=== block 1 ===
[config.mk]
export PLATFORM = sky130hd
export DESIGN_NAME = pwm_capture
export DESIGN_NICKNAME = d
export VERILOG_FILES = /design/src/rtl/pwm_pkg.sv /design/src/rtl/pwm_capture_sync_edge_detect.sv /design/src/rtl/pwm_capture.sv
export SDC_FILE = /design/constraint.sdc
export NUM_CORES = 1
export LEC_CHECK = 0
export CAP_MARGIN = 20
export CELL_PAD_IN_SITES_DETAIL_PLACEMENT = 1
export CELL_PAD_IN_SITES_GLOBAL_PLACEMENT = 1
export CORE_ASPECT_RATIO = 0.5
export CORE_MARGIN = 8
export CORE_UTILIZATION = 45
export DETAILED_ROUTE_END_ITERATION = 7
export GPL_TIMING_DRIVEN = 0
export PLACE_DENSITY = 0.87
export SETUP_SLACK_MARGIN = 0.15
export SLEW_MARGIN = 40
export SYNTH_ARGS = -nofsm -noshare
export SYNTH_HDL_FRONTEND = slang
export SYNTH_SLANG_ARGS = --single-unit
[constraint.sdc]
create_clock -name clk -period 4.49 [get_ports clk]
set_input_delay 0.898 -clock clk [delete_from_list [all_inputs] [get_ports clk]]
set_output_delay 0.898 -clock clk [all_outputs]
set_load 0.01 [all_outputs]
[src/rtl/pwm_pkg.sv]
// Shared definitions for the PWM capture unit and its sibling generator.
package pwm_pkg;

  // Default width of the tick counter and result registers.
  localparam int PWM_CNT_W = 16;

  // Prescaler select width, shared with the generator register map.
  localparam int PWM_DIV_W = 4;

  // The prescaler must count up to 2^(2^PWM_DIV_W - 1) - 1.
  localparam int PWM_PRESC_W = 16;

  typedef enum logic [1:0] {
    ST_IDLE      = 2'd0,
    ST_WAIT_RISE = 2'd1,
    ST_HIGH      = 2'd2,
    ST_LOW       = 2'd3
  } cap_state_e;

  // Terminal prescaler value for a given divider setting: 2^div - 1.
  function automatic logic [PWM_PRESC_W-1:0] presc_max(input logic [PWM_DIV_W-1:0] div);
    return (PWM_PRESC_W'(1) << div) - PWM_PRESC_W'(1);
  endfunction

endpackage

[src/rtl/pwm_capture_sync_edge_detect.sv]
// Multi-flop synchronizer for an asynchronous input, followed by an
// edge-detect flop. Rise and fall share the same pipeline, so both edges
// are reported with identical latency and measured widths stay exact.
module sync_edge_detect #(
  parameter int STAGES = 2
) (
  input  logic clk,
  input  logic rst_n,
  input  logic async_in,
  output logic level,
  output logic rise,
  output logic fall
);

  logic [STAGES-1:0] sync_q;
  logic [STAGES-1:0] sync_d;
  logic              prev_q;
  logic              prev_d;

  // Shift the raw input into the synchronizer chain; remember the last level.
  always_comb begin
    sync_d = {sync_q[STAGES-2:0], async_in};
    prev_d = sync_q[STAGES-1];
  end

  // Synchronizer and edge-detect registers.
  always_ff @(posedge clk or negedge rst_n) begin
    if (!rst_n) begin
      sync_q <= '0;
      prev_q <= 1'b0;
    end else begin
      sync_q <= sync_d;
      prev_q <= prev_d;
    end
  end

  assign level = sync_q[STAGES-1];
  assign rise  = level & ~prev_q;
  assign fall  = ~level & prev_q;

endmodule

[src/rtl/pwm_capture.sv]
// PWM input capture: measures high time and rise-to-rise period of pwm_in
// in prescaled ticks and publishes each complete measurement with a
// one-cycle meas_valid strobe.
module pwm_capture
  import pwm_pkg::*;
#(
  parameter int CNT_W       = PWM_CNT_W,
  parameter int SYNC_STAGES = 2
) (
  input  logic                 clk,
  input  logic                 rst_n,
  input  logic                 pwm_in,
  input  logic                 en,
  input  logic [PWM_DIV_W-1:0] reg_divider,
  output logic [CNT_W-1:0]     high_cnt,
  output logic [CNT_W-1:0]     period_cnt,
  output logic                 meas_valid,
  output logic                 timeout,
  output logic                 busy
);

  localparam logic [CNT_W-1:0] CNT_MAX = '1;

  logic pwm_level;
  logic pwm_rise;
  logic pwm_fall;

  sync_edge_detect #(
    .STAGES (SYNC_STAGES)
  ) u_sync (
    .clk      (clk),
    .rst_n    (rst_n),
    .async_in (pwm_in),
    .level    (pwm_level),
    .rise     (pwm_rise),
    .fall     (pwm_fall)
  );

  cap_state_e             state_q, state_d;
  logic [PWM_PRESC_W-1:0] presc_q, presc_d;
  logic [PWM_DIV_W-1:0]   div_q, div_d;
  logic [CNT_W-1:0]       cnt_q, cnt_d;
  logic [CNT_W-1:0]       high_int_q, high_int_d;
  logic [CNT_W-1:0]       high_cnt_q, high_cnt_d;
  logic [CNT_W-1:0]       period_cnt_q, period_cnt_d;
  logic                   meas_valid_q, meas_valid_d;
  logic                   timeout_q, timeout_d;

  logic                   tick;
  logic                   sat;
  logic [CNT_W-1:0]       cnt_next;
  logic [PWM_PRESC_W-1:0] presc_next;

  // Prescaler tick and the counter value including this cycle's tick.
  // A tick that would overflow the counter is flagged as saturation and
  // the count is held at its maximum.
  always_comb begin
    tick       = (presc_q == presc_max(div_q));
    sat        = tick && (cnt_q == CNT_MAX);
    cnt_next   = (tick && !sat) ? cnt_q + 1'b1 : cnt_q;
    presc_next = tick ? '0 : presc_q + 1'b1;
  end

  // Next-state and datapath control. A closing edge takes priority over
  // saturation in the same cycle; en=0 overrides everything and discards
  // any in-flight measurement while keeping published results.
  always_comb begin
    state_d      = state_q;
    presc_d      = presc_q;
    div_d        = div_q;
    cnt_d        = cnt_q;
    high_int_d   = high_int_q;
    high_cnt_d   = high_cnt_q;
    period_cnt_d = period_cnt_q;
    meas_valid_d = 1'b0;
    timeout_d    = timeout_q;

    case (state_q)
      ST_IDLE: begin
        presc_d = '0;
        cnt_d   = '0;
        if (en) begin
          state_d = ST_WAIT_RISE;
        end
      end

      ST_WAIT_RISE: begin
        presc_d = '0;
        cnt_d   = '0;
        if (pwm_rise) begin
          div_d   = reg_divider;
          state_d = ST_HIGH;
        end
      end

      ST_HIGH: begin
        presc_d = presc_next;
        cnt_d   = cnt_next;
        if (pwm_fall) begin
          high_int_d = cnt_next;
          state_d    = ST_LOW;
        end else if (sat) begin
          timeout_d = 1'b1;
          state_d   = ST_WAIT_RISE;
        end
      end

      ST_LOW: begin
        presc_d = presc_next;
        cnt_d   = cnt_next;
        if (pwm_rise) begin
          high_cnt_d   = high_int_q;
          period_cnt_d = cnt_next;
          meas_valid_d = 1'b1;
          timeout_d    = 1'b0;
          cnt_d        = '0;
          presc_d      = '0;
          div_d        = reg_divider;
          state_d      = ST_HIGH;
        end else if (sat) begin
          timeout_d = 1'b1;
          state_d   = ST_WAIT_RISE;
        end
      end

      default: begin
        state_d = ST_IDLE;
      end
    endcase

    if (!en) begin
      state_d      = ST_IDLE;
      high_cnt_d   = high_cnt_q;
      period_cnt_d = period_cnt_q;
      meas_valid_d = 1'b0;
      timeout_d    = timeout_q;
    end
  end

  // State, counter and result registers.
  always_ff @(posedge clk or negedge rst_n) begin
    if (!rst_n) begin
      state_q      <= ST_IDLE;
      presc_q      <= '0;
      div_q        <= '0;
      cnt_q        <= '0;
      high_int_q   <= '0;
      high_cnt_q   <= '0;
      period_cnt_q <= '0;
      meas_valid_q <= 1'b0;
      timeout_q    <= 1'b0;
    end else begin
      state_q      <= state_d;
      presc_q      <= presc_d;
      div_q        <= div_d;
      cnt_q        <= cnt_d;
      high_int_q   <= high_int_d;
      high_cnt_q   <= high_cnt_d;
      period_cnt_q <= period_cnt_d;
      meas_valid_q <= meas_valid_d;
      timeout_q    <= timeout_d;
    end
  end

  assign high_cnt   = high_cnt_q;
  assign period_cnt = period_cnt_q;
  assign meas_valid = meas_valid_q;
  assign timeout    = timeout_q;
  assign busy       = (state_q != ST_IDLE);

endmodule
=== block 2 ===
File: src/rtl/pg_input_arbiter.sv
`default_nettype none
// ============================================================================
// Module      : pg_input_arbiter
// Description : Round-robin packet arbiter sharing one port_group between
//               NUM_IN match/metadata channels; holds each grant for a packet.
// Revision    : 1.0 - initial release
// ============================================================================

package pg_input_arbiter_pkg;
  typedef struct packed {
    logic [31:0] flow_id;
    logic [15:0] pkt_len;
    logic [15:0] rule_id;
  } metadata_t;
endpackage

module pg_input_arbiter
  import pg_input_arbiter_pkg::*;
#(
  parameter int NUM_IN = 4,
  parameter int GW     = $clog2(NUM_IN)
) (
  input  logic                     clk,
  input  logic                     rst_n,
  input  logic [NUM_IN-1:0]        in_match_sop,
  input  logic [NUM_IN-1:0]        in_match_eop,
  input  logic [NUM_IN*128-1:0]    in_match_data,
  input  logic [NUM_IN*6-1:0]      in_match_empty,
  input  logic [NUM_IN-1:0]        in_match_valid,
  output logic [NUM_IN-1:0]        in_match_ready,
  input  logic [NUM_IN-1:0]        in_meta_valid,
  input  metadata_t [NUM_IN-1:0]   in_meta_data,
  output logic [NUM_IN-1:0]        in_meta_ready,
  output logic                     out_match_sop,
  output logic                     out_match_eop,
  output logic [127:0]             out_match_data,
  output logic [5:0]               out_match_empty,
  output logic                     out_match_valid,
  input  logic                     out_match_ready,
  output logic                     out_meta_valid,
  output metadata_t                out_meta_data,
  input  logic                     out_meta_ready,
  output logic [GW-1:0]            grant_id,
  output logic                     busy,
  output logic [31:0]              pkt_cnt
);

  typedef enum logic [0:0] {
    S_IDLE = 1'b0,
    S_BUSY = 1'b1
  } state_t;

  state_t        r_state;
  state_t        w_state_nxt;
  logic [GW-1:0] r_grant;
  logic [GW-1:0] r_last_grant;
  logic [GW-1:0] w_pick;
  logic [GW-1:0] w_idx;
  logic          w_req_any;
  logic          w_busy;
  logic          r_eop_done;
  logic          r_meta_done;
  logic          w_eop_fire;
  logic          w_meta_fire;
  logic          w_eop_now;
  logic          w_meta_now;
  logic          w_complete;
  logic [31:0]   r_pkt_cnt;

  // Scan downward so the channel nearest last_grant+1 is written last and wins.
  always_comb begin
    w_req_any = |in_meta_valid;
    w_pick    = r_last_grant;
    w_idx     = '0;
    for (int k = NUM_IN; k >= 1; k--) begin
      w_idx = GW'((int'(r_last_grant) + k) % NUM_IN);
      if (in_meta_valid[w_idx]) begin
        w_pick = w_idx;
      end
    end
  end

  always_comb begin
    w_busy          = (r_state == S_BUSY);
    out_match_sop   = in_match_sop[r_grant];
    out_match_eop   = in_match_eop[r_grant];
    out_match_data  = in_match_data[int'(r_grant)*128 +: 128];
    out_match_empty = in_match_empty[int'(r_grant)*6 +: 6];
    out_meta_data   = in_meta_data[r_grant];
    // Each side is closed off once its handshake has happened for this packet.
    out_match_valid = w_busy & ~r_eop_done & in_match_valid[r_grant];
    out_meta_valid  = w_busy & ~r_meta_done & in_meta_valid[r_grant];
    in_match_ready  = '0;
    in_meta_ready   = '0;
    in_match_ready[r_grant] = w_busy & ~r_eop_done & out_match_ready;
    in_meta_ready[r_grant]  = w_busy & ~r_meta_done & out_meta_ready;
  end

  assign w_eop_fire  = out_match_valid & out_match_ready & out_match_eop;
  assign w_meta_fire = out_meta_valid & out_meta_ready;
  assign w_eop_now   = r_eop_done | w_eop_fire;
  assign w_meta_now  = r_meta_done | w_meta_fire;
  assign w_complete  = w_busy & w_eop_now & w_meta_now;

  always_ff @(posedge clk) begin
    if (!rst_n) begin
      r_state <= S_IDLE;
    end else begin
      r_state <= w_state_nxt;
    end
  end

  always_comb begin
    w_state_nxt = r_state;
    case (r_state)
      S_IDLE:  if (w_req_any) w_state_nxt = S_BUSY;
      S_BUSY:  if (w_complete) w_state_nxt = S_IDLE;
      default: w_state_nxt = S_IDLE;
    endcase
  end

  always_ff @(posedge clk) begin
    if (!rst_n) begin
      r_grant      <= '0;
      r_last_grant <= GW'(NUM_IN - 1);
      r_eop_done   <= 1'b0;
      r_meta_done  <= 1'b0;
      r_pkt_cnt    <= '0;
    end else if (r_state == S_IDLE) begin
      if (w_req_any) begin
        r_grant     <= w_pick;
        r_eop_done  <= 1'b0;
        r_meta_done <= 1'b0;
      end
    end else if (w_complete) begin
      r_last_grant <= r_grant;
      r_pkt_cnt    <= r_pkt_cnt + 32'd1;
    end else begin
      r_eop_done  <= w_eop_now;
      r_meta_done <= w_meta_now;
    end
  end

  assign grant_id = r_grant;
  assign busy     = w_busy;
  assign pkt_cnt  = r_pkt_cnt;

endmodule

`default_nettype wire

File: config.mk
export PLATFORM = sky130hd
export DESIGN_NAME = pg_input_arbiter
export DESIGN_NICKNAME = d
export VERILOG_FILES = /design/src/rtl/pg_input_arbiter.sv
export SDC_FILE = /design/constraint.sdc
export NUM_CORES = 1
export LEC_CHECK = 0
export ABC_AREA = 0
export ABC_CLOCK_PERIOD_IN_PS = 2029
export CAP_MARGIN = 15
export CORE_AREA = 4 4 408 410
export DETAILED_ROUTE_END_ITERATION = 8
export DIE_AREA = 0 0 412 414
export GPL_ROUTABILITY_DRIVEN = 0
export PLACE_DENSITY = 0.35
export SYNTH_ARGS = -nofsm -noshare
export SYNTH_HDL_FRONTEND = slang
export SYNTH_SLANG_ARGS = --single-unit
File: constraint.sdc
create_clock -name clk -period 2.03 [get_ports clk]
set_clock_uncertainty 0.05 [all_clocks]
set_input_delay 0.203 -clock clk [delete_from_list [all_inputs] [get_ports clk]]
set_output_delay 0.203 -clock clk [all_outputs]
set_load 0.005 [all_outputs]
=== block 3 ===
## config.mk

```make
export PLATFORM = sky130hd
export DESIGN_NAME = ag_mem_read
export DESIGN_NICKNAME = d
export VERILOG_FILES = /design/src/rtl/ag_mem_read.sv
export SDC_FILE = /design/constraint.sdc
export NUM_CORES = 1
export LEC_CHECK = 0
export ABC_AREA = 0
export CORE_MARGIN = 3
export CORE_UTILIZATION = 50
export DETAILED_ROUTE_END_ITERATION = 6
export PLACE_DENSITY = 0.82
export RECOVER_POWER = 50
export SLEW_MARGIN = 30
export SYNTH_ARGS = -nofsm -noshare
export SYNTH_HDL_FRONTEND = slang
export SYNTH_SLANG_ARGS = --single-unit
```

## constraint.sdc

```tcl
create_clock -name clk -period 9.05 [get_ports clk]
set_clock_uncertainty 0.15 [all_clocks]
set_input_delay 1.3575 -clock clk [delete_from_list [all_inputs] [get_ports clk]]
set_output_delay 1.3575 -clock clk [all_outputs]
set_load 0.02 [all_outputs]
```

## src/rtl/ag_mem_read.sv

```systemverilog
// Memory-read stage behind the address-generation latch: issues word-aligned cache
// reads (two when the access straddles a word boundary) and right-justifies the operand.
module ag_mem_read #(
  parameter int TAG_W = 4,
  parameter int CNT_W = 16
) (
  input  logic             clk,
  input  logic             rst,
  input  logic             i_v,
  input  logic             i_rd,
  input  logic [31:0]      i_addr1,
  input  logic [1:0]       i_opSize,
  input  logic [TAG_W-1:0] i_tag,
  input  logic             i_inv,
  input  logic             i_ack,
  input  logic [31:0]      i_cdata,
  input  logic             i_ds_stall,
  output logic             o_stall,
  output logic             o_req_v,
  output logic [31:0]      o_req_addr,
  output logic             o_v,
  output logic [31:0]      o_data,
  output logic [TAG_W-1:0] o_tag,
  output logic [CNT_W-1:0] o_split_cnt
);

  typedef enum logic [1:0] {
    S_IDLE = 2'd0,
    S_REQ1 = 2'd1,
    S_REQ2 = 2'd2,
    S_DONE = 2'd3
  } state_t;

  state_t             state_q, state_d;
  logic [1:0]         off_q, off_d;
  logic [1:0]         size_q, size_d;
  logic               cross_q, cross_d;
  logic [TAG_W-1:0]   tag_in_q, tag_in_d;
  logic [31:0]        lo_q, lo_d;
  logic [31:0]        hi_q, hi_d;
  logic               req_v_q, req_v_d;
  logic [31:0]        req_addr_q, req_addr_d;
  logic               v_q, v_d;
  logic [31:0]        data_q, data_d;
  logic [TAG_W-1:0]   tag_q, tag_d;
  logic [CNT_W-1:0]   cnt_q, cnt_d;

  // Size code 11 behaves as a 4-byte access; single bytes can never straddle a word.
  function automatic logic crosses(input logic [1:0] size, input logic [1:0] off);
    case (size)
      2'b00:   crosses = 1'b0;
      2'b01:   crosses = (off == 2'd3);
      default: crosses = (off != 2'd0);
    endcase
  endfunction

  function automatic logic [31:0] assemble(input logic [31:0] hi, input logic [31:0] lo,
                                           input logic [1:0] off, input logic [1:0] size);
    logic [63:0] shifted;
    shifted = {hi, lo} >> {off, 3'b000};
    case (size)
      2'b00:   assemble = shifted[31:0] & 32'h0000_00FF;
      2'b01:   assemble = shifted[31:0] & 32'h0000_FFFF;
      default: assemble = shifted[31:0];
    endcase
  endfunction

  // Next-state and next-output computation; flush overrides everything at the end.
  always_comb begin
    state_d    = state_q;
    off_d      = off_q;
    size_d     = size_q;
    cross_d    = cross_q;
    tag_in_d   = tag_in_q;
    lo_d       = lo_q;
    hi_d       = hi_q;
    req_v_d    = req_v_q;
    req_addr_d = req_addr_q;
    v_d        = v_q;
    data_d     = data_q;
    tag_d      = tag_q;
    cnt_d      = cnt_q;

    case (state_q)
      S_IDLE: begin
        if (i_v && !i_inv) begin
          off_d    = i_addr1[1:0];
          size_d   = i_opSize;
          cross_d  = crosses(i_opSize, i_addr1[1:0]);
          tag_in_d = i_tag;
          if (i_rd) begin
            state_d    = S_REQ1;
            req_v_d    = 1'b1;
            req_addr_d = {i_addr1[31:2], 2'b00};
          end else begin
            state_d = S_DONE;
            lo_d    = 32'h0000_0000;
            hi_d    = 32'h0000_0000;
            data_d  = 32'h0000_0000;
            tag_d   = i_tag;
            v_d     = 1'b1;
          end
        end else begin
          state_d = S_IDLE;
        end
      end
      S_REQ1: begin
        if (i_ack) begin
          lo_d = i_cdata;
          if (cross_q) begin
            state_d    = S_REQ2;
            req_addr_d = req_addr_q + 32'd4;
          end else begin
            state_d = S_DONE;
            req_v_d = 1'b0;
            hi_d    = 32'h0000_0000;
            data_d  = assemble(32'h0000_0000, i_cdata, off_q, size_q);
            tag_d   = tag_in_q;
            v_d     = 1'b1;
          end
        end else begin
          state_d = S_REQ1;
        end
      end
      S_REQ2: begin
        if (i_ack) begin
          state_d = S_DONE;
          req_v_d = 1'b0;
          hi_d    = i_cdata;
          data_d  = assemble(i_cdata, lo_q, off_q, size_q);
          tag_d   = tag_in_q;
          v_d     = 1'b1;
          if (cnt_q != {CNT_W{1'b1}}) begin
            cnt_d = cnt_q + {{(CNT_W-1){1'b0}}, 1'b1};
          end else begin
            cnt_d = cnt_q;
          end
        end else begin
          state_d = S_REQ2;
        end
      end
      S_DONE: begin
        if (!i_ds_stall) begin
          state_d = S_IDLE;
          v_d     = 1'b0;
        end else begin
          state_d = S_DONE;
        end
      end
      default: begin
        state_d = S_IDLE;
        req_v_d = 1'b0;
        v_d     = 1'b0;
      end
    endcase

    // A flush discards any in-flight ack and returns straight to IDLE.
    if (i_inv) begin
      state_d    = S_IDLE;
      off_d      = off_q;
      size_d     = size_q;
      cross_d    = cross_q;
      tag_in_d   = tag_in_q;
      lo_d       = lo_q;
      hi_d       = hi_q;
      req_v_d    = 1'b0;
      req_addr_d = req_addr_q;
      v_d        = 1'b0;
      data_d     = data_q;
      tag_d      = tag_q;
      cnt_d      = cnt_q;
    end else begin
      state_d = state_d;
    end
  end

  // State and output registers.
  always_ff @(posedge clk or posedge rst) begin
    if (rst) begin
      state_q    <= S_IDLE;
      off_q      <= 2'b00;
      size_q     <= 2'b00;
      cross_q    <= 1'b0;
      tag_in_q   <= {TAG_W{1'b0}};
      lo_q       <= 32'h0000_0000;
      hi_q       <= 32'h0000_0000;
      req_v_q    <= 1'b0;
      req_addr_q <= 32'h0000_0000;
      v_q        <= 1'b0;
      data_q     <= 32'h0000_0000;
      tag_q      <= {TAG_W{1'b0}};
      cnt_q      <= {CNT_W{1'b0}};
    end else begin
      state_q    <= state_d;
      off_q      <= off_d;
      size_q     <= size_d;
      cross_q    <= cross_d;
      tag_in_q   <= tag_in_d;
      lo_q       <= lo_d;
      hi_q       <= hi_d;
      req_v_q    <= req_v_d;
      req_addr_q <= req_addr_d;
      v_q        <= v_d;
      data_q     <= data_d;
      tag_q      <= tag_d;
      cnt_q      <= cnt_d;
    end
  end

  assign o_stall     = (state_q != S_IDLE);
  assign o_req_v     = req_v_q;
  assign o_req_addr  = req_addr_q;
  assign o_v         = v_q;
  assign o_data      = data_q;
  assign o_tag       = tag_q;
  assign o_split_cnt = cnt_q;

endmodule

```


## Gallery

I/O pins on the die edge.
Pins as bars across the die edge, other pins in gray.
picture 1
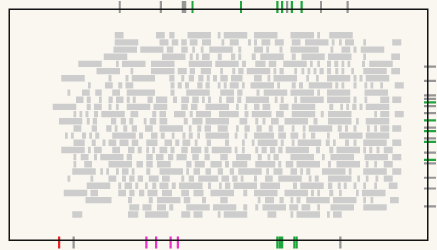
picture 2
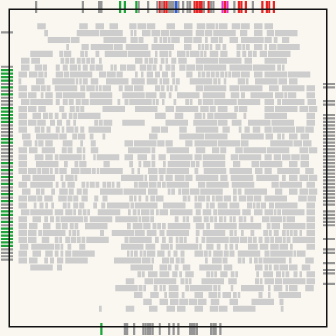
picture 3
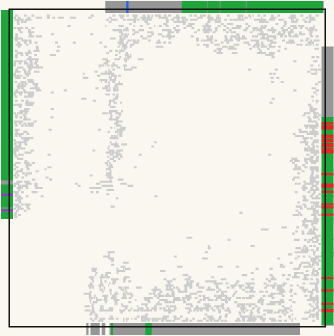
Picture 1 comes from block 1.
Picture 2 comes from block 3.
Picture 3 comes from block 2.

Key to picture 1:
Key: magenta = `reg_divider` [pins 4, direction input, edge south]; green = `period_cnt` [pins 16, direction output, edge 6 north, 5 south, 5 east]; red = `clk` [pins 1, direction input, edge south]
All pins by edge: 18 east, 13 north, 12 south.

==> block_1/wire_density.png <==
The die is cut into 32 by 17 equal tiles; dark blue is low, red is high, scaled to the fullest tile. Values are wire area over tile area, all layers added.
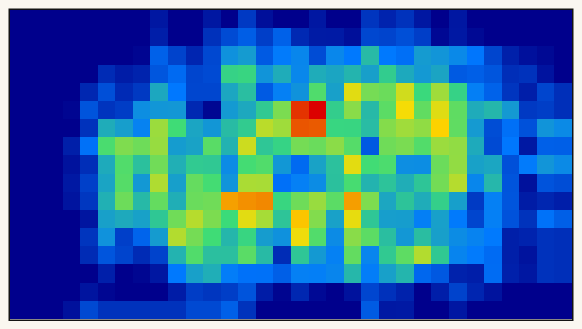
24% of the tiles are nearly empty. The emptiest ninth of the die: north-west. The densest ninth of the die: center. The fullest tile reaches 0.56. The mean over all tiles is 0.14.

==> impl_metrics.ini, block 1 <==
; generated from flow reports
[sta]
fin_crit_sh_pct = 82.0
final-setup-viol-count = 0
fmax_mhz = 272
finalSetupTns_ps = 0

[worst_setup_path]
cp-end-kind = flip-flop
rr_startpoint = div_q[0]
r2r-end = period_cnt[12]
path_depth = 12
start_kind = flip-flop

[synth]
ys_top_logic_family = simple AND/OR/NAND/NOR gates
edf_count = 0
syn_nets = 482
aoi_share_pct = 10.3
postSynthAreaPerCell_um2 = 9.66

[die]
die_h_um = 87.1

[pwr]
top_power_group = registers
intPower_mw = 1.44
ir_drop_mv = 0.209
clkPwrFrac_pct = 41.7

[route]
first_pass_iters = 5
wirelength_um = 12100

[clock_tree]
root_buffer = clkbuf_16
cts_made_buffers = 9
h-tree-depth = 3

[final_layout]
logic_area_um2 = 2080
n_all_buffers = 71
nets = 536

[flow_run]
maxCapViolCount = 0

[outcome]
outcome = finished clean
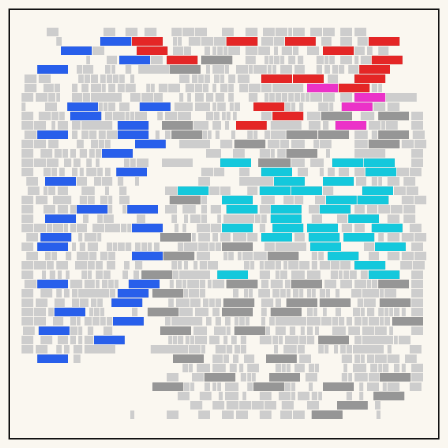
(block_3/registers.png)
Other sequential cells in the stronger gray, the rest of the logic in the fainter gray.
Key: magenta = `tag_in_q` [sequential cells 4, where north-east]; blue = `o_req_addr` [sequential cells 30]; cyan = `o_data` [sequential cells 32]; red = `o_split_cnt` [sequential cells 16]
Another 45 sequential cells are not colored.

==> impl_metrics.ini, block 3 <==
; generated from flow reports
[synth]
mux_area_share_pct = 9.64
fa_ha_area_share_pct = 1.06
edf_count = 0
synth_top_area_share_pct = 45.1
synth-main-ff-cell = dfrtp_1
async_flop_share_pct = 100
postSynthSeqShare_pct = 45.1

[outcome]
outcome = finished, violations left
violations = max-capacitance violations, max-slew violations

[grt]
gr-total-overflow = 0
grt_start_max_net_pins = 69

[die]
die_h_um = 125
fp-utilization_pct = 52.2
core_area_um2 = 13500
rows = 42

[hold_path]
hp-class = flip-flop to flip-flop

[final_layout]
drive_above_1_share_pct = 8.42
seq_area_um2 = 3180

[flow_run]
maxCapViolCount = 4

[route]
wl_per_cell_um = 18.2
vias = 6636

[sta]
final_max_slew_viol_count = 187
whs_ps = 332

[worst_setup_path]
r2r-end = o_data[15]
r2r_cells = 8

[pwr]
switching_power_mw = 1.18
sw_frac_of_total_pct = 40.7
==> block_2/gate_families.png <==
The bar under the picture is 100 um long.
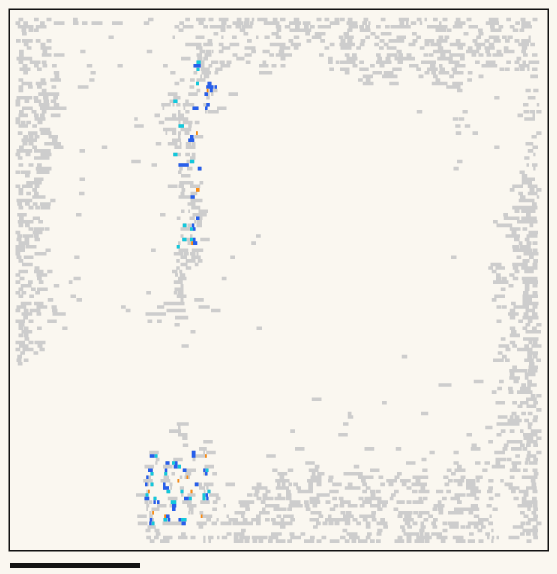
Key: orange = inverters [cells 12]; blue = inverting AOI/OAI gates [cells 54]; cyan = AND and OR gates [cells 31]
dominant logic cell type in the layout: clkdlybuf4s50_1
fin cells: 3,934

==> block_2/registers.png <==
Other sequential cells in the stronger gray, the rest of the logic in the fainter gray.
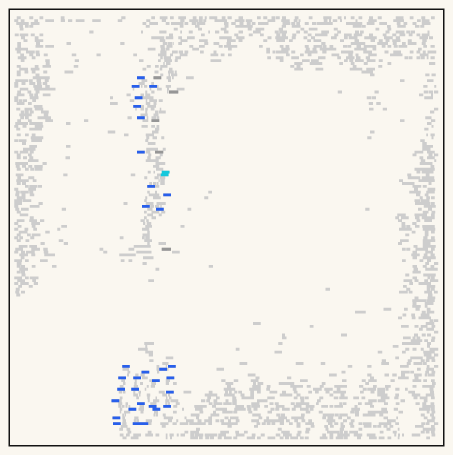
Key: blue = `pkt_cnt` [sequential cells 32]; cyan = `r_last_grant` [sequential cells 2]
Another 5 sequential cells are not colored.
Final Util: 14.4%
P_seq: 0.793 mW
Flop area: 790 um2

==> impl_metrics.ini, block 2 <==
; generated from flow reports
[die]
num_io_pins = 1057

[outcome]
violations = negative setup slack
outcome = finished, violations left

[final_layout]
comb_area_share_pct = 25.1
logic_area_um2 = 5880

[pwr]
pwr-share-comb_pct = 79.1
sw_frac_of_total_pct = 36.8
clkPwrFrac_pct = 11.7

[grt]
gr-total-overflow = 0
grt_start_max_net_pins = 36

[worst_setup_path]
reg2reg_slack_ps = -250
r2r-end = pkt_cnt[19]
r2r_cells = 9

[route]
ant_nets = 0
met1_length_um = 42600
drtIter0Drc = 575

[clock_tree]
clk_pin_slew_ps = 70
clkSinkCount = 39
cts_made_buffers = 5

[sta]
final-setup-viol-count = 238
setup_ws_ps = -310

[synth]
synth_cells = 492
ys_top_logic_family = multiplexers

=== block 4 ===
==> block_4/gate_families.png <==
The bar under the picture is 20 um long.
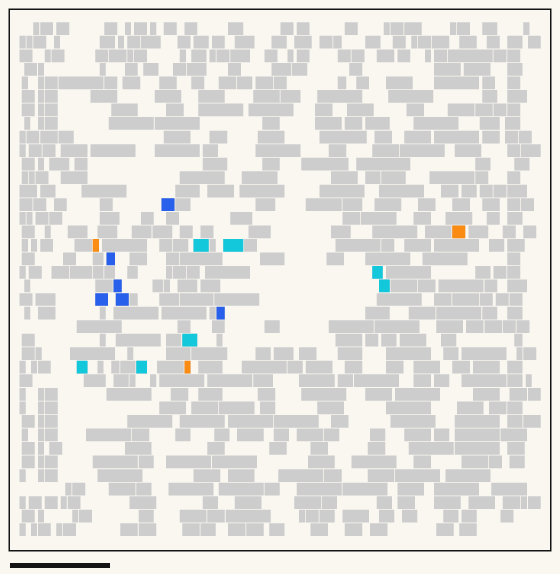

### src/rtl/pc_seq_pkg.sv
// Shared encodings for the fetch/PC sequencer: FSM state codes and halt error codes.
package pc_seq_pkg;

  localparam logic [2:0] ST_IDLE   = 3'd0;
  localparam logic [2:0] ST_FETCH  = 3'd1;
  localparam logic [2:0] ST_DECODE = 3'd2;
  localparam logic [2:0] ST_EXEC   = 3'd3;
  localparam logic [2:0] ST_HALT   = 3'd4;

  localparam logic [1:0] ERR_NONE    = 2'b00;
  localparam logic [1:0] ERR_ALIGN   = 2'b01;
  localparam logic [1:0] ERR_TIMEOUT = 2'b10;

  // Word alignment is the only legality check applied to a next-PC target.
  function automatic logic is_aligned(input logic [31:0] addr);
    return addr[1:0] == 2'b00;
  endfunction

endpackage

### src/rtl/pc_seq_perf.sv
// Performance counters for pc_sequencer: active cycles and retired instructions.
// Only instantiated when PC_SEQ_PERF_CNT_EN is defined.
module pc_seq_perf (
  input  logic        clk,
  input  logic        rst_n,
  input  logic        active,
  input  logic        retire,
  output logic [31:0] retire_cnt,
  output logic [31:0] cycle_cnt
);

  // Both counters wrap naturally at 2^32.
  always_ff @(posedge clk or negedge rst_n) begin
    if (!rst_n) begin
      retire_cnt <= '0;
      cycle_cnt  <= '0;
    end else begin
      if (retire) retire_cnt <= retire_cnt + 32'd1;
      if (active) cycle_cnt  <= cycle_cnt + 32'd1;
    end
  end

endmodule

### src/rtl/pc_sequencer.sv
// Multi-cycle fetch/PC controller: IDLE -> FETCH -> DECODE -> EXEC, halting on a
// misaligned target or fetch timeout. Optional counters under PC_SEQ_PERF_CNT_EN.
module pc_sequencer
  import pc_seq_pkg::*;
#(
  parameter logic [31:0] RESET_PC      = 32'h0000_3000,
  parameter int          FETCH_TIMEOUT = 16
) (
  input  logic        clk,
  input  logic        rst_n,
  input  logic        run,
  output logic        imem_req,
  output logic [31:0] imem_addr,
  input  logic        imem_ack,
  input  logic [31:0] imem_rdata,
  output logic [31:0] instr,
  output logic        instr_valid,
  input  logic        exec_done,
  input  logic [31:0] pcnext,
  output logic [31:0] pc,
  output logic        pc_we,
  output logic        halted,
  output logic [1:0]  err,
  output logic [31:0] retire_cnt,
  output logic [31:0] cycle_cnt
);

  localparam int              WCW       = $clog2(FETCH_TIMEOUT + 1);
  localparam logic [WCW-1:0] WAIT_LAST = WCW'(FETCH_TIMEOUT - 1);

  // Handshake: imem_req is held high for the whole FETCH state; the cycle in which
  // imem_ack is high (including the first one) transfers imem_rdata. exec_done is
  // a single-cycle completion strobe that only counts while in EXEC.
  logic [2:0]     state, state_nxt;
  logic [WCW-1:0] wait_cnt;
  logic           commit, align_fault, fetch_to;

  assign commit      = (state == ST_EXEC) && exec_done && is_aligned(pcnext);
  assign align_fault = (state == ST_EXEC) && exec_done && !is_aligned(pcnext);
  // Last allowed FETCH cycle with no ack; an ack on that same cycle still wins.
  assign fetch_to    = (state == ST_FETCH) && !imem_ack && (wait_cnt == WAIT_LAST);

  always_ff @(posedge clk or negedge rst_n) begin
    if (!rst_n) state <= ST_IDLE;
    else        state <= state_nxt;
  end

  always_comb begin
    state_nxt = state;
    case (state)
      ST_IDLE:   if (run) state_nxt = ST_FETCH;
      ST_FETCH: begin
        if (imem_ack)      state_nxt = ST_DECODE;
        else if (fetch_to) state_nxt = ST_HALT;
      end
      ST_DECODE: state_nxt = ST_EXEC;
      ST_EXEC: begin
        if (commit)           state_nxt = run ? ST_FETCH : ST_IDLE;
        else if (align_fault) state_nxt = ST_HALT;
      end
      ST_HALT:   state_nxt = ST_HALT;
      default:   state_nxt = ST_IDLE;
    endcase
  end

  always_comb begin
    imem_req    = 1'b0;
    instr_valid = 1'b0;
    halted      = 1'b0;
    case (state)
      ST_FETCH:  imem_req    = 1'b1;
      ST_DECODE: instr_valid = 1'b1;
      ST_HALT:   halted      = 1'b1;
      default:   ;
    endcase
    pc_we = commit;
  end

  assign imem_addr = pc;

  always_ff @(posedge clk or negedge rst_n) begin
    if (!rst_n) begin
      pc       <= RESET_PC;
      instr    <= '0;
      wait_cnt <= '0;
      err      <= ERR_NONE;
    end else begin
      if (commit) pc <= pcnext;
      if ((state == ST_FETCH) && imem_ack) instr <= imem_rdata;
      if ((state == ST_FETCH) && !imem_ack && !fetch_to) wait_cnt <= wait_cnt + WCW'(1);
      else                                             wait_cnt <= '0;
      if (fetch_to)         err <= ERR_TIMEOUT;
      else if (align_fault) err <= ERR_ALIGN;
    end
  end

`ifdef PC_SEQ_PERF_CNT_EN
  logic active;
  assign active = (state == ST_FETCH) || (state == ST_DECODE) || (state == ST_EXEC);

  pc_seq_perf u_perf (
    .clk        (clk),
    .rst_n      (rst_n),
    .active     (active),
    .retire     (commit),
    .retire_cnt (retire_cnt),
    .cycle_cnt  (cycle_cnt)
  );
`else
  assign retire_cnt = '0;
  assign cycle_cnt  = '0;
`endif

endmodule

### config.mk
export PLATFORM = sky130hd
export DESIGN_NAME = pc_sequencer
export DESIGN_NICKNAME = d
export VERILOG_FILES = /design/src/rtl/pc_seq_pkg.sv /design/src/rtl/pc_seq_perf.sv /design/src/rtl/pc_sequencer.sv
export SDC_FILE = /design/constraint.sdc
export NUM_CORES = 1
export LEC_CHECK = 0
export CAP_MARGIN = 20
export CORE_MARGIN = 1.5
export CORE_UTILIZATION = 34
export CTS_CLUSTER_SIZE = 25
export DETAILED_ROUTE_END_ITERATION = 10
export GPL_TIMING_DRIVEN = 0
export PLACE_DENSITY_LB_ADDON = 0.05
export SYNTH_ARGS = -nofsm -noshare
export SYNTH_HDL_FRONTEND = slang
export SYNTH_SLANG_ARGS = --single-unit
export TNS_END_PERCENT = 20
### constraint.sdc
create_clock -name clk -period 1.7 [get_ports clk]
set_input_delay 0.51 -clock clk [delete_from_list [all_inputs] [get_ports clk]]
set_output_delay 0.51 -clock clk [all_outputs]
set_load 0.03 [all_outputs]
=== block 5 ===
$ cat src/rtl/mem_access_arbiter.sv
// mem_access_arbiter
//   Shares the 4x8 memory_system between two requesters:
//     req 0 = switch/button front end, req 1 = auto-fill/pattern engine.
//   One transaction at a time. The block drives mem_addr/mem_data with setup
//   and hold around a level-enabled mem_store pulse. It samples the readback
//   and returns it to the granted requester with a one-cycle ack.
//   Optional feature macro: MEM_ARB_VERIFY_EN
//     Adds a VERIFY state after HOLD. This state compares the readback with
//     the written byte and sets a sticky err flag on mismatch.
module mem_access_arbiter #(
  parameter int STORE_CYCLES = 2,     // mem_store pulse width in clocks, 1..15
  parameter bit RR_EN        = 1'b1   // 1 = round-robin, 0 = fixed priority (req 0)
) (
  input  logic       clk,
  input  logic       rst_n,
  input  logic [1:0] req,
  input  logic [1:0] we,
  input  logic [1:0] addr0,
  input  logic [1:0] addr1,
  input  logic [7:0] wdata0,
  input  logic [7:0] wdata1,
  output logic [1:0] ack,
  output logic [7:0] rdata,
  output logic       busy,
  output logic       err,
  output logic [1:0] mem_addr,
  output logic [7:0] mem_data,
  output logic       mem_store,
  input  logic [7:0] mem_q
);

  localparam logic [2:0] IDLE   = 3'd0;
  localparam logic [2:0] SETUP  = 3'd1;
  localparam logic [2:0] STORE  = 3'd2;
  localparam logic [2:0] HOLD   = 3'd3;
  localparam logic [2:0] SAMPLE = 3'd4;
  localparam logic [2:0] ACK    = 3'd5;
`ifdef MEM_ARB_VERIFY_EN
  localparam logic [2:0] VERIFY = 3'd6;
`endif

  // The counter is loaded with one less than the width, so that exit happens on count zero.
  localparam logic [3:0] CNT_LOAD = 4'(STORE_CYCLES - 1);

  logic [2:0] r_state;
  logic       r_gnt;        // granted requester of the transaction in flight
  logic       r_last;       // requester granted most recently (round-robin pointer)
  logic       r_we;
  logic [7:0] r_wdata;
  logic [3:0] r_cnt;
  logic [1:0] r_ack;
  logic [7:0] r_rdata;
  logic       r_busy;
  logic [1:0] r_mem_addr;
  logic [7:0] r_mem_data;
  logic       r_mem_store;
`ifdef MEM_ARB_VERIFY_EN
  logic       r_err;
`endif

  logic       w_any;
  logic       w_win;
  logic [1:0] w_gnt_oh;
  logic [2:0] w_next;

  assign w_any    = |req;
  assign w_gnt_oh = r_gnt ? 2'b10 : 2'b01;

  // Arbitration: a lone request wins. On contention, round-robin picks the requester not granted last.
  always_comb begin
    w_win = req[1];
    if (req == 2'b11) begin
      w_win = RR_EN ? ~r_last : 1'b0;
    end
  end

  // Next-state selection for the transaction sequencer
  always_comb begin
    w_next = IDLE;
    case (r_state)
      IDLE:   w_next = w_any ? SETUP : IDLE;
      SETUP:  w_next = r_we ? STORE : SAMPLE;
      STORE:  w_next = (r_cnt == 4'd0) ? HOLD : STORE;
`ifdef MEM_ARB_VERIFY_EN
      HOLD:   w_next = VERIFY;
      VERIFY: w_next = ACK;
`else
      HOLD:   w_next = ACK;
`endif
      SAMPLE: w_next = ACK;
      ACK:    w_next = IDLE;
      default: w_next = IDLE;
    endcase
  end

  // Sequencer state, grant capture and all registered outputs
  always_ff @(posedge clk) begin
    if (!rst_n) begin
      r_state     <= IDLE;
      r_gnt       <= 1'b0;
      r_last      <= 1'b1;   // requester 0 is preferred on the first contention
      r_we        <= 1'b0;
      r_wdata     <= 8'h00;
      r_cnt       <= 4'd0;
      r_ack       <= 2'b00;
      r_rdata     <= 8'h00;
      r_busy      <= 1'b0;
      r_mem_addr  <= 2'd0;
      r_mem_data  <= 8'h00;
      r_mem_store <= 1'b0;
`ifdef MEM_ARB_VERIFY_EN
      r_err       <= 1'b0;
`endif
    end else begin
      r_state <= w_next;
      r_busy  <= (w_next != IDLE);
      r_ack   <= 2'b00;
      case (r_state)
        IDLE: begin
          if (w_any) begin
            // Capture the request here. The bus pins change only on this edge.
            r_gnt      <= w_win;
            r_last     <= w_win;
            r_we       <= w_win ? we[1] : we[0];
            r_wdata    <= w_win ? wdata1 : wdata0;
            r_mem_addr <= w_win ? addr1 : addr0;
            r_mem_data <= w_win ? wdata1 : wdata0;
          end
        end
        SETUP: begin
          if (r_we) begin
            r_mem_store <= 1'b1;
            r_cnt       <= CNT_LOAD;
          end
        end
        STORE: begin
          if (r_cnt == 4'd0) begin
            r_mem_store <= 1'b0;
          end else begin
            r_cnt <= r_cnt - 4'd1;
          end
        end
        HOLD: begin
`ifndef MEM_ARB_VERIFY_EN
          r_ack   <= w_gnt_oh;
          r_rdata <= r_wdata;
`endif
        end
`ifdef MEM_ARB_VERIFY_EN
        VERIFY: begin
          if (mem_q != r_wdata) begin
            r_err <= 1'b1;
          end
          r_rdata <= mem_q;
          r_ack   <= w_gnt_oh;
        end
`endif
        SAMPLE: begin
          r_rdata <= mem_q;
          r_ack   <= w_gnt_oh;
        end
        default: begin
        end
      endcase
    end
  end

  assign ack       = r_ack;
  assign rdata     = r_rdata;
  assign busy      = r_busy;
  assign mem_addr  = r_mem_addr;
  assign mem_data  = r_mem_data;
  assign mem_store = r_mem_store;
`ifdef MEM_ARB_VERIFY_EN
  assign err       = r_err;
`else
  assign err       = 1'b0;
`endif

endmodule

$ cat config.mk
export PLATFORM = sky130hd
export DESIGN_NAME = mem_access_arbiter
export DESIGN_NICKNAME = d
export VERILOG_FILES = /design/src/rtl/mem_access_arbiter.sv
export SDC_FILE = /design/constraint.sdc
export NUM_CORES = 1
export LEC_CHECK = 0
export CORE_ASPECT_RATIO = 0.6
export CORE_UTILIZATION = 47
export DETAILED_ROUTE_END_ITERATION = 12
export PLACE_DENSITY = 0.95
export SYNTH_ARGS = -nofsm -noshare
export SYNTH_HDL_FRONTEND = slang
export SYNTH_SLANG_ARGS = --single-unit
$ cat constraint.sdc
create_clock -name clk -period 3.8 [get_ports clk]
set_clock_uncertainty 0.05 [all_clocks]
set_input_delay 0.57 -clock clk [delete_from_list [all_inputs] [get_ports clk]]
set_output_delay 0.57 -clock clk [all_outputs]
set_load 0.01 [all_outputs]
=== block 6 ===
--- src/rtl/vx_iter_divider_unit.sv ---
`default_nettype none
// +----------------------------------------------------------------------------+
// | Module   : vx_iter_divider_unit                                            |
// | Purpose  : Multi-lane radix-2 iterative DIV/REM unit with early-out path   |
// | Revision : 1.0 - initial release                                           |
// +----------------------------------------------------------------------------+
module vx_iter_divider_unit #(
    parameter int XLEN   = 32,
    parameter int LANES  = 4,
    parameter int TAG_W  = 8,
    parameter int W_MODE = 0
) (
    input  logic                  clk,
    input  logic                  reset,
    input  logic                  valid_in,
    output logic                  ready_in,
    input  logic                  is_signed,
    input  logic                  is_rem,
    input  logic                  is_w,
    input  logic [LANES-1:0]      tmask_in,
    input  logic [TAG_W-1:0]      tag_in,
    input  logic [LANES*XLEN-1:0] numer,
    input  logic [LANES*XLEN-1:0] denom,
    output logic                  valid_out,
    input  logic                  ready_out,
    output logic [LANES*XLEN-1:0] result,
    output logic [LANES-1:0]      tmask_out,
    output logic [TAG_W-1:0]      tag_out,
    output logic                  busy
);

    localparam int c_RW = XLEN + 2;
    localparam int c_CW = $clog2(XLEN);
    localparam logic [1:0] c_IDLE = 2'd0;
    localparam logic [1:0] c_CALC = 2'd1;
    localparam logic [1:0] c_FIX  = 2'd2;
    localparam logic [1:0] c_DONE = 2'd3;
    localparam logic [c_CW-1:0] c_N_FULL = c_CW'(XLEN - 1);
    localparam logic [c_CW-1:0] c_N_W    = c_CW'(31);

    // Re-extend bits [31:0] of v to XLEN, sign- or zero-filling the top.
    function automatic logic [XLEN-1:0] f_ext32(input logic [XLEN-1:0] v, input logic sx);
        logic [XLEN-1:0] t;
        t = v << (XLEN - 32);
        if (sx) f_ext32 = $signed(t) >>> (XLEN - 32);
        else    f_ext32 = t >> (XLEN - 32);
    endfunction

    logic [1:0]       r_state;
    logic [1:0]       w_state_nx;
    logic [c_CW-1:0]  r_cnt;
    logic [c_CW-1:0]  w_cnt_nx;
    logic             w_fire;
    logic             w_wop;
    logic             w_early;
    logic [LANES-1:0] w_trivial;
    logic             r_is_rem;
    logic             r_w;
    logic [LANES-1:0] r_tmask;
    logic [TAG_W-1:0] r_tag;

    assign w_wop     = (W_MODE != 0) && is_w;
    assign ready_in  = (r_state == c_IDLE) || ((r_state == c_DONE) && ready_out);
    assign w_fire    = valid_in && ready_in;
    assign w_early   = &w_trivial;
    assign valid_out = (r_state == c_DONE);
    assign busy      = (r_state != c_IDLE);
    assign tmask_out = r_tmask;
    assign tag_out   = r_tag;

    always_ff @(posedge clk or posedge reset) begin
        if (reset) begin
            r_state <= c_IDLE;
            r_cnt   <= '0;
        end else begin
            r_state <= w_state_nx;
            r_cnt   <= w_cnt_nx;
        end
    end

    always_comb begin
        w_state_nx = r_state;
        w_cnt_nx   = r_cnt;
        case (r_state)
            c_CALC: begin
                if (r_cnt == '0) w_state_nx = c_FIX;
                else             w_cnt_nx   = r_cnt - c_CW'(1);
            end
            c_FIX:   w_state_nx = c_DONE;
            c_DONE:  if (ready_out) w_state_nx = c_IDLE;
            default: ;
        endcase
        // A new op may be accepted from IDLE or straight out of DONE.
        if (w_fire) begin
            w_state_nx = w_early ? c_FIX : c_CALC;
            w_cnt_nx   = w_wop ? c_N_W : c_N_FULL;
        end
    end

    always_ff @(posedge clk) begin
        if (w_fire) begin
            r_is_rem <= is_rem;
            r_w      <= w_wop;
            r_tmask  <= tmask_in;
            r_tag    <= tag_in;
        end
    end

    for (genvar gi = 0; gi < LANES; gi++) begin : g_lane
        logic [XLEN-1:0] w_n_raw, w_d_raw, w_n_ext, w_d_ext, w_n_mag, w_d_mag;
        logic            w_sn, w_sd;
        logic [c_RW-1:0] w_sh_rem, w_step;
        logic [XLEN-1:0] w_quo_nx, w_rmag, w_quo_s, w_rem_s, w_sel, w_res;
        logic [c_RW-1:0] r_rem;
        logic [XLEN-1:0] r_quo, r_div, r_num, r_res;
        logic            r_nq, r_nr, r_dz;

        assign w_n_raw = numer[gi*XLEN +: XLEN];
        assign w_d_raw = denom[gi*XLEN +: XLEN];
        assign w_n_ext = w_wop ? f_ext32(w_n_raw, is_signed) : w_n_raw;
        assign w_d_ext = w_wop ? f_ext32(w_d_raw, is_signed) : w_d_raw;
        assign w_sn    = is_signed & w_n_ext[XLEN-1];
        assign w_sd    = is_signed & w_d_ext[XLEN-1];
        assign w_n_mag = w_sn ? -w_n_ext : w_n_ext;
        assign w_d_mag = w_sd ? -w_d_ext : w_d_ext;
        assign w_trivial[gi] = !tmask_in[gi] || (w_d_ext == '0) || (w_n_ext == '0);

        // Non-restoring step: quotient bits match restoring, only the remainder needs a fixup.
        assign w_sh_rem = {r_rem[XLEN:0], r_quo[XLEN-1]};
        assign w_step   = r_rem[c_RW-1] ? (w_sh_rem + {2'b00, r_div}) : (w_sh_rem - {2'b00, r_div});
        assign w_quo_nx = {r_quo[XLEN-2:0], ~w_step[c_RW-1]};

        assign w_rmag  = r_rem[c_RW-1] ? (r_rem[XLEN-1:0] + r_div) : r_rem[XLEN-1:0];
        assign w_quo_s = r_dz ? '1    : (r_nq ? -r_quo  : r_quo);
        assign w_rem_s = r_dz ? r_num : (r_nr ? -w_rmag : w_rmag);
        assign w_sel   = r_is_rem ? w_rem_s : w_quo_s;
        assign w_res   = !r_tmask[gi] ? '0 : (r_w ? f_ext32(w_sel, 1'b1) : w_sel);

        always_ff @(posedge clk) begin
            if (w_fire) begin
                r_rem <= '0;
                // W ops run 32 iterations, so the dividend starts at the top of the shifter.
                r_quo <= w_wop ? (w_n_mag << (XLEN - 32)) : w_n_mag;
                r_div <= w_d_mag;
                r_nq  <= w_sn ^ w_sd;
                r_nr  <= w_sn;
                r_dz  <= (w_d_ext == '0);
                r_num <= w_n_ext;
            end else if (r_state == c_CALC) begin
                r_rem <= w_step;
                r_quo <= w_quo_nx;
            end
            if (r_state == c_FIX) r_res <= w_res;
        end

        assign result[gi*XLEN +: XLEN] = r_res;
    end

endmodule
`default_nettype wire

--- config.mk ---
export PLATFORM = sky130hd
export DESIGN_NAME = vx_iter_divider_unit
export DESIGN_NICKNAME = d
export VERILOG_FILES = /design/src/rtl/vx_iter_divider_unit.sv
export SDC_FILE = /design/constraint.sdc
export NUM_CORES = 2
export LEC_CHECK = 0
export CORE_UTILIZATION = 55
export DETAILED_ROUTE_END_ITERATION = 10
export DONT_BUFFER_PORTS = 1
export PLACE_DENSITY = 0.78
export SETUP_SLACK_MARGIN = 0.5
export SYNTH_ARGS = -nofsm -noshare
export SYNTH_HDL_FRONTEND = slang
export SYNTH_SLANG_ARGS = --single-unit
--- constraint.sdc ---
create_clock -name clk -period 9.7 [get_ports clk]
set_clock_uncertainty 0.1 [all_clocks]
set_input_delay 1.94 -clock clk [delete_from_list [all_inputs] [get_ports clk]]
set_output_delay 1.94 -clock clk [all_outputs]
set_load 0.1 [all_outputs]

==> notes/layouts.md <==
Pictures saved along the way, in no particular order.

Signal wires by layer.
panel A
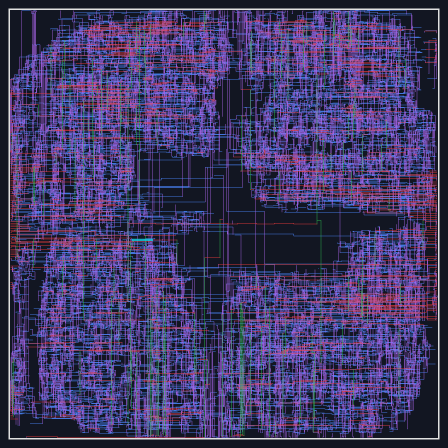
panel B
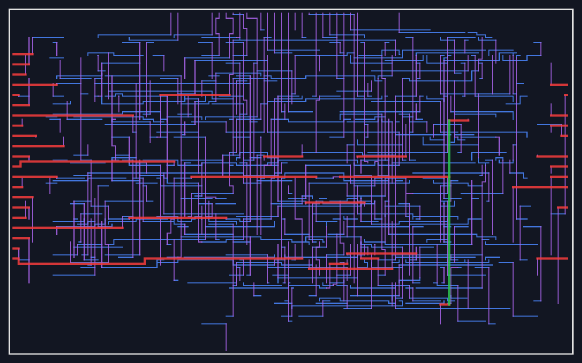
panel C
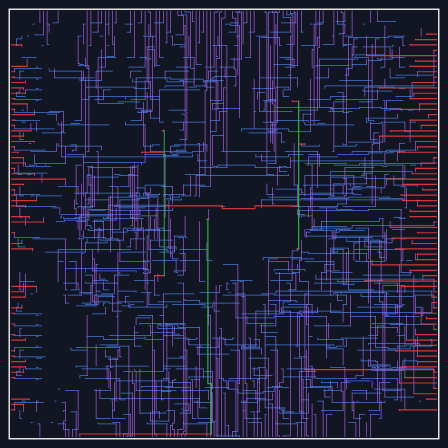
Panel C is block 4.
Panel A is block 6.
Panel B is block 5.
Of these, least wire: panel B

Key to panel C:
Key: purple = met2 [wire length 4,260 um]; blue = met1 [wire length 3,890 um]; red = met3 [wire length 706 um]; green = met4 [wire length 129 um]

==> block_5/gate_families.png <==
The bar under the picture is 20 um long.
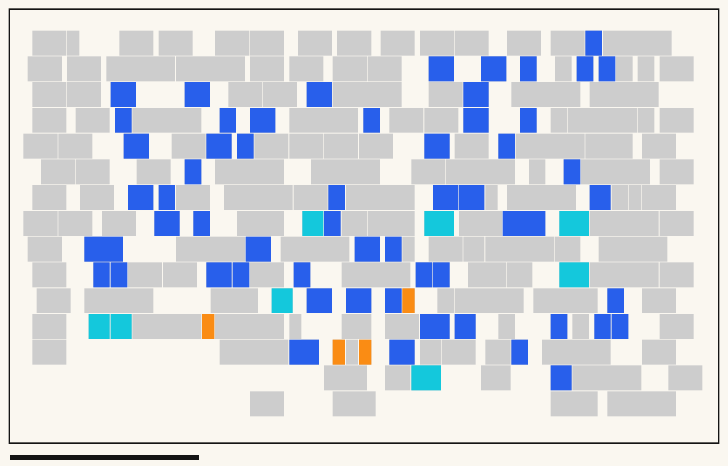
Key: cyan = AND and OR gates [cells 8]; orange = inverters [cells 4, where south]; blue = inverting AOI/OAI gates [cells 57]
logic share of the area: 36.7%
dominant logic cell type in the layout: clkdlybuf4s50_1
fin cells: 247

==> impl_metrics.ini, block 5 <==
; generated from flow reports
[grt]
grt.total_usage_pct = 23.9
gr-total-overflow = 0
grt_first_pass_wirelength_um = 5800

[synth]
postSynthSeqShare_pct = 42.9
most_common_cell = dfxtp_1
area_leaders = dfxtp_1 43%, a21oi_1 8.0%, mux2i_1 8.0%
synthSimpleGateAreaFrac_pct = 15.6
edf_count = 0
mux_area_share_pct = 8.05

[route]
drtIter0Drc = 146
first_pass_iters = 4

[clock_tree]
h-tree-depth = 2
cts_made_buffers = 5

[final_layout]
comb_cells = 109
biggestCellCategory = combinational gates
syn2layout_area_growth_pct = 40.6
n_all_buffers = 55

[worst_setup_path]
r2r-end = mem_addr[0]
r2r_cells = 3
cp_top_family = simple AND/OR/NAND/NOR gates
path_max_fanout = 16
path_depth = 3

[die]
die_area_um2 = 3410

[sta]
setup_ws_ps = 1720
final_max_slew_viol_count = 0

[pwr]
pwr-share-seq_pct = 47.5
ir_drop_mv = 0.215
top_power_group = registers

[outcome]
outcome = finished clean

[placed_design]
gp_congestion = 0.763

[hold_path]
hold_depth = 2
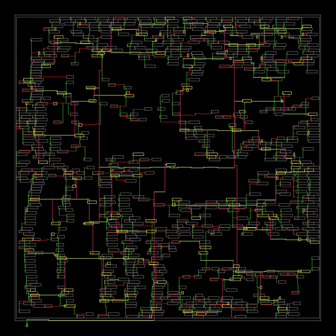
(block_6/final_clocks.png)
clock buffer count from CTS: 80
Clk Latency, worst-skew pair: 670 ps
Clock Buffer Count: 93

==> impl_metrics.ini, block 6 <==
; generated from flow reports
[outcome]
outcome = finished clean

[final_layout]
largest_reg_flops = 136
comb_area_share_pct = 57.1

[synth]
fa_ha_area_share_pct = 7.04
xor_share_pct = 12.8
most_common_cell = nand2_1

[hold_path]
holdCritStartpoint = g_lane[1].r_rem[32]

[route]
met3_length_um = 13900

[worst_setup_path]
path_cells = inv_1 -> ha_1 -> inv_1 -> nand2_1 -> nand2_4 -> inv_8 -> buf_4 -> buf_4 -> o21ai_0
crit_arrival_ps = 6200
slowest_stage = nand2_1
r2r-end = g_lane[0].r_quo[2]

[sta]
whs_ps = 376

[grt]
gr-usage-met3_pct = 6.31
grt_first_pass_wirelength_um = 236000

[die]
fp-utilization_pct = 55.6

[clock_tree]
cts_resized = 0

[pwr]
clkPwrFrac_pct = 14.4
==> block_4/pins.png <==
Pins as bars across the die edge, other pins in gray.
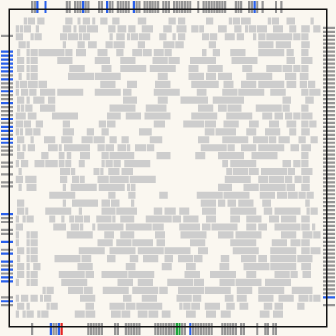
Key: blue = `cycle_cnt` [pins 32, direction output, edge 22 west, 6 north, 3 south, 1 east]; green = `err` [pins 2, direction output, edge south]; red = `clk` [pins 1, direction input, edge south]
All pins by edge: 70 east, 61 north, 54 south, 50 west.

## Picture notes: block_4/gate_families.png
Key: orange = inverters [cells 3]; blue = inverting AOI/OAI gates [cells 6, where west]; cyan = AND and OR gates [cells 7]

==> impl_metrics.ini, block 4 <==
; generated from flow reports
[sta]
final-setup-viol-count = 36
setup_ws_ps = -407
final_max_slew_viol_count = 0
fmax_mhz = 475

[outcome]
outcome = finished, violations left
violations = negative setup slack

[route]
drc = 0
drtIter0Drc = 58

[grt]
grt_first_pass_wirelength_um = 13400
antenna_found_initial = 0

[synth]
ys_area_um2 = 3780
synth_top_area_share_pct = 47.6

[worst_setup_path]
crit_arrival_ps = 1600
path_depth = 6

[die]
fp-utilization_pct = 34.9

[final_layout]
clkCellAreaFrac_pct = 3.27
n_all_buffers = 293

[pwr]
switching_power_mw = 4.39

=== block 7 ===
==> block_7/registers.png <==
Other sequential cells in the stronger gray, the rest of the logic in the fainter gray.
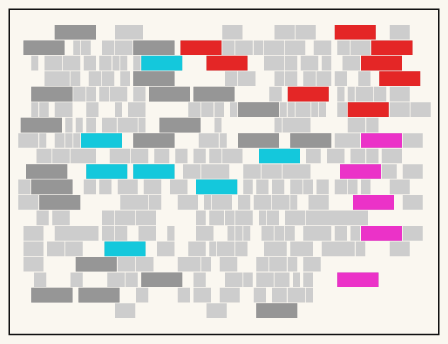

## config.mk

```make
export PLATFORM = sky130hd
export DESIGN_NAME = seg_pattern_reader
export DESIGN_NICKNAME = d
export VERILOG_FILES = /design/src/rtl/seg_pattern_reader.sv
export SDC_FILE = /design/constraint.sdc
export NUM_CORES = 1
export LEC_CHECK = 0
export CAP_MARGIN = 30
export CORE_ASPECT_RATIO = 0.75
export CORE_UTILIZATION = 55
export CTS_CLUSTER_DIAMETER = 120
export DETAILED_ROUTE_END_ITERATION = 16
export MAX_ROUTING_LAYER = met4
export PLACE_DENSITY = 0.79
export SETUP_SLACK_MARGIN = 0.5
export SYNTH_ARGS = -nofsm -noshare
export SYNTH_HDL_FRONTEND = slang
export SYNTH_SLANG_ARGS = --single-unit
```

## constraint.sdc

```tcl
create_clock -name clk -period 3.75 [get_ports clk]
set_clock_uncertainty 0.15 [all_clocks]
set_input_delay 0.375 -clock clk [delete_from_list [all_inputs] [get_ports clk]]
set_output_delay 0.375 -clock clk [all_outputs]
set_load 0.05 [all_outputs]
```

## src/rtl/seg_pattern_reader.sv

```systemverilog
// Recovers the 5-bit symbol code from an observed 7-segment bus after a glitch filter.
// Latency: valid rises STABLE_CYCLES+1 clocks after the segment bus changes.
// Backpressure: symbol held until valid&ready; new stable patterns meanwhile are dropped and set sticky ovf.
module seg_pattern_reader #(
  parameter int STABLE_CYCLES = 4,
  parameter int CNT_W         = 8
) (
  input  logic             clk,
  input  logic             rst_n,
  input  logic             A,
  input  logic             B,
  input  logic             C,
  input  logic             D,
  input  logic             E,
  input  logic             F,
  input  logic             G,
  output logic             C1,
  output logic             C2,
  output logic             C3,
  output logic             C4,
  output logic             C5,
  output logic             valid,
  input  logic             ready,
  output logic             err,
  output logic             ovf,
  output logic [CNT_W-1:0] sym_count
);

  typedef enum logic {TRACK, HOLD} state_t;

  localparam logic [7:0] STABLE_MAX = 8'(STABLE_CYCLES);

  state_t     state;
  logic [6:0] seg_in;
  logic [6:0] seg_q;
  logic [6:0] last_q;
  logic       last_vld;
  logic [7:0] stab_cnt;
  logic [7:0] cnt_nxt;
  logic       same;
  logic       reach_nxt;
  logic       reach_q;
  logic       accept;
  logic [4:0] code_q;
  logic [5:0] dec;

  // {err, code} for a pattern in A..G order
  function automatic logic [5:0] decode(input logic [6:0] p);
    logic [5:0] r;
    case (p)
      7'b1111110: r = {1'b0, 5'd0};
      7'b0110000: r = {1'b0, 5'd1};
      7'b1101101: r = {1'b0, 5'd2};
      7'b1111001: r = {1'b0, 5'd3};
      7'b0110011: r = {1'b0, 5'd4};
      7'b1011011: r = {1'b0, 5'd5};
      7'b1011111: r = {1'b0, 5'd6};
      7'b1110000: r = {1'b0, 5'd7};
      7'b1111111: r = {1'b0, 5'd8};
      7'b1111011: r = {1'b0, 5'd9};
      7'b1110111: r = {1'b0, 5'd10};
      7'b0011111: r = {1'b0, 5'd11};
      7'b1001110: r = {1'b0, 5'd12};
      7'b0111101: r = {1'b0, 5'd13};
      7'b1001111: r = {1'b0, 5'd14};
      7'b1000111: r = {1'b0, 5'd15};
      7'b0000000: r = {1'b0, 5'd16};
      7'b0000001: r = {1'b0, 5'd17};
      default:    r = {1'b1, 5'd31};
    endcase
    return r;
  endfunction

  assign seg_in = {A, B, C, D, E, F, G};
  assign {C1, C2, C3, C4, C5} = code_q;

  always_comb begin
    same    = (seg_in == seg_q);
    cnt_nxt = 8'd1;
    if (same) begin
      cnt_nxt = (stab_cnt == STABLE_MAX) ? stab_cnt : stab_cnt + 8'd1;
    end
    // Pulse only on the cycle the run first reaches the threshold, so a
    // saturated run never re-fires after a dropped event.
    reach_nxt = (cnt_nxt == STABLE_MAX) && ((stab_cnt != STABLE_MAX) || !same);
    accept    = reach_q && (!last_vld || (seg_q != last_q));
    dec       = decode(seg_q);
  end

  always_ff @(posedge clk) begin
    if (!rst_n) begin
      state     <= TRACK;
      seg_q     <= '0;
      stab_cnt  <= '0;
      reach_q   <= 1'b0;
      last_q    <= '0;
      last_vld  <= 1'b0;
      code_q    <= '0;
      valid     <= 1'b0;
      err       <= 1'b0;
      ovf       <= 1'b0;
      sym_count <= '0;
    end else begin
      seg_q    <= seg_in;
      stab_cnt <= cnt_nxt;
      reach_q  <= reach_nxt;
      case (state)
        TRACK: begin
          if (accept) begin
            code_q   <= dec[4:0];
            err      <= dec[5];
            valid    <= 1'b1;
            last_q   <= seg_q;
            last_vld <= 1'b1;
            state    <= HOLD;
          end
        end
        HOLD: begin
          // last_q stays put so a dropped pattern can be reported after a fresh run
          if (accept) begin
            ovf <= 1'b1;
          end
          if (valid && ready) begin
            valid     <= 1'b0;
            err       <= 1'b0;
            sym_count <= sym_count + CNT_W'(1);
            state     <= TRACK;
          end
        end
        default: state <= TRACK;
      endcase
    end
  end

endmodule

```

=== block 8 ===
===== src/rtl/alu_arbiter.sv =====
// alu_arbiter
//   Shares one combinational ALU between two requesters: the execute-stage
//   issue port (requester 0) and the address/branch-compare port
//   (requester 1). One request is latched, driven to the ALU for a cycle,
//   and then the result and flags are held until the winner takes them.
//
// Ports
//   clk, rst                   clock, synchronous active-high reset
//   req<n>_valid/ready         request handshake per requester
//   req<n>_op1/op2/field       operands and {funct7[5], funct3} op code
//   rsp<n>_valid/ready         response handshake per requester
//   rsp_result/flags/err       shared captured response; flags = {z, s, v, c}
//   alu_op1/op2/field          registered ALU drive
//   alu_result, alu_*          ALU result and flags
//   busy                       high whenever the FSM is not IDLE
//
// state | meaning
// ------+-----------------------------------------------------------
// IDLE  | arbitrate, accept one request, latch it into the ALU drive
// EXEC  | ALU evaluates latched operands; result captured at edge
// RESP  | response held for the winner until its rsp_ready
module alu_arbiter #(
  parameter bit RR_ENABLE = 1'b1
) (
  input  logic        clk,
  input  logic        rst,
  input  logic        req0_valid,
  output logic        req0_ready,
  input  logic [31:0] req0_op1,
  input  logic [31:0] req0_op2,
  input  logic [3:0]  req0_field,
  input  logic        req1_valid,
  output logic        req1_ready,
  input  logic [31:0] req1_op1,
  input  logic [31:0] req1_op2,
  input  logic [3:0]  req1_field,
  output logic        rsp0_valid,
  input  logic        rsp0_ready,
  output logic        rsp1_valid,
  input  logic        rsp1_ready,
  output logic [31:0] rsp_result,
  output logic [3:0]  rsp_flags,
  output logic        rsp_err,
  output logic [31:0] alu_op1,
  output logic [31:0] alu_op2,
  output logic [3:0]  alu_field,
  input  logic [31:0] alu_result,
  input  logic        alu_zero,
  input  logic        alu_sign,
  input  logic        alu_overflow,
  input  logic        alu_carry,
  output logic        busy
);

  typedef enum logic [1:0] {
    IDLE = 2'd0,
    EXEC = 2'd1,
    RESP = 2'd2
  } state_t;

  localparam logic [3:0] FLD_ADD = 4'b0000;
  localparam logic [3:0] FLD_SUB = 4'b1000;

  state_t state;
  logic   last_grant;
  logic   gnt_id;       // owner of the in-flight operation
  logic   grant_vld;
  logic   grant_id;

  function automatic logic field_legal(input logic [3:0] f);
    case (f)
      4'b0000, 4'b1000, 4'b0111, 4'b0110, 4'b0100,
      4'b0001, 4'b0101, 4'b1101, 4'b0010, 4'b0011: field_legal = 1'b1;
      default:                                     field_legal = 1'b0;
    endcase
  endfunction

  // On a tie, round-robin picks whoever did not win last time.
  always_comb begin
    grant_vld = req0_valid | req1_valid;
    if (req0_valid && req1_valid) begin
      grant_id = RR_ENABLE ? ~last_grant : 1'b0;
    end else begin
      grant_id = ~req0_valid;
    end
  end

  assign req0_ready = (state == IDLE) && grant_vld && !grant_id;
  assign req1_ready = (state == IDLE) && grant_vld &&  grant_id;

  always_ff @(posedge clk) begin
    if (rst) begin
      state      <= IDLE;
      last_grant <= 1'b1;
      gnt_id     <= 1'b0;
      busy       <= 1'b0;
      rsp0_valid <= 1'b0;
      rsp1_valid <= 1'b0;
      rsp_result <= '0;
      rsp_flags  <= '0;
      rsp_err    <= 1'b0;
      alu_op1    <= '0;
      alu_op2    <= '0;
      alu_field  <= '0;
    end else begin
      case (state)
        IDLE: begin
          if (grant_vld) begin
            alu_op1    <= grant_id ? req1_op1   : req0_op1;
            alu_op2    <= grant_id ? req1_op2   : req0_op2;
            alu_field  <= grant_id ? req1_field : req0_field;
            gnt_id     <= grant_id;
            last_grant <= grant_id;
            busy       <= 1'b1;
            state      <= EXEC;
          end
        end
        EXEC: begin
          // Illegal codes still drive the ALU, but its outputs are discarded.
          if (!field_legal(alu_field)) begin
            rsp_result <= '0;
            rsp_flags  <= '0;
            rsp_err    <= 1'b1;
          end else begin
            rsp_result <= alu_result;
            rsp_flags  <= {alu_zero, alu_sign, alu_overflow,
                           alu_carry & ((alu_field == FLD_ADD) ||
                                        (alu_field == FLD_SUB))};
            rsp_err    <= 1'b0;
          end
          rsp0_valid <= ~gnt_id;
          rsp1_valid <=  gnt_id;
          state      <= RESP;
        end
        RESP: begin
          if (gnt_id ? rsp1_ready : rsp0_ready) begin
            rsp0_valid <= 1'b0;
            rsp1_valid <= 1'b0;
            busy       <= 1'b0;
            state      <= IDLE;
          end
        end
        default: begin
          rsp0_valid <= 1'b0;
          rsp1_valid <= 1'b0;
          busy       <= 1'b0;
          state      <= IDLE;
        end
      endcase
    end
  end

endmodule

===== config.mk =====
export PLATFORM = sky130hd
export DESIGN_NAME = alu_arbiter
export DESIGN_NICKNAME = d
export VERILOG_FILES = /design/src/rtl/alu_arbiter.sv
export SDC_FILE = /design/constraint.sdc
export NUM_CORES = 1
export LEC_CHECK = 0
export ABC_AREA = 0
export CAP_MARGIN = 5
export CORE_MARGIN = 2
export CORE_UTILIZATION = 35
export DETAILED_ROUTE_END_ITERATION = 8
export GPL_ROUTABILITY_DRIVEN = 0
export PLACE_DENSITY = 0.86
export SKIP_CTS_REPAIR_TIMING = 1
export SLEW_MARGIN = 15
export SYNTH_ARGS = -nofsm -noshare
export SYNTH_HDL_FRONTEND = slang
export SYNTH_SLANG_ARGS = --single-unit

===== constraint.sdc =====
create_clock -name clk -period 1.73 [get_ports clk]
set_input_delay 0.346 -clock clk [delete_from_list [all_inputs] [get_ports clk]]
set_output_delay 0.346 -clock clk [all_outputs]
set_load 0.1 [all_outputs]


==> layout pictures side by side <==
Clock nets.
image #1
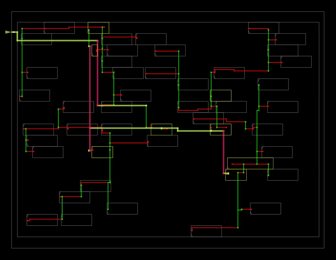
image #2
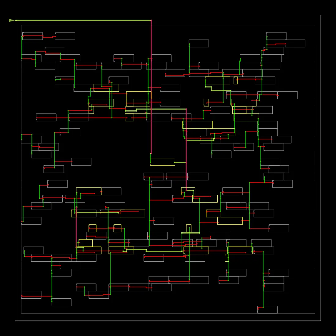
Image #2 is block 8.
Image #1 is block 7.
Of these, most clock buffers: image #2

==> block_7/pins.png <==
Pins as bars across the die edge, other pins in gray.
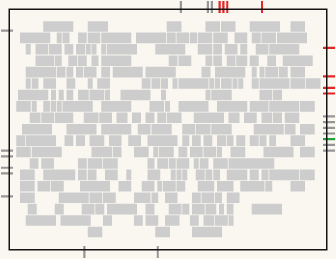
Key: green = `C3` [pins 1, direction output, edge east]; red = `sym_count` [pins 8, direction output, edge 4 east, 4 north]
chip width: 75.3 um
buffers added on ports: 25
Die Y: 57.0 um

## Picture notes: block_7/registers.png
Key: cyan = `last_q` [sequential cells 7]; red = `sym_count` [sequential cells 8, where north-east]; magenta = `code_q` [sequential cells 5]
Another 21 sequential cells are not colored.

==> impl_metrics.ini, block 7 <==
; generated from flow reports
[sta]
fin_crit_sh_pct = 62.2
final_max_slew_viol_count = 0
tightest_slew_ps = 832
finalSetupTns_ps = 0

[grt]
grt.total_usage_pct = 21.5
gr-total-overflow = 0
use_met2_pct = 30.9
grt_start_max_net_pins = 35

[worst_setup_path]
crit_start = seg_q[3]
r2r_cells = 5
cp-end-kind = flip-flop
path_depth = 5
cp_num_buf_inv = 0
crit_path_end = code_q[0]

[synth]
fa_ha_area_share_pct = 1.69
syn_nets = 251
ys_types = 50
async_flop_share_pct = 0
synth-main-ff-cell = dfxtp_1
synth_top_area_share_pct = 37.1

[route]
wl_met2_um = 1770
met1_length_um = 2040

[final_layout]
comb_area_share_pct = 49.2
n_all_buffers = 26
inv_count = 4
seq_area_share_pct = 32.7
diodes = 0
stdcell_area_um2 = 2510
syn2layout_area_growth_pct = 13.2
lay_top_cells = 41 x dfxtp_1, 25 x clkdlybuf4s50_1, 23 x xnor2_1
clkCellAreaFrac_pct = 4.64
logic_area_um2 = 1230

[hold_path]
holdCritStartpoint = last_vld

[placed_design]
dp_hpwl_um = 2750
place_inst = 301

[pwr]
pwr-share-comb_pct = 6.7

[outcome]
outcome = finished clean
==> block_8/registers.png <==
Other sequential cells in the stronger gray, the rest of the logic in the fainter gray.
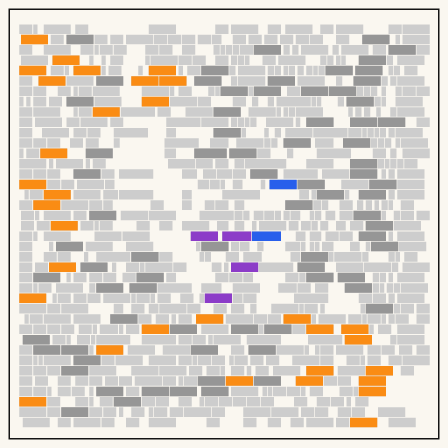
Key: blue = `state` [sequential cells 2]; purple = `alu_field` [sequential cells 4, where center]; orange = `alu_op1` [sequential cells 32, where all over the die]
Another 75 sequential cells are not colored.
P_seq: 3.11 mW
Final Util: 78.7%
Flop area: 2270 um2
register share of the cell area: 25.1%

==> impl_metrics.ini, block 8 <==
; generated from flow reports
[sta]
fin_skew_ps = 10.5
setup_ws_ps = -64.1
final-setup-viol-count = 2
period_needed_ps = 1790
whs_ps = 262

[route]
wl_met2_um = 9230
wl_per_cell_um = 20.1
drtIter0Drc = 618
viasPerCell = 5.58

[final_layout]
stdcell_area_um2 = 9020
inv_count = 3
logic_area_um2 = 1680
n_all_buffers = 319

[flow_run]
tool_warnings = 27
maxCapViolCount = 0

[worst_setup_path]
worst_ep_required_time_ps = 1380
crit_path_end = req0_ready
cp_top_family = buffers and inverters

[outcome]
violations = negative setup slack
outcome = finished, violations left

[grt]
gr-total-overflow = 0
grt_pass1_vias = 5245
grt.total_usage_pct = 26.8
gr-usage-met3_pct = 10.6

[die]
die_h_um = 112
core_area_um2 = 11500

[pwr]
sw_frac_of_total_pct = 36.8
pg_comb_mw = 3.98
pwr-share-seq_pct = 30.0

[clock_tree]
clk_pin_slew_ps = 50

[synth]
mux_area_share_pct = 0.729
syn_nets = 618

=== block 9 ===
==> block_9/registers.png <==
Other sequential cells in the stronger gray, the rest of the logic in the fainter gray.
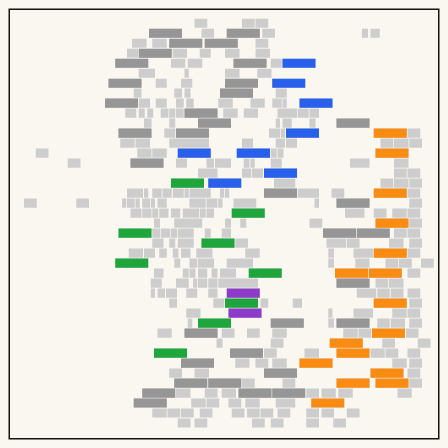

`config.mk`:
```
export PLATFORM = sky130hd
export DESIGN_NAME = ram_fifo_ctrl_flat
export DESIGN_NICKNAME = d
export VERILOG_FILES = /design/src/rtl/ram_fifo_ctrl_if.sv /design/src/rtl/ram_fifo_ctrl.sv /design/src/flat_wrapper.sv
export SDC_FILE = /design/constraint.sdc
export NUM_CORES = 1
export LEC_CHECK = 0
export CAP_MARGIN = 20
export CORE_UTILIZATION = 25
export CTS_BUF_LIST = sky130_fd_sc_hd__clkbuf_2
export DETAILED_ROUTE_END_ITERATION = 8
export PLACE_DENSITY = 0.57
export SLEW_MARGIN = 5
export SYNTH_ARGS = -nofsm -noshare
export SYNTH_HDL_FRONTEND = slang
export SYNTH_SLANG_ARGS = --single-unit
```
`constraint.sdc`:
```
create_clock -name clk -period 5.72 [get_ports clk]
set_clock_uncertainty 0.2 [all_clocks]
set_input_delay 1.144 -clock clk [delete_from_list [all_inputs] [get_ports clk]]
set_output_delay 1.144 -clock clk [all_outputs]
set_load 0.03 [all_outputs]
```
`src/rtl/ram_fifo_ctrl_if.sv`:
```
// Push/pop handshake plus external single-port RAM signals for ram_fifo_ctrl.
// master = the FIFO controller, slave = the producer/consumer/RAM environment.
interface ram_fifo_ctrl_if #(
    parameter int ADDR_WIDTH = 8,
    parameter int DATA_WIDTH = 16
);
    logic                  wr_valid;
    logic                  wr_ready;
    logic [DATA_WIDTH-1:0] wr_data;
    logic                  rd_valid;
    logic                  rd_ready;
    logic [DATA_WIDTH-1:0] rd_data;
    logic                  ram_cs;
    logic                  ram_we;
    logic [ADDR_WIDTH-1:0] ram_addr;
    logic [DATA_WIDTH-1:0] ram_din;
    logic [DATA_WIDTH-1:0] ram_dout;

    modport master (
        input  wr_valid, wr_data, rd_ready, ram_dout,
        output wr_ready, rd_valid, rd_data, ram_cs, ram_we, ram_addr, ram_din
    );

    modport slave (
        output wr_valid, wr_data, rd_ready, ram_dout,
        input  wr_ready, rd_valid, rd_data, ram_cs, ram_we, ram_addr, ram_din
    );
endinterface

```
`src/rtl/ram_fifo_ctrl.sv`:
```
// FIFO controller keeping its storage in an external single-port async-read RAM,
// with a registered output word. Define FIFO_LEVEL_EN to add the 'level' output.
module ram_fifo_ctrl #(
    parameter int ADDR_WIDTH = 8,
    parameter int DATA_WIDTH = 16
) (
    input  logic                   clk,
    input  logic                   rst_n,
    ram_fifo_ctrl_if.master        io_bus
`ifdef FIFO_LEVEL_EN
    ,
    output logic [ADDR_WIDTH:0]    level
`endif
);
    typedef enum logic [1:0] {ST_IDLE, ST_WR, ST_RD} state_t;

    state_t                r_st;
    logic [ADDR_WIDTH-1:0] r_wr_ptr;
    logic [ADDR_WIDTH-1:0] r_rd_ptr;
    logic [ADDR_WIDTH:0]   r_mem_cnt;
    logic                  r_ram_cs;
    logic                  r_ram_we;
    logic [ADDR_WIDTH-1:0] r_ram_addr;
    logic [DATA_WIDTH-1:0] r_ram_din;
    logic                  r_rd_valid;
    logic [DATA_WIDTH-1:0] r_rd_data;

    logic w_full;
    logic w_rd_need;
    logic w_wr_ready;
    logic w_push;
    logic w_pop;

    // mem_cnt never exceeds DEPTH = 2**ADDR_WIDTH, so its MSB alone means full.
    assign w_full     = r_mem_cnt[ADDR_WIDTH];
    assign w_rd_need  = (r_mem_cnt != '0) && (r_st != ST_RD) && (!r_rd_valid || io_bus.rd_ready);
    assign w_wr_ready = !w_rd_need && !w_full;
    assign w_push     = io_bus.wr_valid && w_wr_ready;
    assign w_pop      = r_rd_valid && io_bus.rd_ready;

    // NOTE: every r_ register is assigned non-blocking so all of them update from
    // the same pre-edge values; blocking here would let later lines see new state.
    always_ff @(posedge clk or negedge rst_n) begin
        if (!rst_n) begin
            r_st       <= ST_IDLE;
            r_wr_ptr   <= '0;
            r_rd_ptr   <= '0;
            r_mem_cnt  <= '0;
            r_ram_cs   <= 1'b0;
            r_ram_we   <= 1'b0;
            r_ram_addr <= '0;
            r_ram_din  <= '0;
            r_rd_valid <= 1'b0;
            r_rd_data  <= '0;
        end else begin
            if (r_st == ST_RD) begin
                r_rd_valid <= 1'b1;
                r_rd_data  <= io_bus.ram_dout;
            end else if (w_pop) begin
                r_rd_valid <= 1'b0;
            end

            if (w_rd_need) begin
                r_st       <= ST_RD;
                r_ram_cs   <= 1'b1;
                r_ram_we   <= 1'b0;
                r_ram_addr <= r_rd_ptr;
                r_rd_ptr   <= r_rd_ptr + ADDR_WIDTH'(1);
                r_mem_cnt  <= r_mem_cnt - (ADDR_WIDTH+1)'(1);
            end else if (w_push) begin
                r_st       <= ST_WR;
                r_ram_cs   <= 1'b1;
                r_ram_we   <= 1'b1;
                r_ram_addr <= r_wr_ptr;
                r_ram_din  <= io_bus.wr_data;
                r_wr_ptr   <= r_wr_ptr + ADDR_WIDTH'(1);
                r_mem_cnt  <= r_mem_cnt + (ADDR_WIDTH+1)'(1);
            end else begin
                r_st     <= ST_IDLE;
                r_ram_cs <= 1'b0;
                r_ram_we <= 1'b0;
            end
        end
    end

    assign io_bus.wr_ready = w_wr_ready;
    assign io_bus.rd_valid = r_rd_valid;
    assign io_bus.rd_data  = r_rd_data;
    assign io_bus.ram_cs   = r_ram_cs;
    assign io_bus.ram_we   = r_ram_we;
    assign io_bus.ram_addr = r_ram_addr;
    assign io_bus.ram_din  = r_ram_din;

`ifdef FIFO_LEVEL_EN
    // Reads only move a word between RAM, the RD stage and the output register,
    // so mem_cnt + (st==RD) + rd_valid changes only on push and pop.
    logic [ADDR_WIDTH:0] r_level;

    always_ff @(posedge clk or negedge rst_n) begin
        if (!rst_n) begin
            r_level <= '0;
        end else if (w_push && !w_pop) begin
            r_level <= r_level + (ADDR_WIDTH+1)'(1);
        end else if (w_pop && !w_push) begin
            r_level <= r_level - (ADDR_WIDTH+1)'(1);
        end
    end

    assign level = r_level;
`endif
endmodule

```
`src/flat_wrapper.sv`:
```
// flat-port wrapper written by rule: the top's interface ports become plain ports
module ram_fifo_ctrl_flat 
#(
    parameter int ADDR_WIDTH = 8,
    parameter int DATA_WIDTH = 16
)
  (clk, rst_n, io_bus_wr_valid, io_bus_wr_data, io_bus_rd_ready, io_bus_ram_dout, io_bus_wr_ready, io_bus_rd_valid, io_bus_rd_data, io_bus_ram_cs, io_bus_ram_we, io_bus_ram_addr, io_bus_ram_din);
  ram_fifo_ctrl_if #(.ADDR_WIDTH(ADDR_WIDTH), .DATA_WIDTH(DATA_WIDTH)) io_bus_i ();
  input  logic clk;
  input  logic rst_n;
  input wire logic [$bits(io_bus_i.wr_valid)-1:0] io_bus_wr_valid;
  input wire logic [$bits(io_bus_i.wr_data)-1:0] io_bus_wr_data;
  input wire logic [$bits(io_bus_i.rd_ready)-1:0] io_bus_rd_ready;
  input wire logic [$bits(io_bus_i.ram_dout)-1:0] io_bus_ram_dout;
  output wire logic [$bits(io_bus_i.wr_ready)-1:0] io_bus_wr_ready;
  output wire logic [$bits(io_bus_i.rd_valid)-1:0] io_bus_rd_valid;
  output wire logic [$bits(io_bus_i.rd_data)-1:0] io_bus_rd_data;
  output wire logic [$bits(io_bus_i.ram_cs)-1:0] io_bus_ram_cs;
  output wire logic [$bits(io_bus_i.ram_we)-1:0] io_bus_ram_we;
  output wire logic [$bits(io_bus_i.ram_addr)-1:0] io_bus_ram_addr;
  output wire logic [$bits(io_bus_i.ram_din)-1:0] io_bus_ram_din;
  assign io_bus_i.wr_valid = io_bus_wr_valid;
  assign io_bus_i.wr_data = io_bus_wr_data;
  assign io_bus_i.rd_ready = io_bus_rd_ready;
  assign io_bus_i.ram_dout = io_bus_ram_dout;
  assign io_bus_wr_ready = io_bus_i.wr_ready;
  assign io_bus_rd_valid = io_bus_i.rd_valid;
  assign io_bus_rd_data = io_bus_i.rd_data;
  assign io_bus_ram_cs = io_bus_i.ram_cs;
  assign io_bus_ram_we = io_bus_i.ram_we;
  assign io_bus_ram_addr = io_bus_i.ram_addr;
  assign io_bus_ram_din = io_bus_i.ram_din;
  ram_fifo_ctrl #(.ADDR_WIDTH(ADDR_WIDTH), .DATA_WIDTH(DATA_WIDTH)) u_core (.clk(clk), .rst_n(rst_n), .io_bus(io_bus_i));
endmodule
```
=== block 10 ===
`config.mk`:
```
export PLATFORM = sky130hd
export DESIGN_NAME = seq_mul_arbiter
export DESIGN_NICKNAME = d
export VERILOG_FILES = /design/src/rtl/seq_mul_arbiter.sv
export SDC_FILE = /design/constraint.sdc
export NUM_CORES = 1
export LEC_CHECK = 0
export CORE_AREA = 2 2 186 188
export CTS_CLUSTER_DIAMETER = 80
export DETAILED_ROUTE_END_ITERATION = 10
export DIE_AREA = 0 0 188 190
export PLACE_DENSITY_LB_ADDON = 0.12
export REMOVE_ABC_BUFFERS = 1
export SETUP_SLACK_MARGIN = 0.4
export SLEW_MARGIN = 10
export SYNTH_ARGS = -nofsm -noshare
export SYNTH_HDL_FRONTEND = slang
export SYNTH_SLANG_ARGS = --single-unit
```
`constraint.sdc`:
```
create_clock -name clk -period 14.6 [get_ports clk]
set_input_delay 3.65 -clock clk [delete_from_list [all_inputs] [get_ports clk]]
set_output_delay 3.65 -clock clk [all_outputs]
set_load 0.05 [all_outputs]
```
`src/rtl/seq_mul_arbiter.sv`:
```
// Round-robin front end for a shared sequential signed multiplier core.
// Accepts one request at a time, pulses the core, waits out its latency, returns a tagged product.
module seq_mul_arbiter #(
  parameter int N_REQ       = 4,
  parameter int WIDTH       = 32,
  parameter int MUL_LATENCY = 32,
  localparam int ID_W       = (N_REQ > 1) ? $clog2(N_REQ) : 1
) (
  input  logic                     clk,
  input  logic                     reset,
  input  logic [N_REQ-1:0]         req_valid,
  input  logic [N_REQ*WIDTH-1:0]   req_a,
  input  logic [N_REQ*WIDTH-1:0]   req_b,
  output logic [N_REQ-1:0]         req_ready,
  output logic                     rsp_valid,
  output logic [ID_W-1:0]          rsp_id,
  output logic [2*WIDTH-1:0]       rsp_result,
  input  logic                     rsp_ready,
  output logic                     mul_load,
  output logic [WIDTH-1:0]         mul_a,
  output logic [WIDTH-1:0]         mul_b,
  input  logic [2*WIDTH-1:0]       mul_result,
  output logic                     busy,
  output logic [15:0]              ops_done
);

  localparam int CNT_W = (MUL_LATENCY > 1) ? $clog2(MUL_LATENCY) : 1;

  // Handshakes: a request transfers on a rising edge where req_valid[i] and
  // req_ready[i] are both high; the response transfers on an edge where
  // rsp_valid and rsp_ready are both high. Neither valid may depend on ready.
  typedef enum logic [1:0] {
    ST_IDLE = 2'd0,
    ST_LOAD = 2'd1,
    ST_BUSY = 2'd2,
    ST_RESP = 2'd3
  } state_t;

  state_t            state;
  state_t            state_nxt;
  logic [ID_W-1:0]   rr_ptr;
  logic [ID_W-1:0]   win_id;
  logic [ID_W-1:0]   cand;
  logic              found;
  logic [CNT_W-1:0]  cnt;
  logic [15:0]       ops_cnt;
  logic              accept;
  logic              rsp_fire;
  logic [ID_W-1:0]   rr_next;

  // First valid requester at or after rr_ptr, wrapping modulo N_REQ.
  always_comb begin
    found  = 1'b0;
    win_id = '0;
    cand   = '0;
    for (int k = 0; k < N_REQ; k++) begin
      cand = ID_W'((int'(rr_ptr) + k) % N_REQ);
      if (!found && req_valid[cand]) begin
        found  = 1'b1;
        win_id = cand;
      end
    end
  end

  // Gated by reset so no grant is visible while reset is held.
  assign accept    = (state == ST_IDLE) && found && !reset;
  assign req_ready = accept ? (N_REQ'(1) << win_id) : '0;
  assign rsp_fire  = (state == ST_RESP) && rsp_ready;
  assign rr_next   = (rsp_id == ID_W'(N_REQ - 1)) ? '0 : rsp_id + ID_W'(1);

  always_comb begin
    state_nxt = state;
    case (state)
      ST_IDLE: if (accept) state_nxt = ST_LOAD;
      ST_LOAD: state_nxt = ST_BUSY;
      ST_BUSY: if (cnt == '0) state_nxt = ST_RESP;
      ST_RESP: if (rsp_ready) state_nxt = ST_IDLE;
      default: state_nxt = ST_IDLE;
    endcase
  end

  always_ff @(posedge clk or posedge reset) begin
    if (reset) state <= ST_IDLE;
    else       state <= state_nxt;
  end

  always_ff @(posedge clk or posedge reset) begin
    if (reset) begin
      rr_ptr     <= '0;
      cnt        <= '0;
      ops_cnt    <= '0;
      mul_a      <= '0;
      mul_b      <= '0;
      rsp_id     <= '0;
      rsp_result <= '0;
    end else begin
      if (accept) begin
        mul_a  <= req_a[win_id*WIDTH +: WIDTH];
        mul_b  <= req_b[win_id*WIDTH +: WIDTH];
        rsp_id <= win_id;
      end
      if (state == ST_LOAD) cnt <= CNT_W'(MUL_LATENCY - 1);
      // The core result is valid on the edge where the countdown reaches zero.
      if (state == ST_BUSY) begin
        if (cnt == '0) rsp_result <= mul_result;
        else           cnt        <= cnt - CNT_W'(1);
      end
      if (rsp_fire) begin
        rr_ptr  <= rr_next;
        ops_cnt <= ops_cnt + 16'd1;
      end
    end
  end

  assign mul_load  = (state == ST_LOAD);
  assign rsp_valid = (state == ST_RESP);
  assign busy      = (state != ST_IDLE);
  assign ops_done  = ops_cnt;

endmodule

```
=== block 11 ===
--- src/rtl/trace_frame_encoder.sv ---
// HDLC-style framer between the trace packet splitter and the UART transmitter.
// Optional build macro TRACE_FRAME_CRC_EN appends a stuffed CRC-16/CCITT-FALSE before the closing flag.
module trace_frame_encoder #(
  parameter int unsigned FRAME_LEN    = 16,
  parameter int unsigned IDLE_TIMEOUT = 4800,
  parameter logic [7:0]  FLAG         = 8'h7E,
  parameter logic [7:0]  ESC          = 8'h7D
) (
  input  logic        clk,
  input  logic        rst,
  input  logic        DataAvail,
  input  logic [7:0]  DataVal,
  output logic        DataNext,
  input  logic        tx_free,
  output logic        transmit,
  output logic [7:0]  tx_byte,
  output logic        busy,
  output logic [15:0] frame_cnt
);

  typedef enum logic [2:0] {
    StIdle,
    StOpen,
    StFetch,
    StEsc2,
    StTail,
`ifdef TRACE_FRAME_CRC_EN
    StCrcHi,
    StCrcLo,
`endif
    StClose
  } state_e;

  localparam logic [7:0]  FrameLen    = 8'(FRAME_LEN);
  localparam logic [15:0] IdleTimeout = 16'(IDLE_TIMEOUT);

  state_e      state_q, ret_q;
  logic [7:0]  hold_q;
  logic [7:0]  pay_cnt_q;
  logic [15:0] idle_cnt_q;
  logic        emit_ok;

  // One idle cycle between loads covers the UART's tx_free deassert latency.
  assign emit_ok = tx_free && !transmit;

  function automatic logic is_special(input logic [7:0] b);
    return (b == FLAG) || (b == ESC);
  endfunction

`ifdef TRACE_FRAME_CRC_EN
  logic [15:0] crc_q;

  function automatic logic [15:0] crc_step(input logic [15:0] crc, input logic [7:0] b);
    logic [15:0] c;
    c = crc ^ {b, 8'h00};
    for (int i = 0; i < 8; i++) begin
      c = c[15] ? ((c << 1) ^ 16'h1021) : (c << 1);
    end
    return c;
  endfunction
`endif

  always_ff @(posedge clk) begin
    if (rst) begin
      state_q    <= StIdle;
      ret_q      <= StFetch;
      hold_q     <= 8'h00;
      pay_cnt_q  <= 8'h00;
      idle_cnt_q <= 16'h0000;
      DataNext   <= 1'b0;
      transmit   <= 1'b0;
      tx_byte    <= 8'h00;
      busy       <= 1'b0;
      frame_cnt  <= 16'h0000;
`ifdef TRACE_FRAME_CRC_EN
      crc_q      <= 16'h0000;
`endif
    end else begin
      DataNext <= 1'b0;
      transmit <= 1'b0;
      case (state_q)
        StIdle: begin
          if (DataAvail) begin
            state_q    <= StOpen;
            busy       <= 1'b1;
            pay_cnt_q  <= 8'h00;
            idle_cnt_q <= 16'h0000;
          end
        end
        StOpen: begin
          if (emit_ok) begin
            transmit <= 1'b1;
            tx_byte  <= FLAG;
            state_q  <= StFetch;
`ifdef TRACE_FRAME_CRC_EN
            crc_q    <= 16'hFFFF;
`endif
          end
        end
        StFetch: begin
          // Timeout takes priority over a byte arriving in the same cycle.
          if (pay_cnt_q != 8'h00 && idle_cnt_q >= IdleTimeout) begin
            state_q <= StTail;
          end else if (DataAvail) begin
            if (emit_ok) begin
              DataNext   <= 1'b1;
              transmit   <= 1'b1;
              hold_q     <= DataVal;
              pay_cnt_q  <= pay_cnt_q + 8'd1;
              idle_cnt_q <= 16'h0000;
              ret_q      <= (pay_cnt_q + 8'd1 == FrameLen) ? StTail : StFetch;
`ifdef TRACE_FRAME_CRC_EN
              crc_q      <= crc_step(crc_q, DataVal);
`endif
              if (is_special(DataVal)) begin
                tx_byte <= ESC;
                state_q <= StEsc2;
              end else begin
                tx_byte <= DataVal;
                if (pay_cnt_q + 8'd1 == FrameLen) state_q <= StTail;
              end
            end
          end else if (idle_cnt_q != 16'hFFFF) begin
            idle_cnt_q <= idle_cnt_q + 16'd1;
          end
        end
        StEsc2: begin
          if (emit_ok) begin
            transmit <= 1'b1;
            tx_byte  <= hold_q ^ 8'h20;
            state_q  <= ret_q;
          end
        end
`ifdef TRACE_FRAME_CRC_EN
        StTail: state_q <= StCrcHi;
        StCrcHi: begin
          if (emit_ok) begin
            transmit <= 1'b1;
            if (is_special(crc_q[15:8])) begin
              tx_byte <= ESC;
              hold_q  <= crc_q[15:8];
              ret_q   <= StCrcLo;
              state_q <= StEsc2;
            end else begin
              tx_byte <= crc_q[15:8];
              state_q <= StCrcLo;
            end
          end
        end
        StCrcLo: begin
          if (emit_ok) begin
            transmit <= 1'b1;
            if (is_special(crc_q[7:0])) begin
              tx_byte <= ESC;
              hold_q  <= crc_q[7:0];
              ret_q   <= StClose;
              state_q <= StEsc2;
            end else begin
              tx_byte <= crc_q[7:0];
              state_q <= StClose;
            end
          end
        end
`else
        StTail: state_q <= StClose;
`endif
        StClose: begin
          if (emit_ok) begin
            transmit  <= 1'b1;
            tx_byte   <= FLAG;
            frame_cnt <= frame_cnt + 16'd1;
            busy      <= 1'b0;
            state_q   <= StIdle;
          end
        end
        default: state_q <= StIdle;
      endcase
    end
  end

endmodule

--- config.mk ---
export PLATFORM = sky130hd
export DESIGN_NAME = trace_frame_encoder
export DESIGN_NICKNAME = d
export VERILOG_FILES = /design/src/rtl/trace_frame_encoder.sv
export SDC_FILE = /design/constraint.sdc
export NUM_CORES = 1
export LEC_CHECK = 0
export CAP_MARGIN = 40
export CORE_MARGIN = 4
export CORE_UTILIZATION = 55
export CTS_CLUSTER_SIZE = 40
export DETAILED_ROUTE_END_ITERATION = 8
export PLACE_DENSITY = 0.79
export REMOVE_ABC_BUFFERS = 1
export SYNTH_ARGS = -nofsm -noshare
export SYNTH_HDL_FRONTEND = slang
export SYNTH_SLANG_ARGS = --single-unit
--- constraint.sdc ---
create_clock -name clk -period 5.1 [get_ports clk]
set_input_delay 0.51 -clock clk [delete_from_list [all_inputs] [get_ports clk]]
set_output_delay 0.51 -clock clk [all_outputs]
set_load 0.1 [all_outputs]
==> block_9/gate_families.png <==
The bar under the picture is 20 um long.
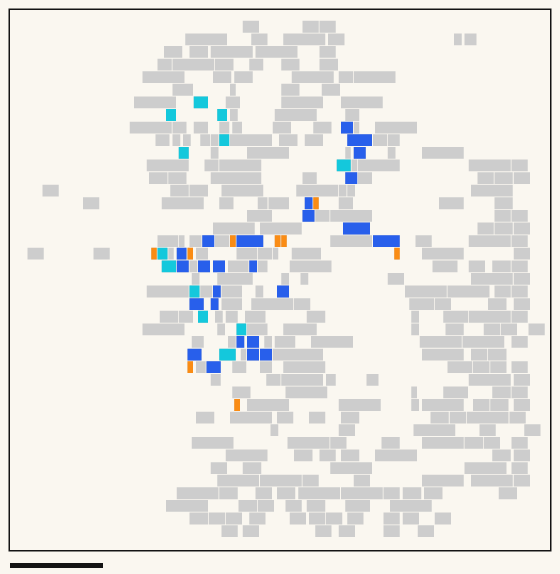
Key: blue = inverting AOI/OAI gates [cells 25, where center]; cyan = AND and OR gates [cells 12]; orange = inverters [cells 9, where center]

## Picture notes: block_9/registers.png
Key: blue = `u_core.r_wr_ptr` [sequential cells 8]; green = `u_core.r_mem_cnt` [sequential cells 9, where center]; purple = `u_core.r_st` [sequential cells 2]; orange = `u_core.io_bus.rd_data` [sequential cells 16]

==> impl_metrics.ini, block 9 <==
; generated from flow reports
[final_layout]
buffer_area_share_pct = 18.4
nets = 373
drive_above_1_share_pct = 24.5
comb_cells = 155
lay_top_cells = 78 x clkdlybuf4s50_1, 69 x dfrtp_1, 46 x mux2_2

[synth]
yosys_cells = 241
synth_top_area_share_pct = 52.7
common_cells = 69 x dfrtp_1, 46 x mux2_2, 10 x ha_1, 10 x nand3_1
xor_share_pct = 4.54
ys_area_um2 = 3280

[placed_design]
dpl_cell_area_um2 = 4250

[route]
wirelength_um = 6750
top_layer = met4

[worst_setup_path]
r2r-end = u_core.r_mem_cnt[5]
path_max_fanout = 17

[clock_tree]
post_cts_buffers = 0

[sta]
tightest_slew_ps = 869
period_needed_ps = 4480

[pwr]
intPower_mw = 1.65
pg_comb_mw = 1.63
pwr-share-seq_pct = 31.1
sw_frac_of_total_pct = 41.8
pg_clk_mw = 0.320

[die]
rows = 41
core_area_um2 = 12700

[flow_run]
tool_warnings = 26

[grt]
grtUsageMet1_pct = 13.4

[outcome]
outcome = finished clean
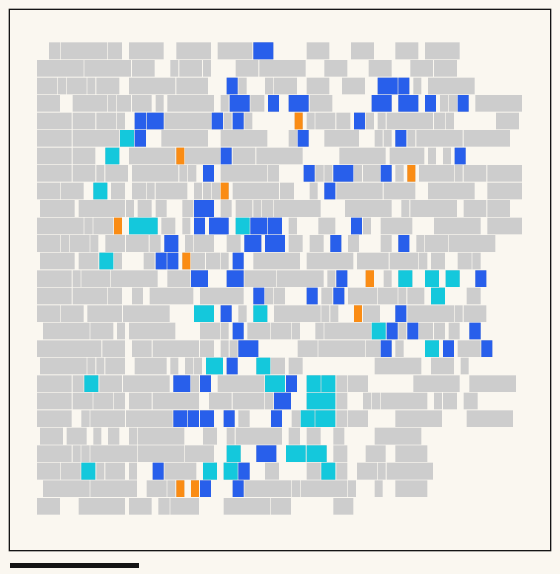
(block_11/gate_families.png)
The bar under the picture is 20 um long.
Key: blue = inverting AOI/OAI gates [cells 72]; cyan = AND and OR gates [cells 30]; orange = inverters [cells 10]

==> impl_metrics.ini, block 11 <==
; generated from flow reports
[worst_setup_path]
crit_arrival_ps = 2830
cp-end-kind = flip-flop
path_max_fanout = 9
path_cells = clkdlybuf4s50_1 -> nor2b_1 -> nand2_1 -> o2bb2ai_1 -> o221ai_1 -> a21oi_1
start_kind = input pin
path_depth = 6

[final_layout]
reg.largest.list = frame_cnt x16, idle_cnt_q x16
finalNonFillerCells = 526
comb_cells = 298
stdcell_area_um2 = 4180
nClkBuffers = 12
final_util_pct = 75.4
nets = 467

[sta]
whs_ps = 376
setup_ws_ps = 2530
fin_crit_sh_pct = 50.3

[synth]
ys_top_logic_family = simple AND/OR/NAND/NOR gates
postSynthSeqShare_pct = 40.5
fa_ha_area_share_pct = 1.98
aoi_share_pct = 15.5
synthSimpleGateAreaFrac_pct = 31.0
xor_share_pct = 6.92
ys_area_um2 = 3170
edf_count = 0

[route]
drtIter0Drc = 234
met3_length_um = 521
first_pass_iters = 5
ant_nets = 0

[pwr]
pg_clk_mw = 0.387
seq_power_mw = 0.588
power_mw = 1.51
sw_frac_of_total_pct = 39.0
switching_power_mw = 0.590

[die]
die_w_um = 83.9
fp-utilization_pct = 57.1

[flow_run]
tool_warnings = 28

[outcome]
outcome = finished clean

[clock_tree]
insertion_delay_ps = 340
cts_resized = 0
cts_hold_buf = 0

[grt]
grt_start_max_net_pins = 51
use_met2_pct = 36.5
top_usage_layer = met2

[placed_design]
gp_congestion = 0.841
==> block_10/pins.png <==
Pins as bars across the die edge, other pins in gray.
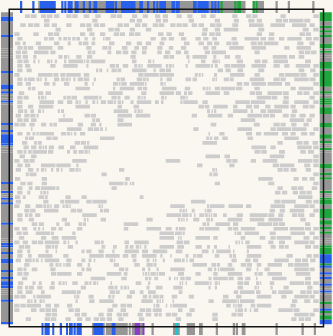
Key: blue = `req_b` [pins 128, direction input, edge 63 north, 32 west, 21 south, 12 east]; green = `mul_result` [pins 64, direction input, edge 58 east, 6 north]; cyan = `reset` [pins 1, direction input, edge south]; purple = `req_valid` [pins 4, direction input, edge south]

==> impl_metrics.ini, block 10 <==
; generated from flow reports
[synth]
postSynthSeqShare_pct = 47.0
ys_area_um2 = 8260
synth-main-ff-cell = dfrtp_1

[sta]
fin_crit_sh_pct = 72.8

[final_layout]
n_all_buffers = 487
nClkBuffers = 17

[route]
drtIter0Drc = 285
wl_met2_um = 17100
top_layer = met5

[worst_setup_path]
path_max_fanout = 93
critical_path.max_stage_delay_ps = 820

[die]
core_area_um2 = 33900

[outcome]
outcome = finished clean

[pwr]
sw_frac_of_total_pct = 47.3
intPower_mw = 1.30

[clock_tree]
post_cts_buffers = 0

[grt]
grt.total_usage_pct = 18.8

=== block 12 ===
$ cat src/rtl/pressure_ok_qualifier.sv
// pressure_ok_qualifier: synchronizes and debounces a raw pressure switch and qualifies it against the pump command.
// Latency: SYNC_STAGES + DEBOUNCE_CYCLES + 1 edges from a stable Pressure_Raw change to Pressure_OK_Signal.
// Backpressure: none; level in, level out, evaluated on every System_Clock edge.
//
// Ports:
//   System_Clock       - single clock, all state on the rising edge
//   System_Reset       - asynchronous, active-high reset
//   Pump_ON_Signal     - pump run command (synchronous)
//   Pressure_Raw       - raw pressure switch (asynchronous, noisy)
//   Fault_Clear        - fault acknowledge, honoured only with the pump off
//   Pressure_OK_Signal - registered, 1 only in OK
//   Pressure_Fault     - registered, 1 only in FAULT
//   State_Code         - IDLE=00, WAIT_RISE=01, OK=10, FAULT=11
module pressure_ok_qualifier #(
  parameter int SYNC_STAGES     = 2,    // >= 2
  parameter int DEBOUNCE_CYCLES = 16,   // >= 2
  parameter int TIMEOUT_CYCLES  = 1000, // > SYNC_STAGES + DEBOUNCE_CYCLES + 1
  parameter int CNT_W           = 16    // must hold TIMEOUT_CYCLES-1
) (
  input  logic       System_Clock,
  input  logic       System_Reset,
  input  logic       Pump_ON_Signal,
  input  logic       Pressure_Raw,
  input  logic       Fault_Clear,
  output logic       Pressure_OK_Signal,
  output logic       Pressure_Fault,
  output logic [1:0] State_Code
);

  localparam int DB_W = (DEBOUNCE_CYCLES > 2) ? $clog2(DEBOUNCE_CYCLES) : 1;
  localparam logic [DB_W-1:0]  DB_LAST  = DB_W'(DEBOUNCE_CYCLES - 1);
  localparam logic [CNT_W-1:0] TMR_LAST = CNT_W'(TIMEOUT_CYCLES - 1);

  typedef enum logic [1:0] {
    ST_IDLE      = 2'b00,
    ST_WAIT_RISE = 2'b01,
    ST_OK        = 2'b10,
    ST_FAULT     = 2'b11
  } state_t;

  logic [SYNC_STAGES-1:0] sync_q;
  logic                   s;
  logic                   db;
  logic [DB_W-1:0]        db_cnt;

  state_t                 state;
  state_t                 state_nxt;
  logic [CNT_W-1:0]       timer;
  logic [CNT_W-1:0]       timer_nxt;

  // Metastability chain; the oldest stage is the synchronized sample.
  always_ff @(posedge System_Clock or posedge System_Reset) begin
    if (System_Reset) begin
      sync_q <= '0;
    end else begin
      sync_q <= {sync_q[SYNC_STAGES-2:0], Pressure_Raw};
    end
  end

  assign s = sync_q[SYNC_STAGES-1];

  // Debouncer runs regardless of FSM state. A new level must be seen on
  // DEBOUNCE_CYCLES consecutive edges; any sample equal to db restarts it.
  always_ff @(posedge System_Clock or posedge System_Reset) begin
    if (System_Reset) begin
      db     <= 1'b0;
      db_cnt <= '0;
    end else if (s == db) begin
      db_cnt <= '0;
    end else if (db_cnt == DB_LAST) begin
      db     <= s;
      db_cnt <= '0;
    end else begin
      db_cnt <= db_cnt + DB_W'(1);
    end
  end

  // Next-state decode. Pump-off is checked first so a pump drop never
  // produces a fault, and db is checked before the timeout so a rise on
  // the final timeout edge still qualifies.
  always_comb begin
    state_nxt = state;
    timer_nxt = timer;
    case (state)
      ST_IDLE: begin
        if (Pump_ON_Signal) begin
          state_nxt = ST_WAIT_RISE;
          timer_nxt = '0;
        end
      end
      ST_WAIT_RISE: begin
        if (!Pump_ON_Signal) begin
          state_nxt = ST_IDLE;
        end else if (db) begin
          state_nxt = ST_OK;
        end else if (timer == TMR_LAST) begin
          state_nxt = ST_FAULT;
        end else begin
          timer_nxt = timer + CNT_W'(1);
        end
      end
      ST_OK: begin
        if (!Pump_ON_Signal) begin
          state_nxt = ST_IDLE;
        end else if (!db) begin
          state_nxt = ST_FAULT;
        end
      end
      ST_FAULT: begin
        if (Fault_Clear && !Pump_ON_Signal) begin
          state_nxt = ST_IDLE;
        end
      end
      default: begin
        state_nxt = ST_IDLE;
      end
    endcase
  end

  // Outputs are decoded from the next state so they move on the same
  // edge as State_Code.
  always_ff @(posedge System_Clock or posedge System_Reset) begin
    if (System_Reset) begin
      state              <= ST_IDLE;
      timer              <= '0;
      Pressure_OK_Signal <= 1'b0;
      Pressure_Fault     <= 1'b0;
    end else begin
      state              <= state_nxt;
      timer              <= timer_nxt;
      Pressure_OK_Signal <= (state_nxt == ST_OK);
      Pressure_Fault     <= (state_nxt == ST_FAULT);
    end
  end

  assign State_Code = state;

endmodule

$ cat config.mk
export PLATFORM = sky130hd
export DESIGN_NAME = pressure_ok_qualifier
export DESIGN_NICKNAME = d
export VERILOG_FILES = /design/src/rtl/pressure_ok_qualifier.sv
export SDC_FILE = /design/constraint.sdc
export NUM_CORES = 1
export LEC_CHECK = 0
export CAP_MARGIN = 20
export CORE_ASPECT_RATIO = 0.75
export CORE_MARGIN = 2
export CORE_UTILIZATION = 35
export CTS_BUF_LIST = sky130_fd_sc_hd__clkbuf_8
export DETAILED_ROUTE_END_ITERATION = 6
export GPL_TIMING_DRIVEN = 0
export PLACE_DENSITY_LB_ADDON = 0.2
export REMOVE_ABC_BUFFERS = 1
export SETUP_SLACK_MARGIN = 0.05
export SLEW_MARGIN = 30
export SYNTH_ARGS = -nofsm -noshare
export SYNTH_HDL_FRONTEND = slang
export SYNTH_SLANG_ARGS = --single-unit
$ cat constraint.sdc
create_clock -name System_Clock -period 3.3 [get_ports System_Clock]
set_input_delay 0.495 -clock System_Clock [delete_from_list [all_inputs] [get_ports System_Clock]]
set_output_delay 0.495 -clock System_Clock [all_outputs]
set_load 0.05 [all_outputs]
=== block 13 ===
`src/rtl/regfile_pkg.sv`:
```
// Shared types and default sizing for the multi-port register file.
package regfile_pkg;

    localparam int DATA_W_DEF = 16;
    localparam int ADDR_W_DEF = 3;

    typedef enum logic [1:0] {
        IDLE  = 2'd0,
        CLEAR = 2'd1,
        DONE  = 2'd2
    } scrub_state_t;

endpackage

```
`src/rtl/regfile_read_port.sv`:
```
// One combinational read port: address decode over the flattened storage,
// hardwired-zero masking of entry 0 and same-cycle write forwarding.
module regfile_read_port
    import regfile_pkg::*;
#(
    parameter int DATA_W   = DATA_W_DEF,
    parameter int ADDR_W   = ADDR_W_DEF,
    parameter int ZERO_REG = 0,
    parameter int BYPASS   = 1
) (
    input  logic [(2**ADDR_W)*DATA_W-1:0] entries,
    input  logic [ADDR_W-1:0]             address,
    input  logic                          wr_accept,
    input  logic [ADDR_W-1:0]             wr_address,
    input  logic [DATA_W-1:0]             wr_data,
    output logic [DATA_W-1:0]             data
);

    localparam int DEPTH     = 2**ADDR_W;
    localparam bit ZERO_EN   = (ZERO_REG != 0);
    localparam bit BYPASS_EN = (BYPASS != 0);

    logic [DATA_W-1:0] stored;
    logic              hit;
    logic              is_zero;

    // Decode the stored value, then apply zero-entry mask ahead of the bypass.
    always_comb begin
        stored = '0;
        for (int i = 0; i < DEPTH; i++) begin
            if (address == ADDR_W'(i)) begin
                stored = entries[i*DATA_W +: DATA_W];
            end
        end
        hit     = BYPASS_EN && wr_accept && (wr_address == address);
        is_zero = ZERO_EN && (address == '0);
        if (is_zero) begin
            data = '0;
        end else if (hit) begin
            data = wr_data;
        end else begin
            data = stored;
        end
    end

endmodule

```
`src/rtl/register_file_mp.sv`:
```
// Parametrised multi-read-port register file with a sequential scrub engine.
//
// Scrub FSM:
//   state | meaning
//   IDLE  | no scrub; writes accepted; clear_req starts a scrub at entry 0
//   CLEAR | busy; one entry zeroed per cycle, pointer counts up to DEPTH-1
//   DONE  | clear_done high for one cycle; returns to IDLE unconditionally
module register_file_mp
    import regfile_pkg::*;
#(
    parameter int DATA_W   = DATA_W_DEF,
    parameter int ADDR_W   = ADDR_W_DEF,
    parameter int NUM_RD   = 2,
    parameter int ZERO_REG = 0,
    parameter int BYPASS   = 1
) (
    input  logic                     clock,
    input  logic                     reset,
    input  logic                     write,
    output logic                     write_ready,
    input  logic [ADDR_W-1:0]        write_address,
    input  logic [DATA_W-1:0]        write_data,
    input  logic [NUM_RD*ADDR_W-1:0] read_address,
    output logic [NUM_RD*DATA_W-1:0] read_data,
    input  logic                     clear_req,
    output logic                     busy,
    output logic                     clear_done
);

    localparam int              DEPTH    = 2**ADDR_W;
    localparam bit              ZERO_EN  = (ZERO_REG != 0);
    localparam logic [ADDR_W-1:0] LAST_PTR = ADDR_W'(DEPTH - 1);

    logic [DATA_W-1:0]       mem [DEPTH] = '{default: '0};
    logic [DEPTH*DATA_W-1:0] mem_flat;

    scrub_state_t      state;
    logic [ADDR_W-1:0] ptr;
    logic              busy_q;
    logic              done_q;

    logic wr_accept;
    logic wr_store;

    // Writes are refused while scrubbing; entry 0 writes are dropped when hardwired.
    always_comb begin
        wr_accept = write && !busy_q;
        wr_store  = wr_accept && !(ZERO_EN && (write_address == '0));
    end

    assign write_ready = !busy_q;
    assign busy        = busy_q;
    assign clear_done  = done_q;

    // Storage update: reset clears everything at once, scrub clears one entry per cycle.
    always_ff @(posedge clock) begin
        if (!reset) begin
            for (int i = 0; i < DEPTH; i++) begin
                mem[i] <= '0;
            end
        end else if (state == CLEAR) begin
            mem[ptr] <= '0;
        end else if (wr_store) begin
            mem[write_address] <= write_data;
        end
    end

    // Scrub sequencer with registered busy and clear_done.
    always_ff @(posedge clock) begin
        if (!reset) begin
            state  <= IDLE;
            ptr    <= '0;
            busy_q <= 1'b0;
            done_q <= 1'b0;
        end else begin
            case (state)
                IDLE: begin
                    done_q <= 1'b0;
                    if (clear_req) begin
                        state  <= CLEAR;
                        ptr    <= '0;
                        busy_q <= 1'b1;
                    end
                end
                CLEAR: begin
                    if (ptr == LAST_PTR) begin
                        state  <= DONE;
                        busy_q <= 1'b0;
                        done_q <= 1'b1;
                    end else begin
                        ptr <= ptr + 1'b1;
                    end
                end
                DONE: begin
                    state  <= IDLE;
                    done_q <= 1'b0;
                end
                default: begin
                    state  <= IDLE;
                    busy_q <= 1'b0;
                    done_q <= 1'b0;
                end
            endcase
        end
    end

    // Flatten the array so each read port sees the whole storage as one vector.
    always_comb begin
        mem_flat = '0;
        for (int i = 0; i < DEPTH; i++) begin
            mem_flat[i*DATA_W +: DATA_W] = mem[i];
        end
    end

    for (genvar k = 0; k < NUM_RD; k++) begin : g_rd
        regfile_read_port #(
            .DATA_W   (DATA_W),
            .ADDR_W   (ADDR_W),
            .ZERO_REG (ZERO_REG),
            .BYPASS   (BYPASS)
        ) u_port (
            .entries    (mem_flat),
            .address    (read_address[k*ADDR_W +: ADDR_W]),
            .wr_accept  (wr_accept),
            .wr_address (write_address),
            .wr_data    (write_data),
            .data       (read_data[k*DATA_W +: DATA_W])
        );
    end

endmodule

```
`config.mk`:
```
export PLATFORM = sky130hd
export DESIGN_NAME = register_file_mp
export DESIGN_NICKNAME = d
export VERILOG_FILES = /design/src/rtl/regfile_pkg.sv /design/src/rtl/regfile_read_port.sv /design/src/rtl/register_file_mp.sv
export SDC_FILE = /design/constraint.sdc
export NUM_CORES = 1
export LEC_CHECK = 0
export ABC_AREA = 1
export CAP_MARGIN = 10
export CORE_MARGIN = 4
export CORE_UTILIZATION = 50
export DETAILED_ROUTE_END_ITERATION = 8
export GPL_TIMING_DRIVEN = 0
export PLACE_DENSITY = 0.72
export SYNTH_ARGS = -nofsm -noshare
export SYNTH_HDL_FRONTEND = slang
export SYNTH_SLANG_ARGS = --single-unit
```
`constraint.sdc`:
```
create_clock -name clock -period 2.3 [get_ports clock]
set_input_delay 0.23 -clock clock [delete_from_list [all_inputs] [get_ports clock]]
set_output_delay 0.23 -clock clock [all_outputs]
set_load 0.005 [all_outputs]
```

==> gallery <==
Signal wires by layer.
shot_01.png
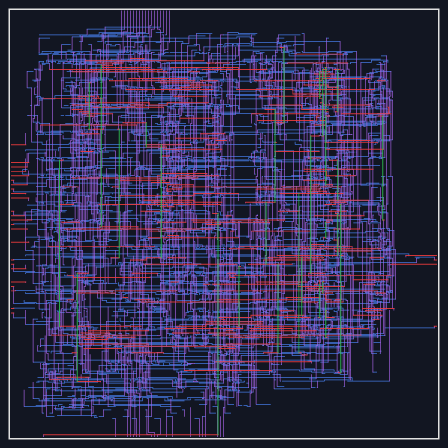
shot_02.png
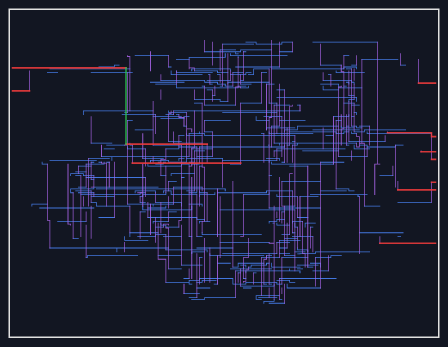
The one with the most wire is shot_01.png.
- shot_02.png = block 12
- shot_01.png = block 13

==> block_13/final_clocks.png <==
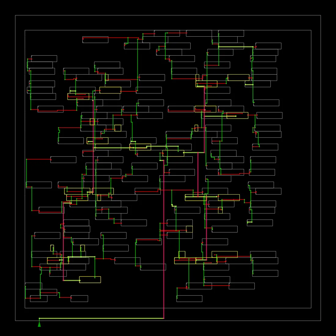
reported clock group power: 2.56 mW
Clk Latency, worst-skew pair: 410 ps
clock buffer count from CTS: 17
flop count: 135
clock skew: 4.78 ps

==> impl_metrics.ini, block 13 <==
; generated from flow reports
[placed_design]
place_inst = 1189
dp_hpwl_um = 17600

[worst_setup_path]
cp-end-kind = output port
crit_top_cell = nand2_1
crit_start = read_address[5]

[grt]
use_met2_pct = 44.1

[route]
viasPerCell = 5.90
met3_length_um = 2840

[synth]
area_leaders = edfxtp_1 50%, nor2_1 12%, nand2_1 11%
xor_share_pct = 0.230
postSynthSeqShare_pct = 52.2

[sta]
finalSetupTns_ps = 0

[die]
rows = 44

[outcome]
outcome = finished clean

[hold_path]
hold_end = clear_done

[pwr]
sw_frac_of_total_pct = 26.4
==> block_12/pins.png <==
Pins as bars across the die edge, other pins in gray.
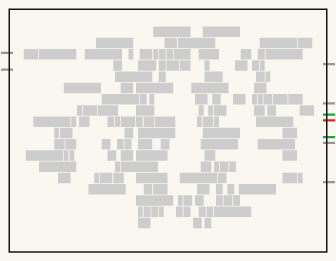
Key: red = `Pump_ON_Signal` [pins 1, direction input, edge east]; green = `State_Code` [pins 2, direction output, edge east]
All pins by edge: 7 east, 2 west.
chip width: 76.4 um
Die Y: 58.3 um
buffers added on ports: 8

==> impl_metrics.ini, block 12 <==
; generated from flow reports
[outcome]
outcome = finished clean

[final_layout]
drive_above_1_share_pct = 10.1
lay_top_cells = 27 x dfrtp_1, 14 x nand2_1, 8 x a21oi_1, 8 x o21ai_0, 8 x clkdlybuf4s50_1
clkCellAreaFrac_pct = 2.97
fillerInstances = 378

[worst_setup_path]
cp_top_family = simple AND/OR/NAND/NOR gates
start_kind = input pin

[route]
first_pass_iters = 4
top_layer = met4

[die]
fp-utilization_pct = 37.1
core_area_um2 = 3710

[sta]
finalSetupTns_ps = 0
slew-limit-headroom_pct = 52.0

[synth]
synth_cells = 131
xor_share_pct = 5.10
most_common_cell = dfrtp_1
ys_top_logic_family = simple AND/OR/NAND/NOR gates

[placed_design]
place_inst = 186
gp_congestion = 0.787

[grt]
antenna_found_initial = 0
top_usage_layer = met2

[pwr]
intPower_mw = 0.448
seq_power_mw = 0.356


## Gallery

Where the registers sit.
Other sequential cells in the stronger gray, the rest of the logic in the fainter gray.
Plate I
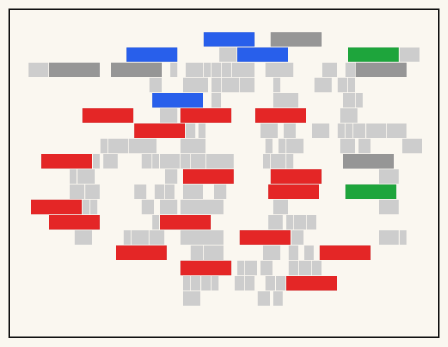
Plate II
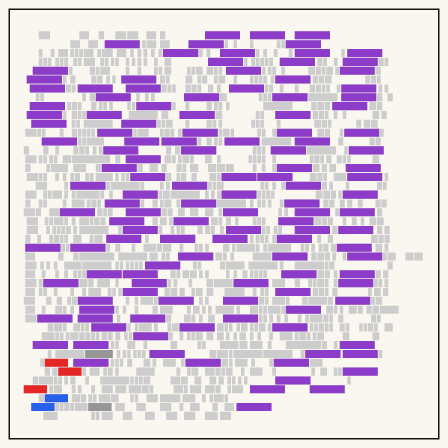
Plate III
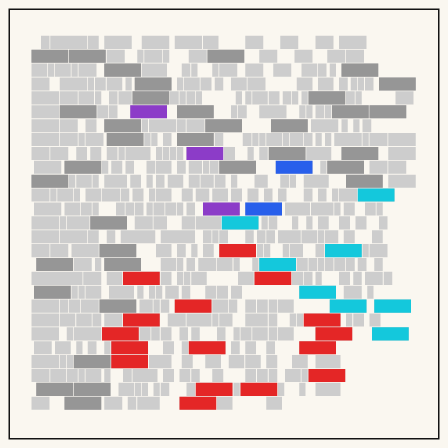
Plate IV
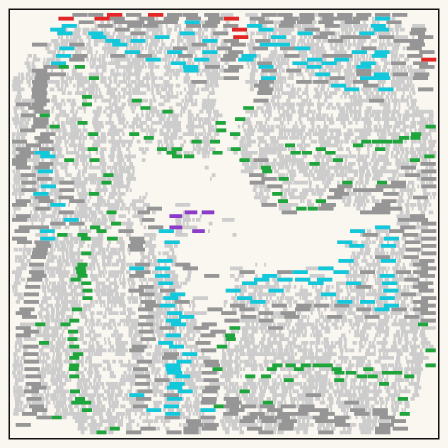
Plate V
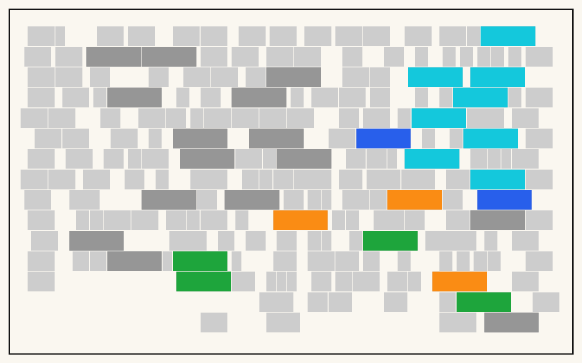
Plate VI
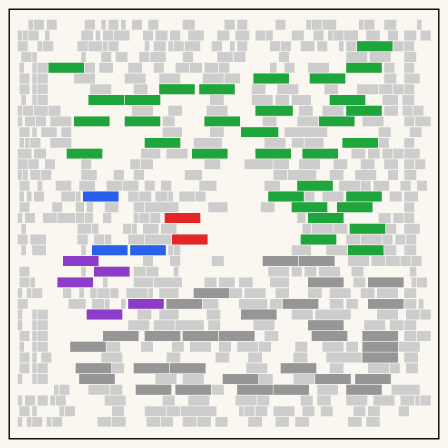
Of these, most cells: Plate IV
Block 5 is Plate V.
Block 4 is Plate VI.
Block 11 is Plate III.
Block 13 is Plate II.
Block 6 is Plate IV.
Block 12 is Plate I.

Key to Plate III:
Key: cyan = `pay_cnt_q` [sequential cells 8]; red = `idle_cnt_q` [sequential cells 16]; purple = `state_q` [sequential cells 3]; blue = `ret_q` [sequential cells 2]


==> notes/layouts.md <==
Pictures saved along the way, in no particular order.

Clock nets.
(a)
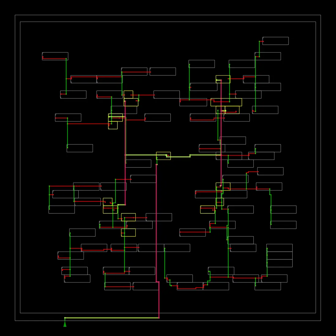
(b)
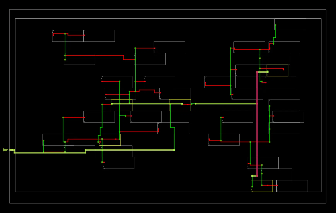
(c)
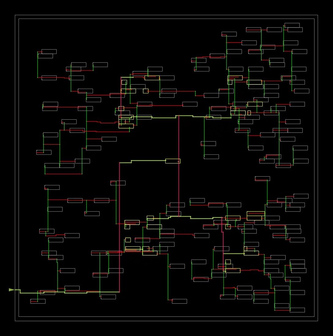
(d)
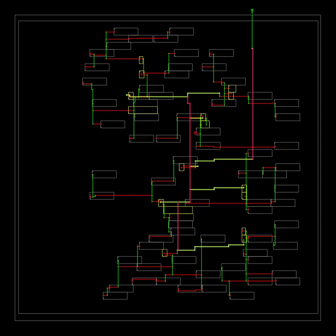
(e)
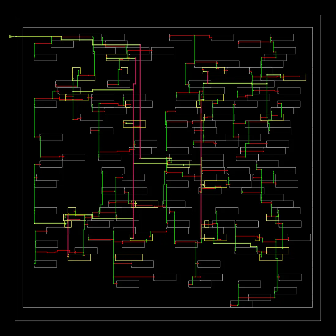
(f)
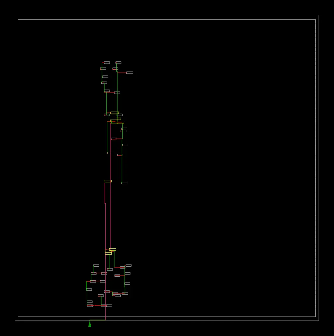
(e) -> block 3
(d) -> block 9
(a) -> block 4
(b) -> block 5
(f) -> block 2
(c) -> block 10
Of these, most sequential cells: (c)
Of these, fewest sequential cells: (b)

Power is estimated from default activity; no workload was simulated.
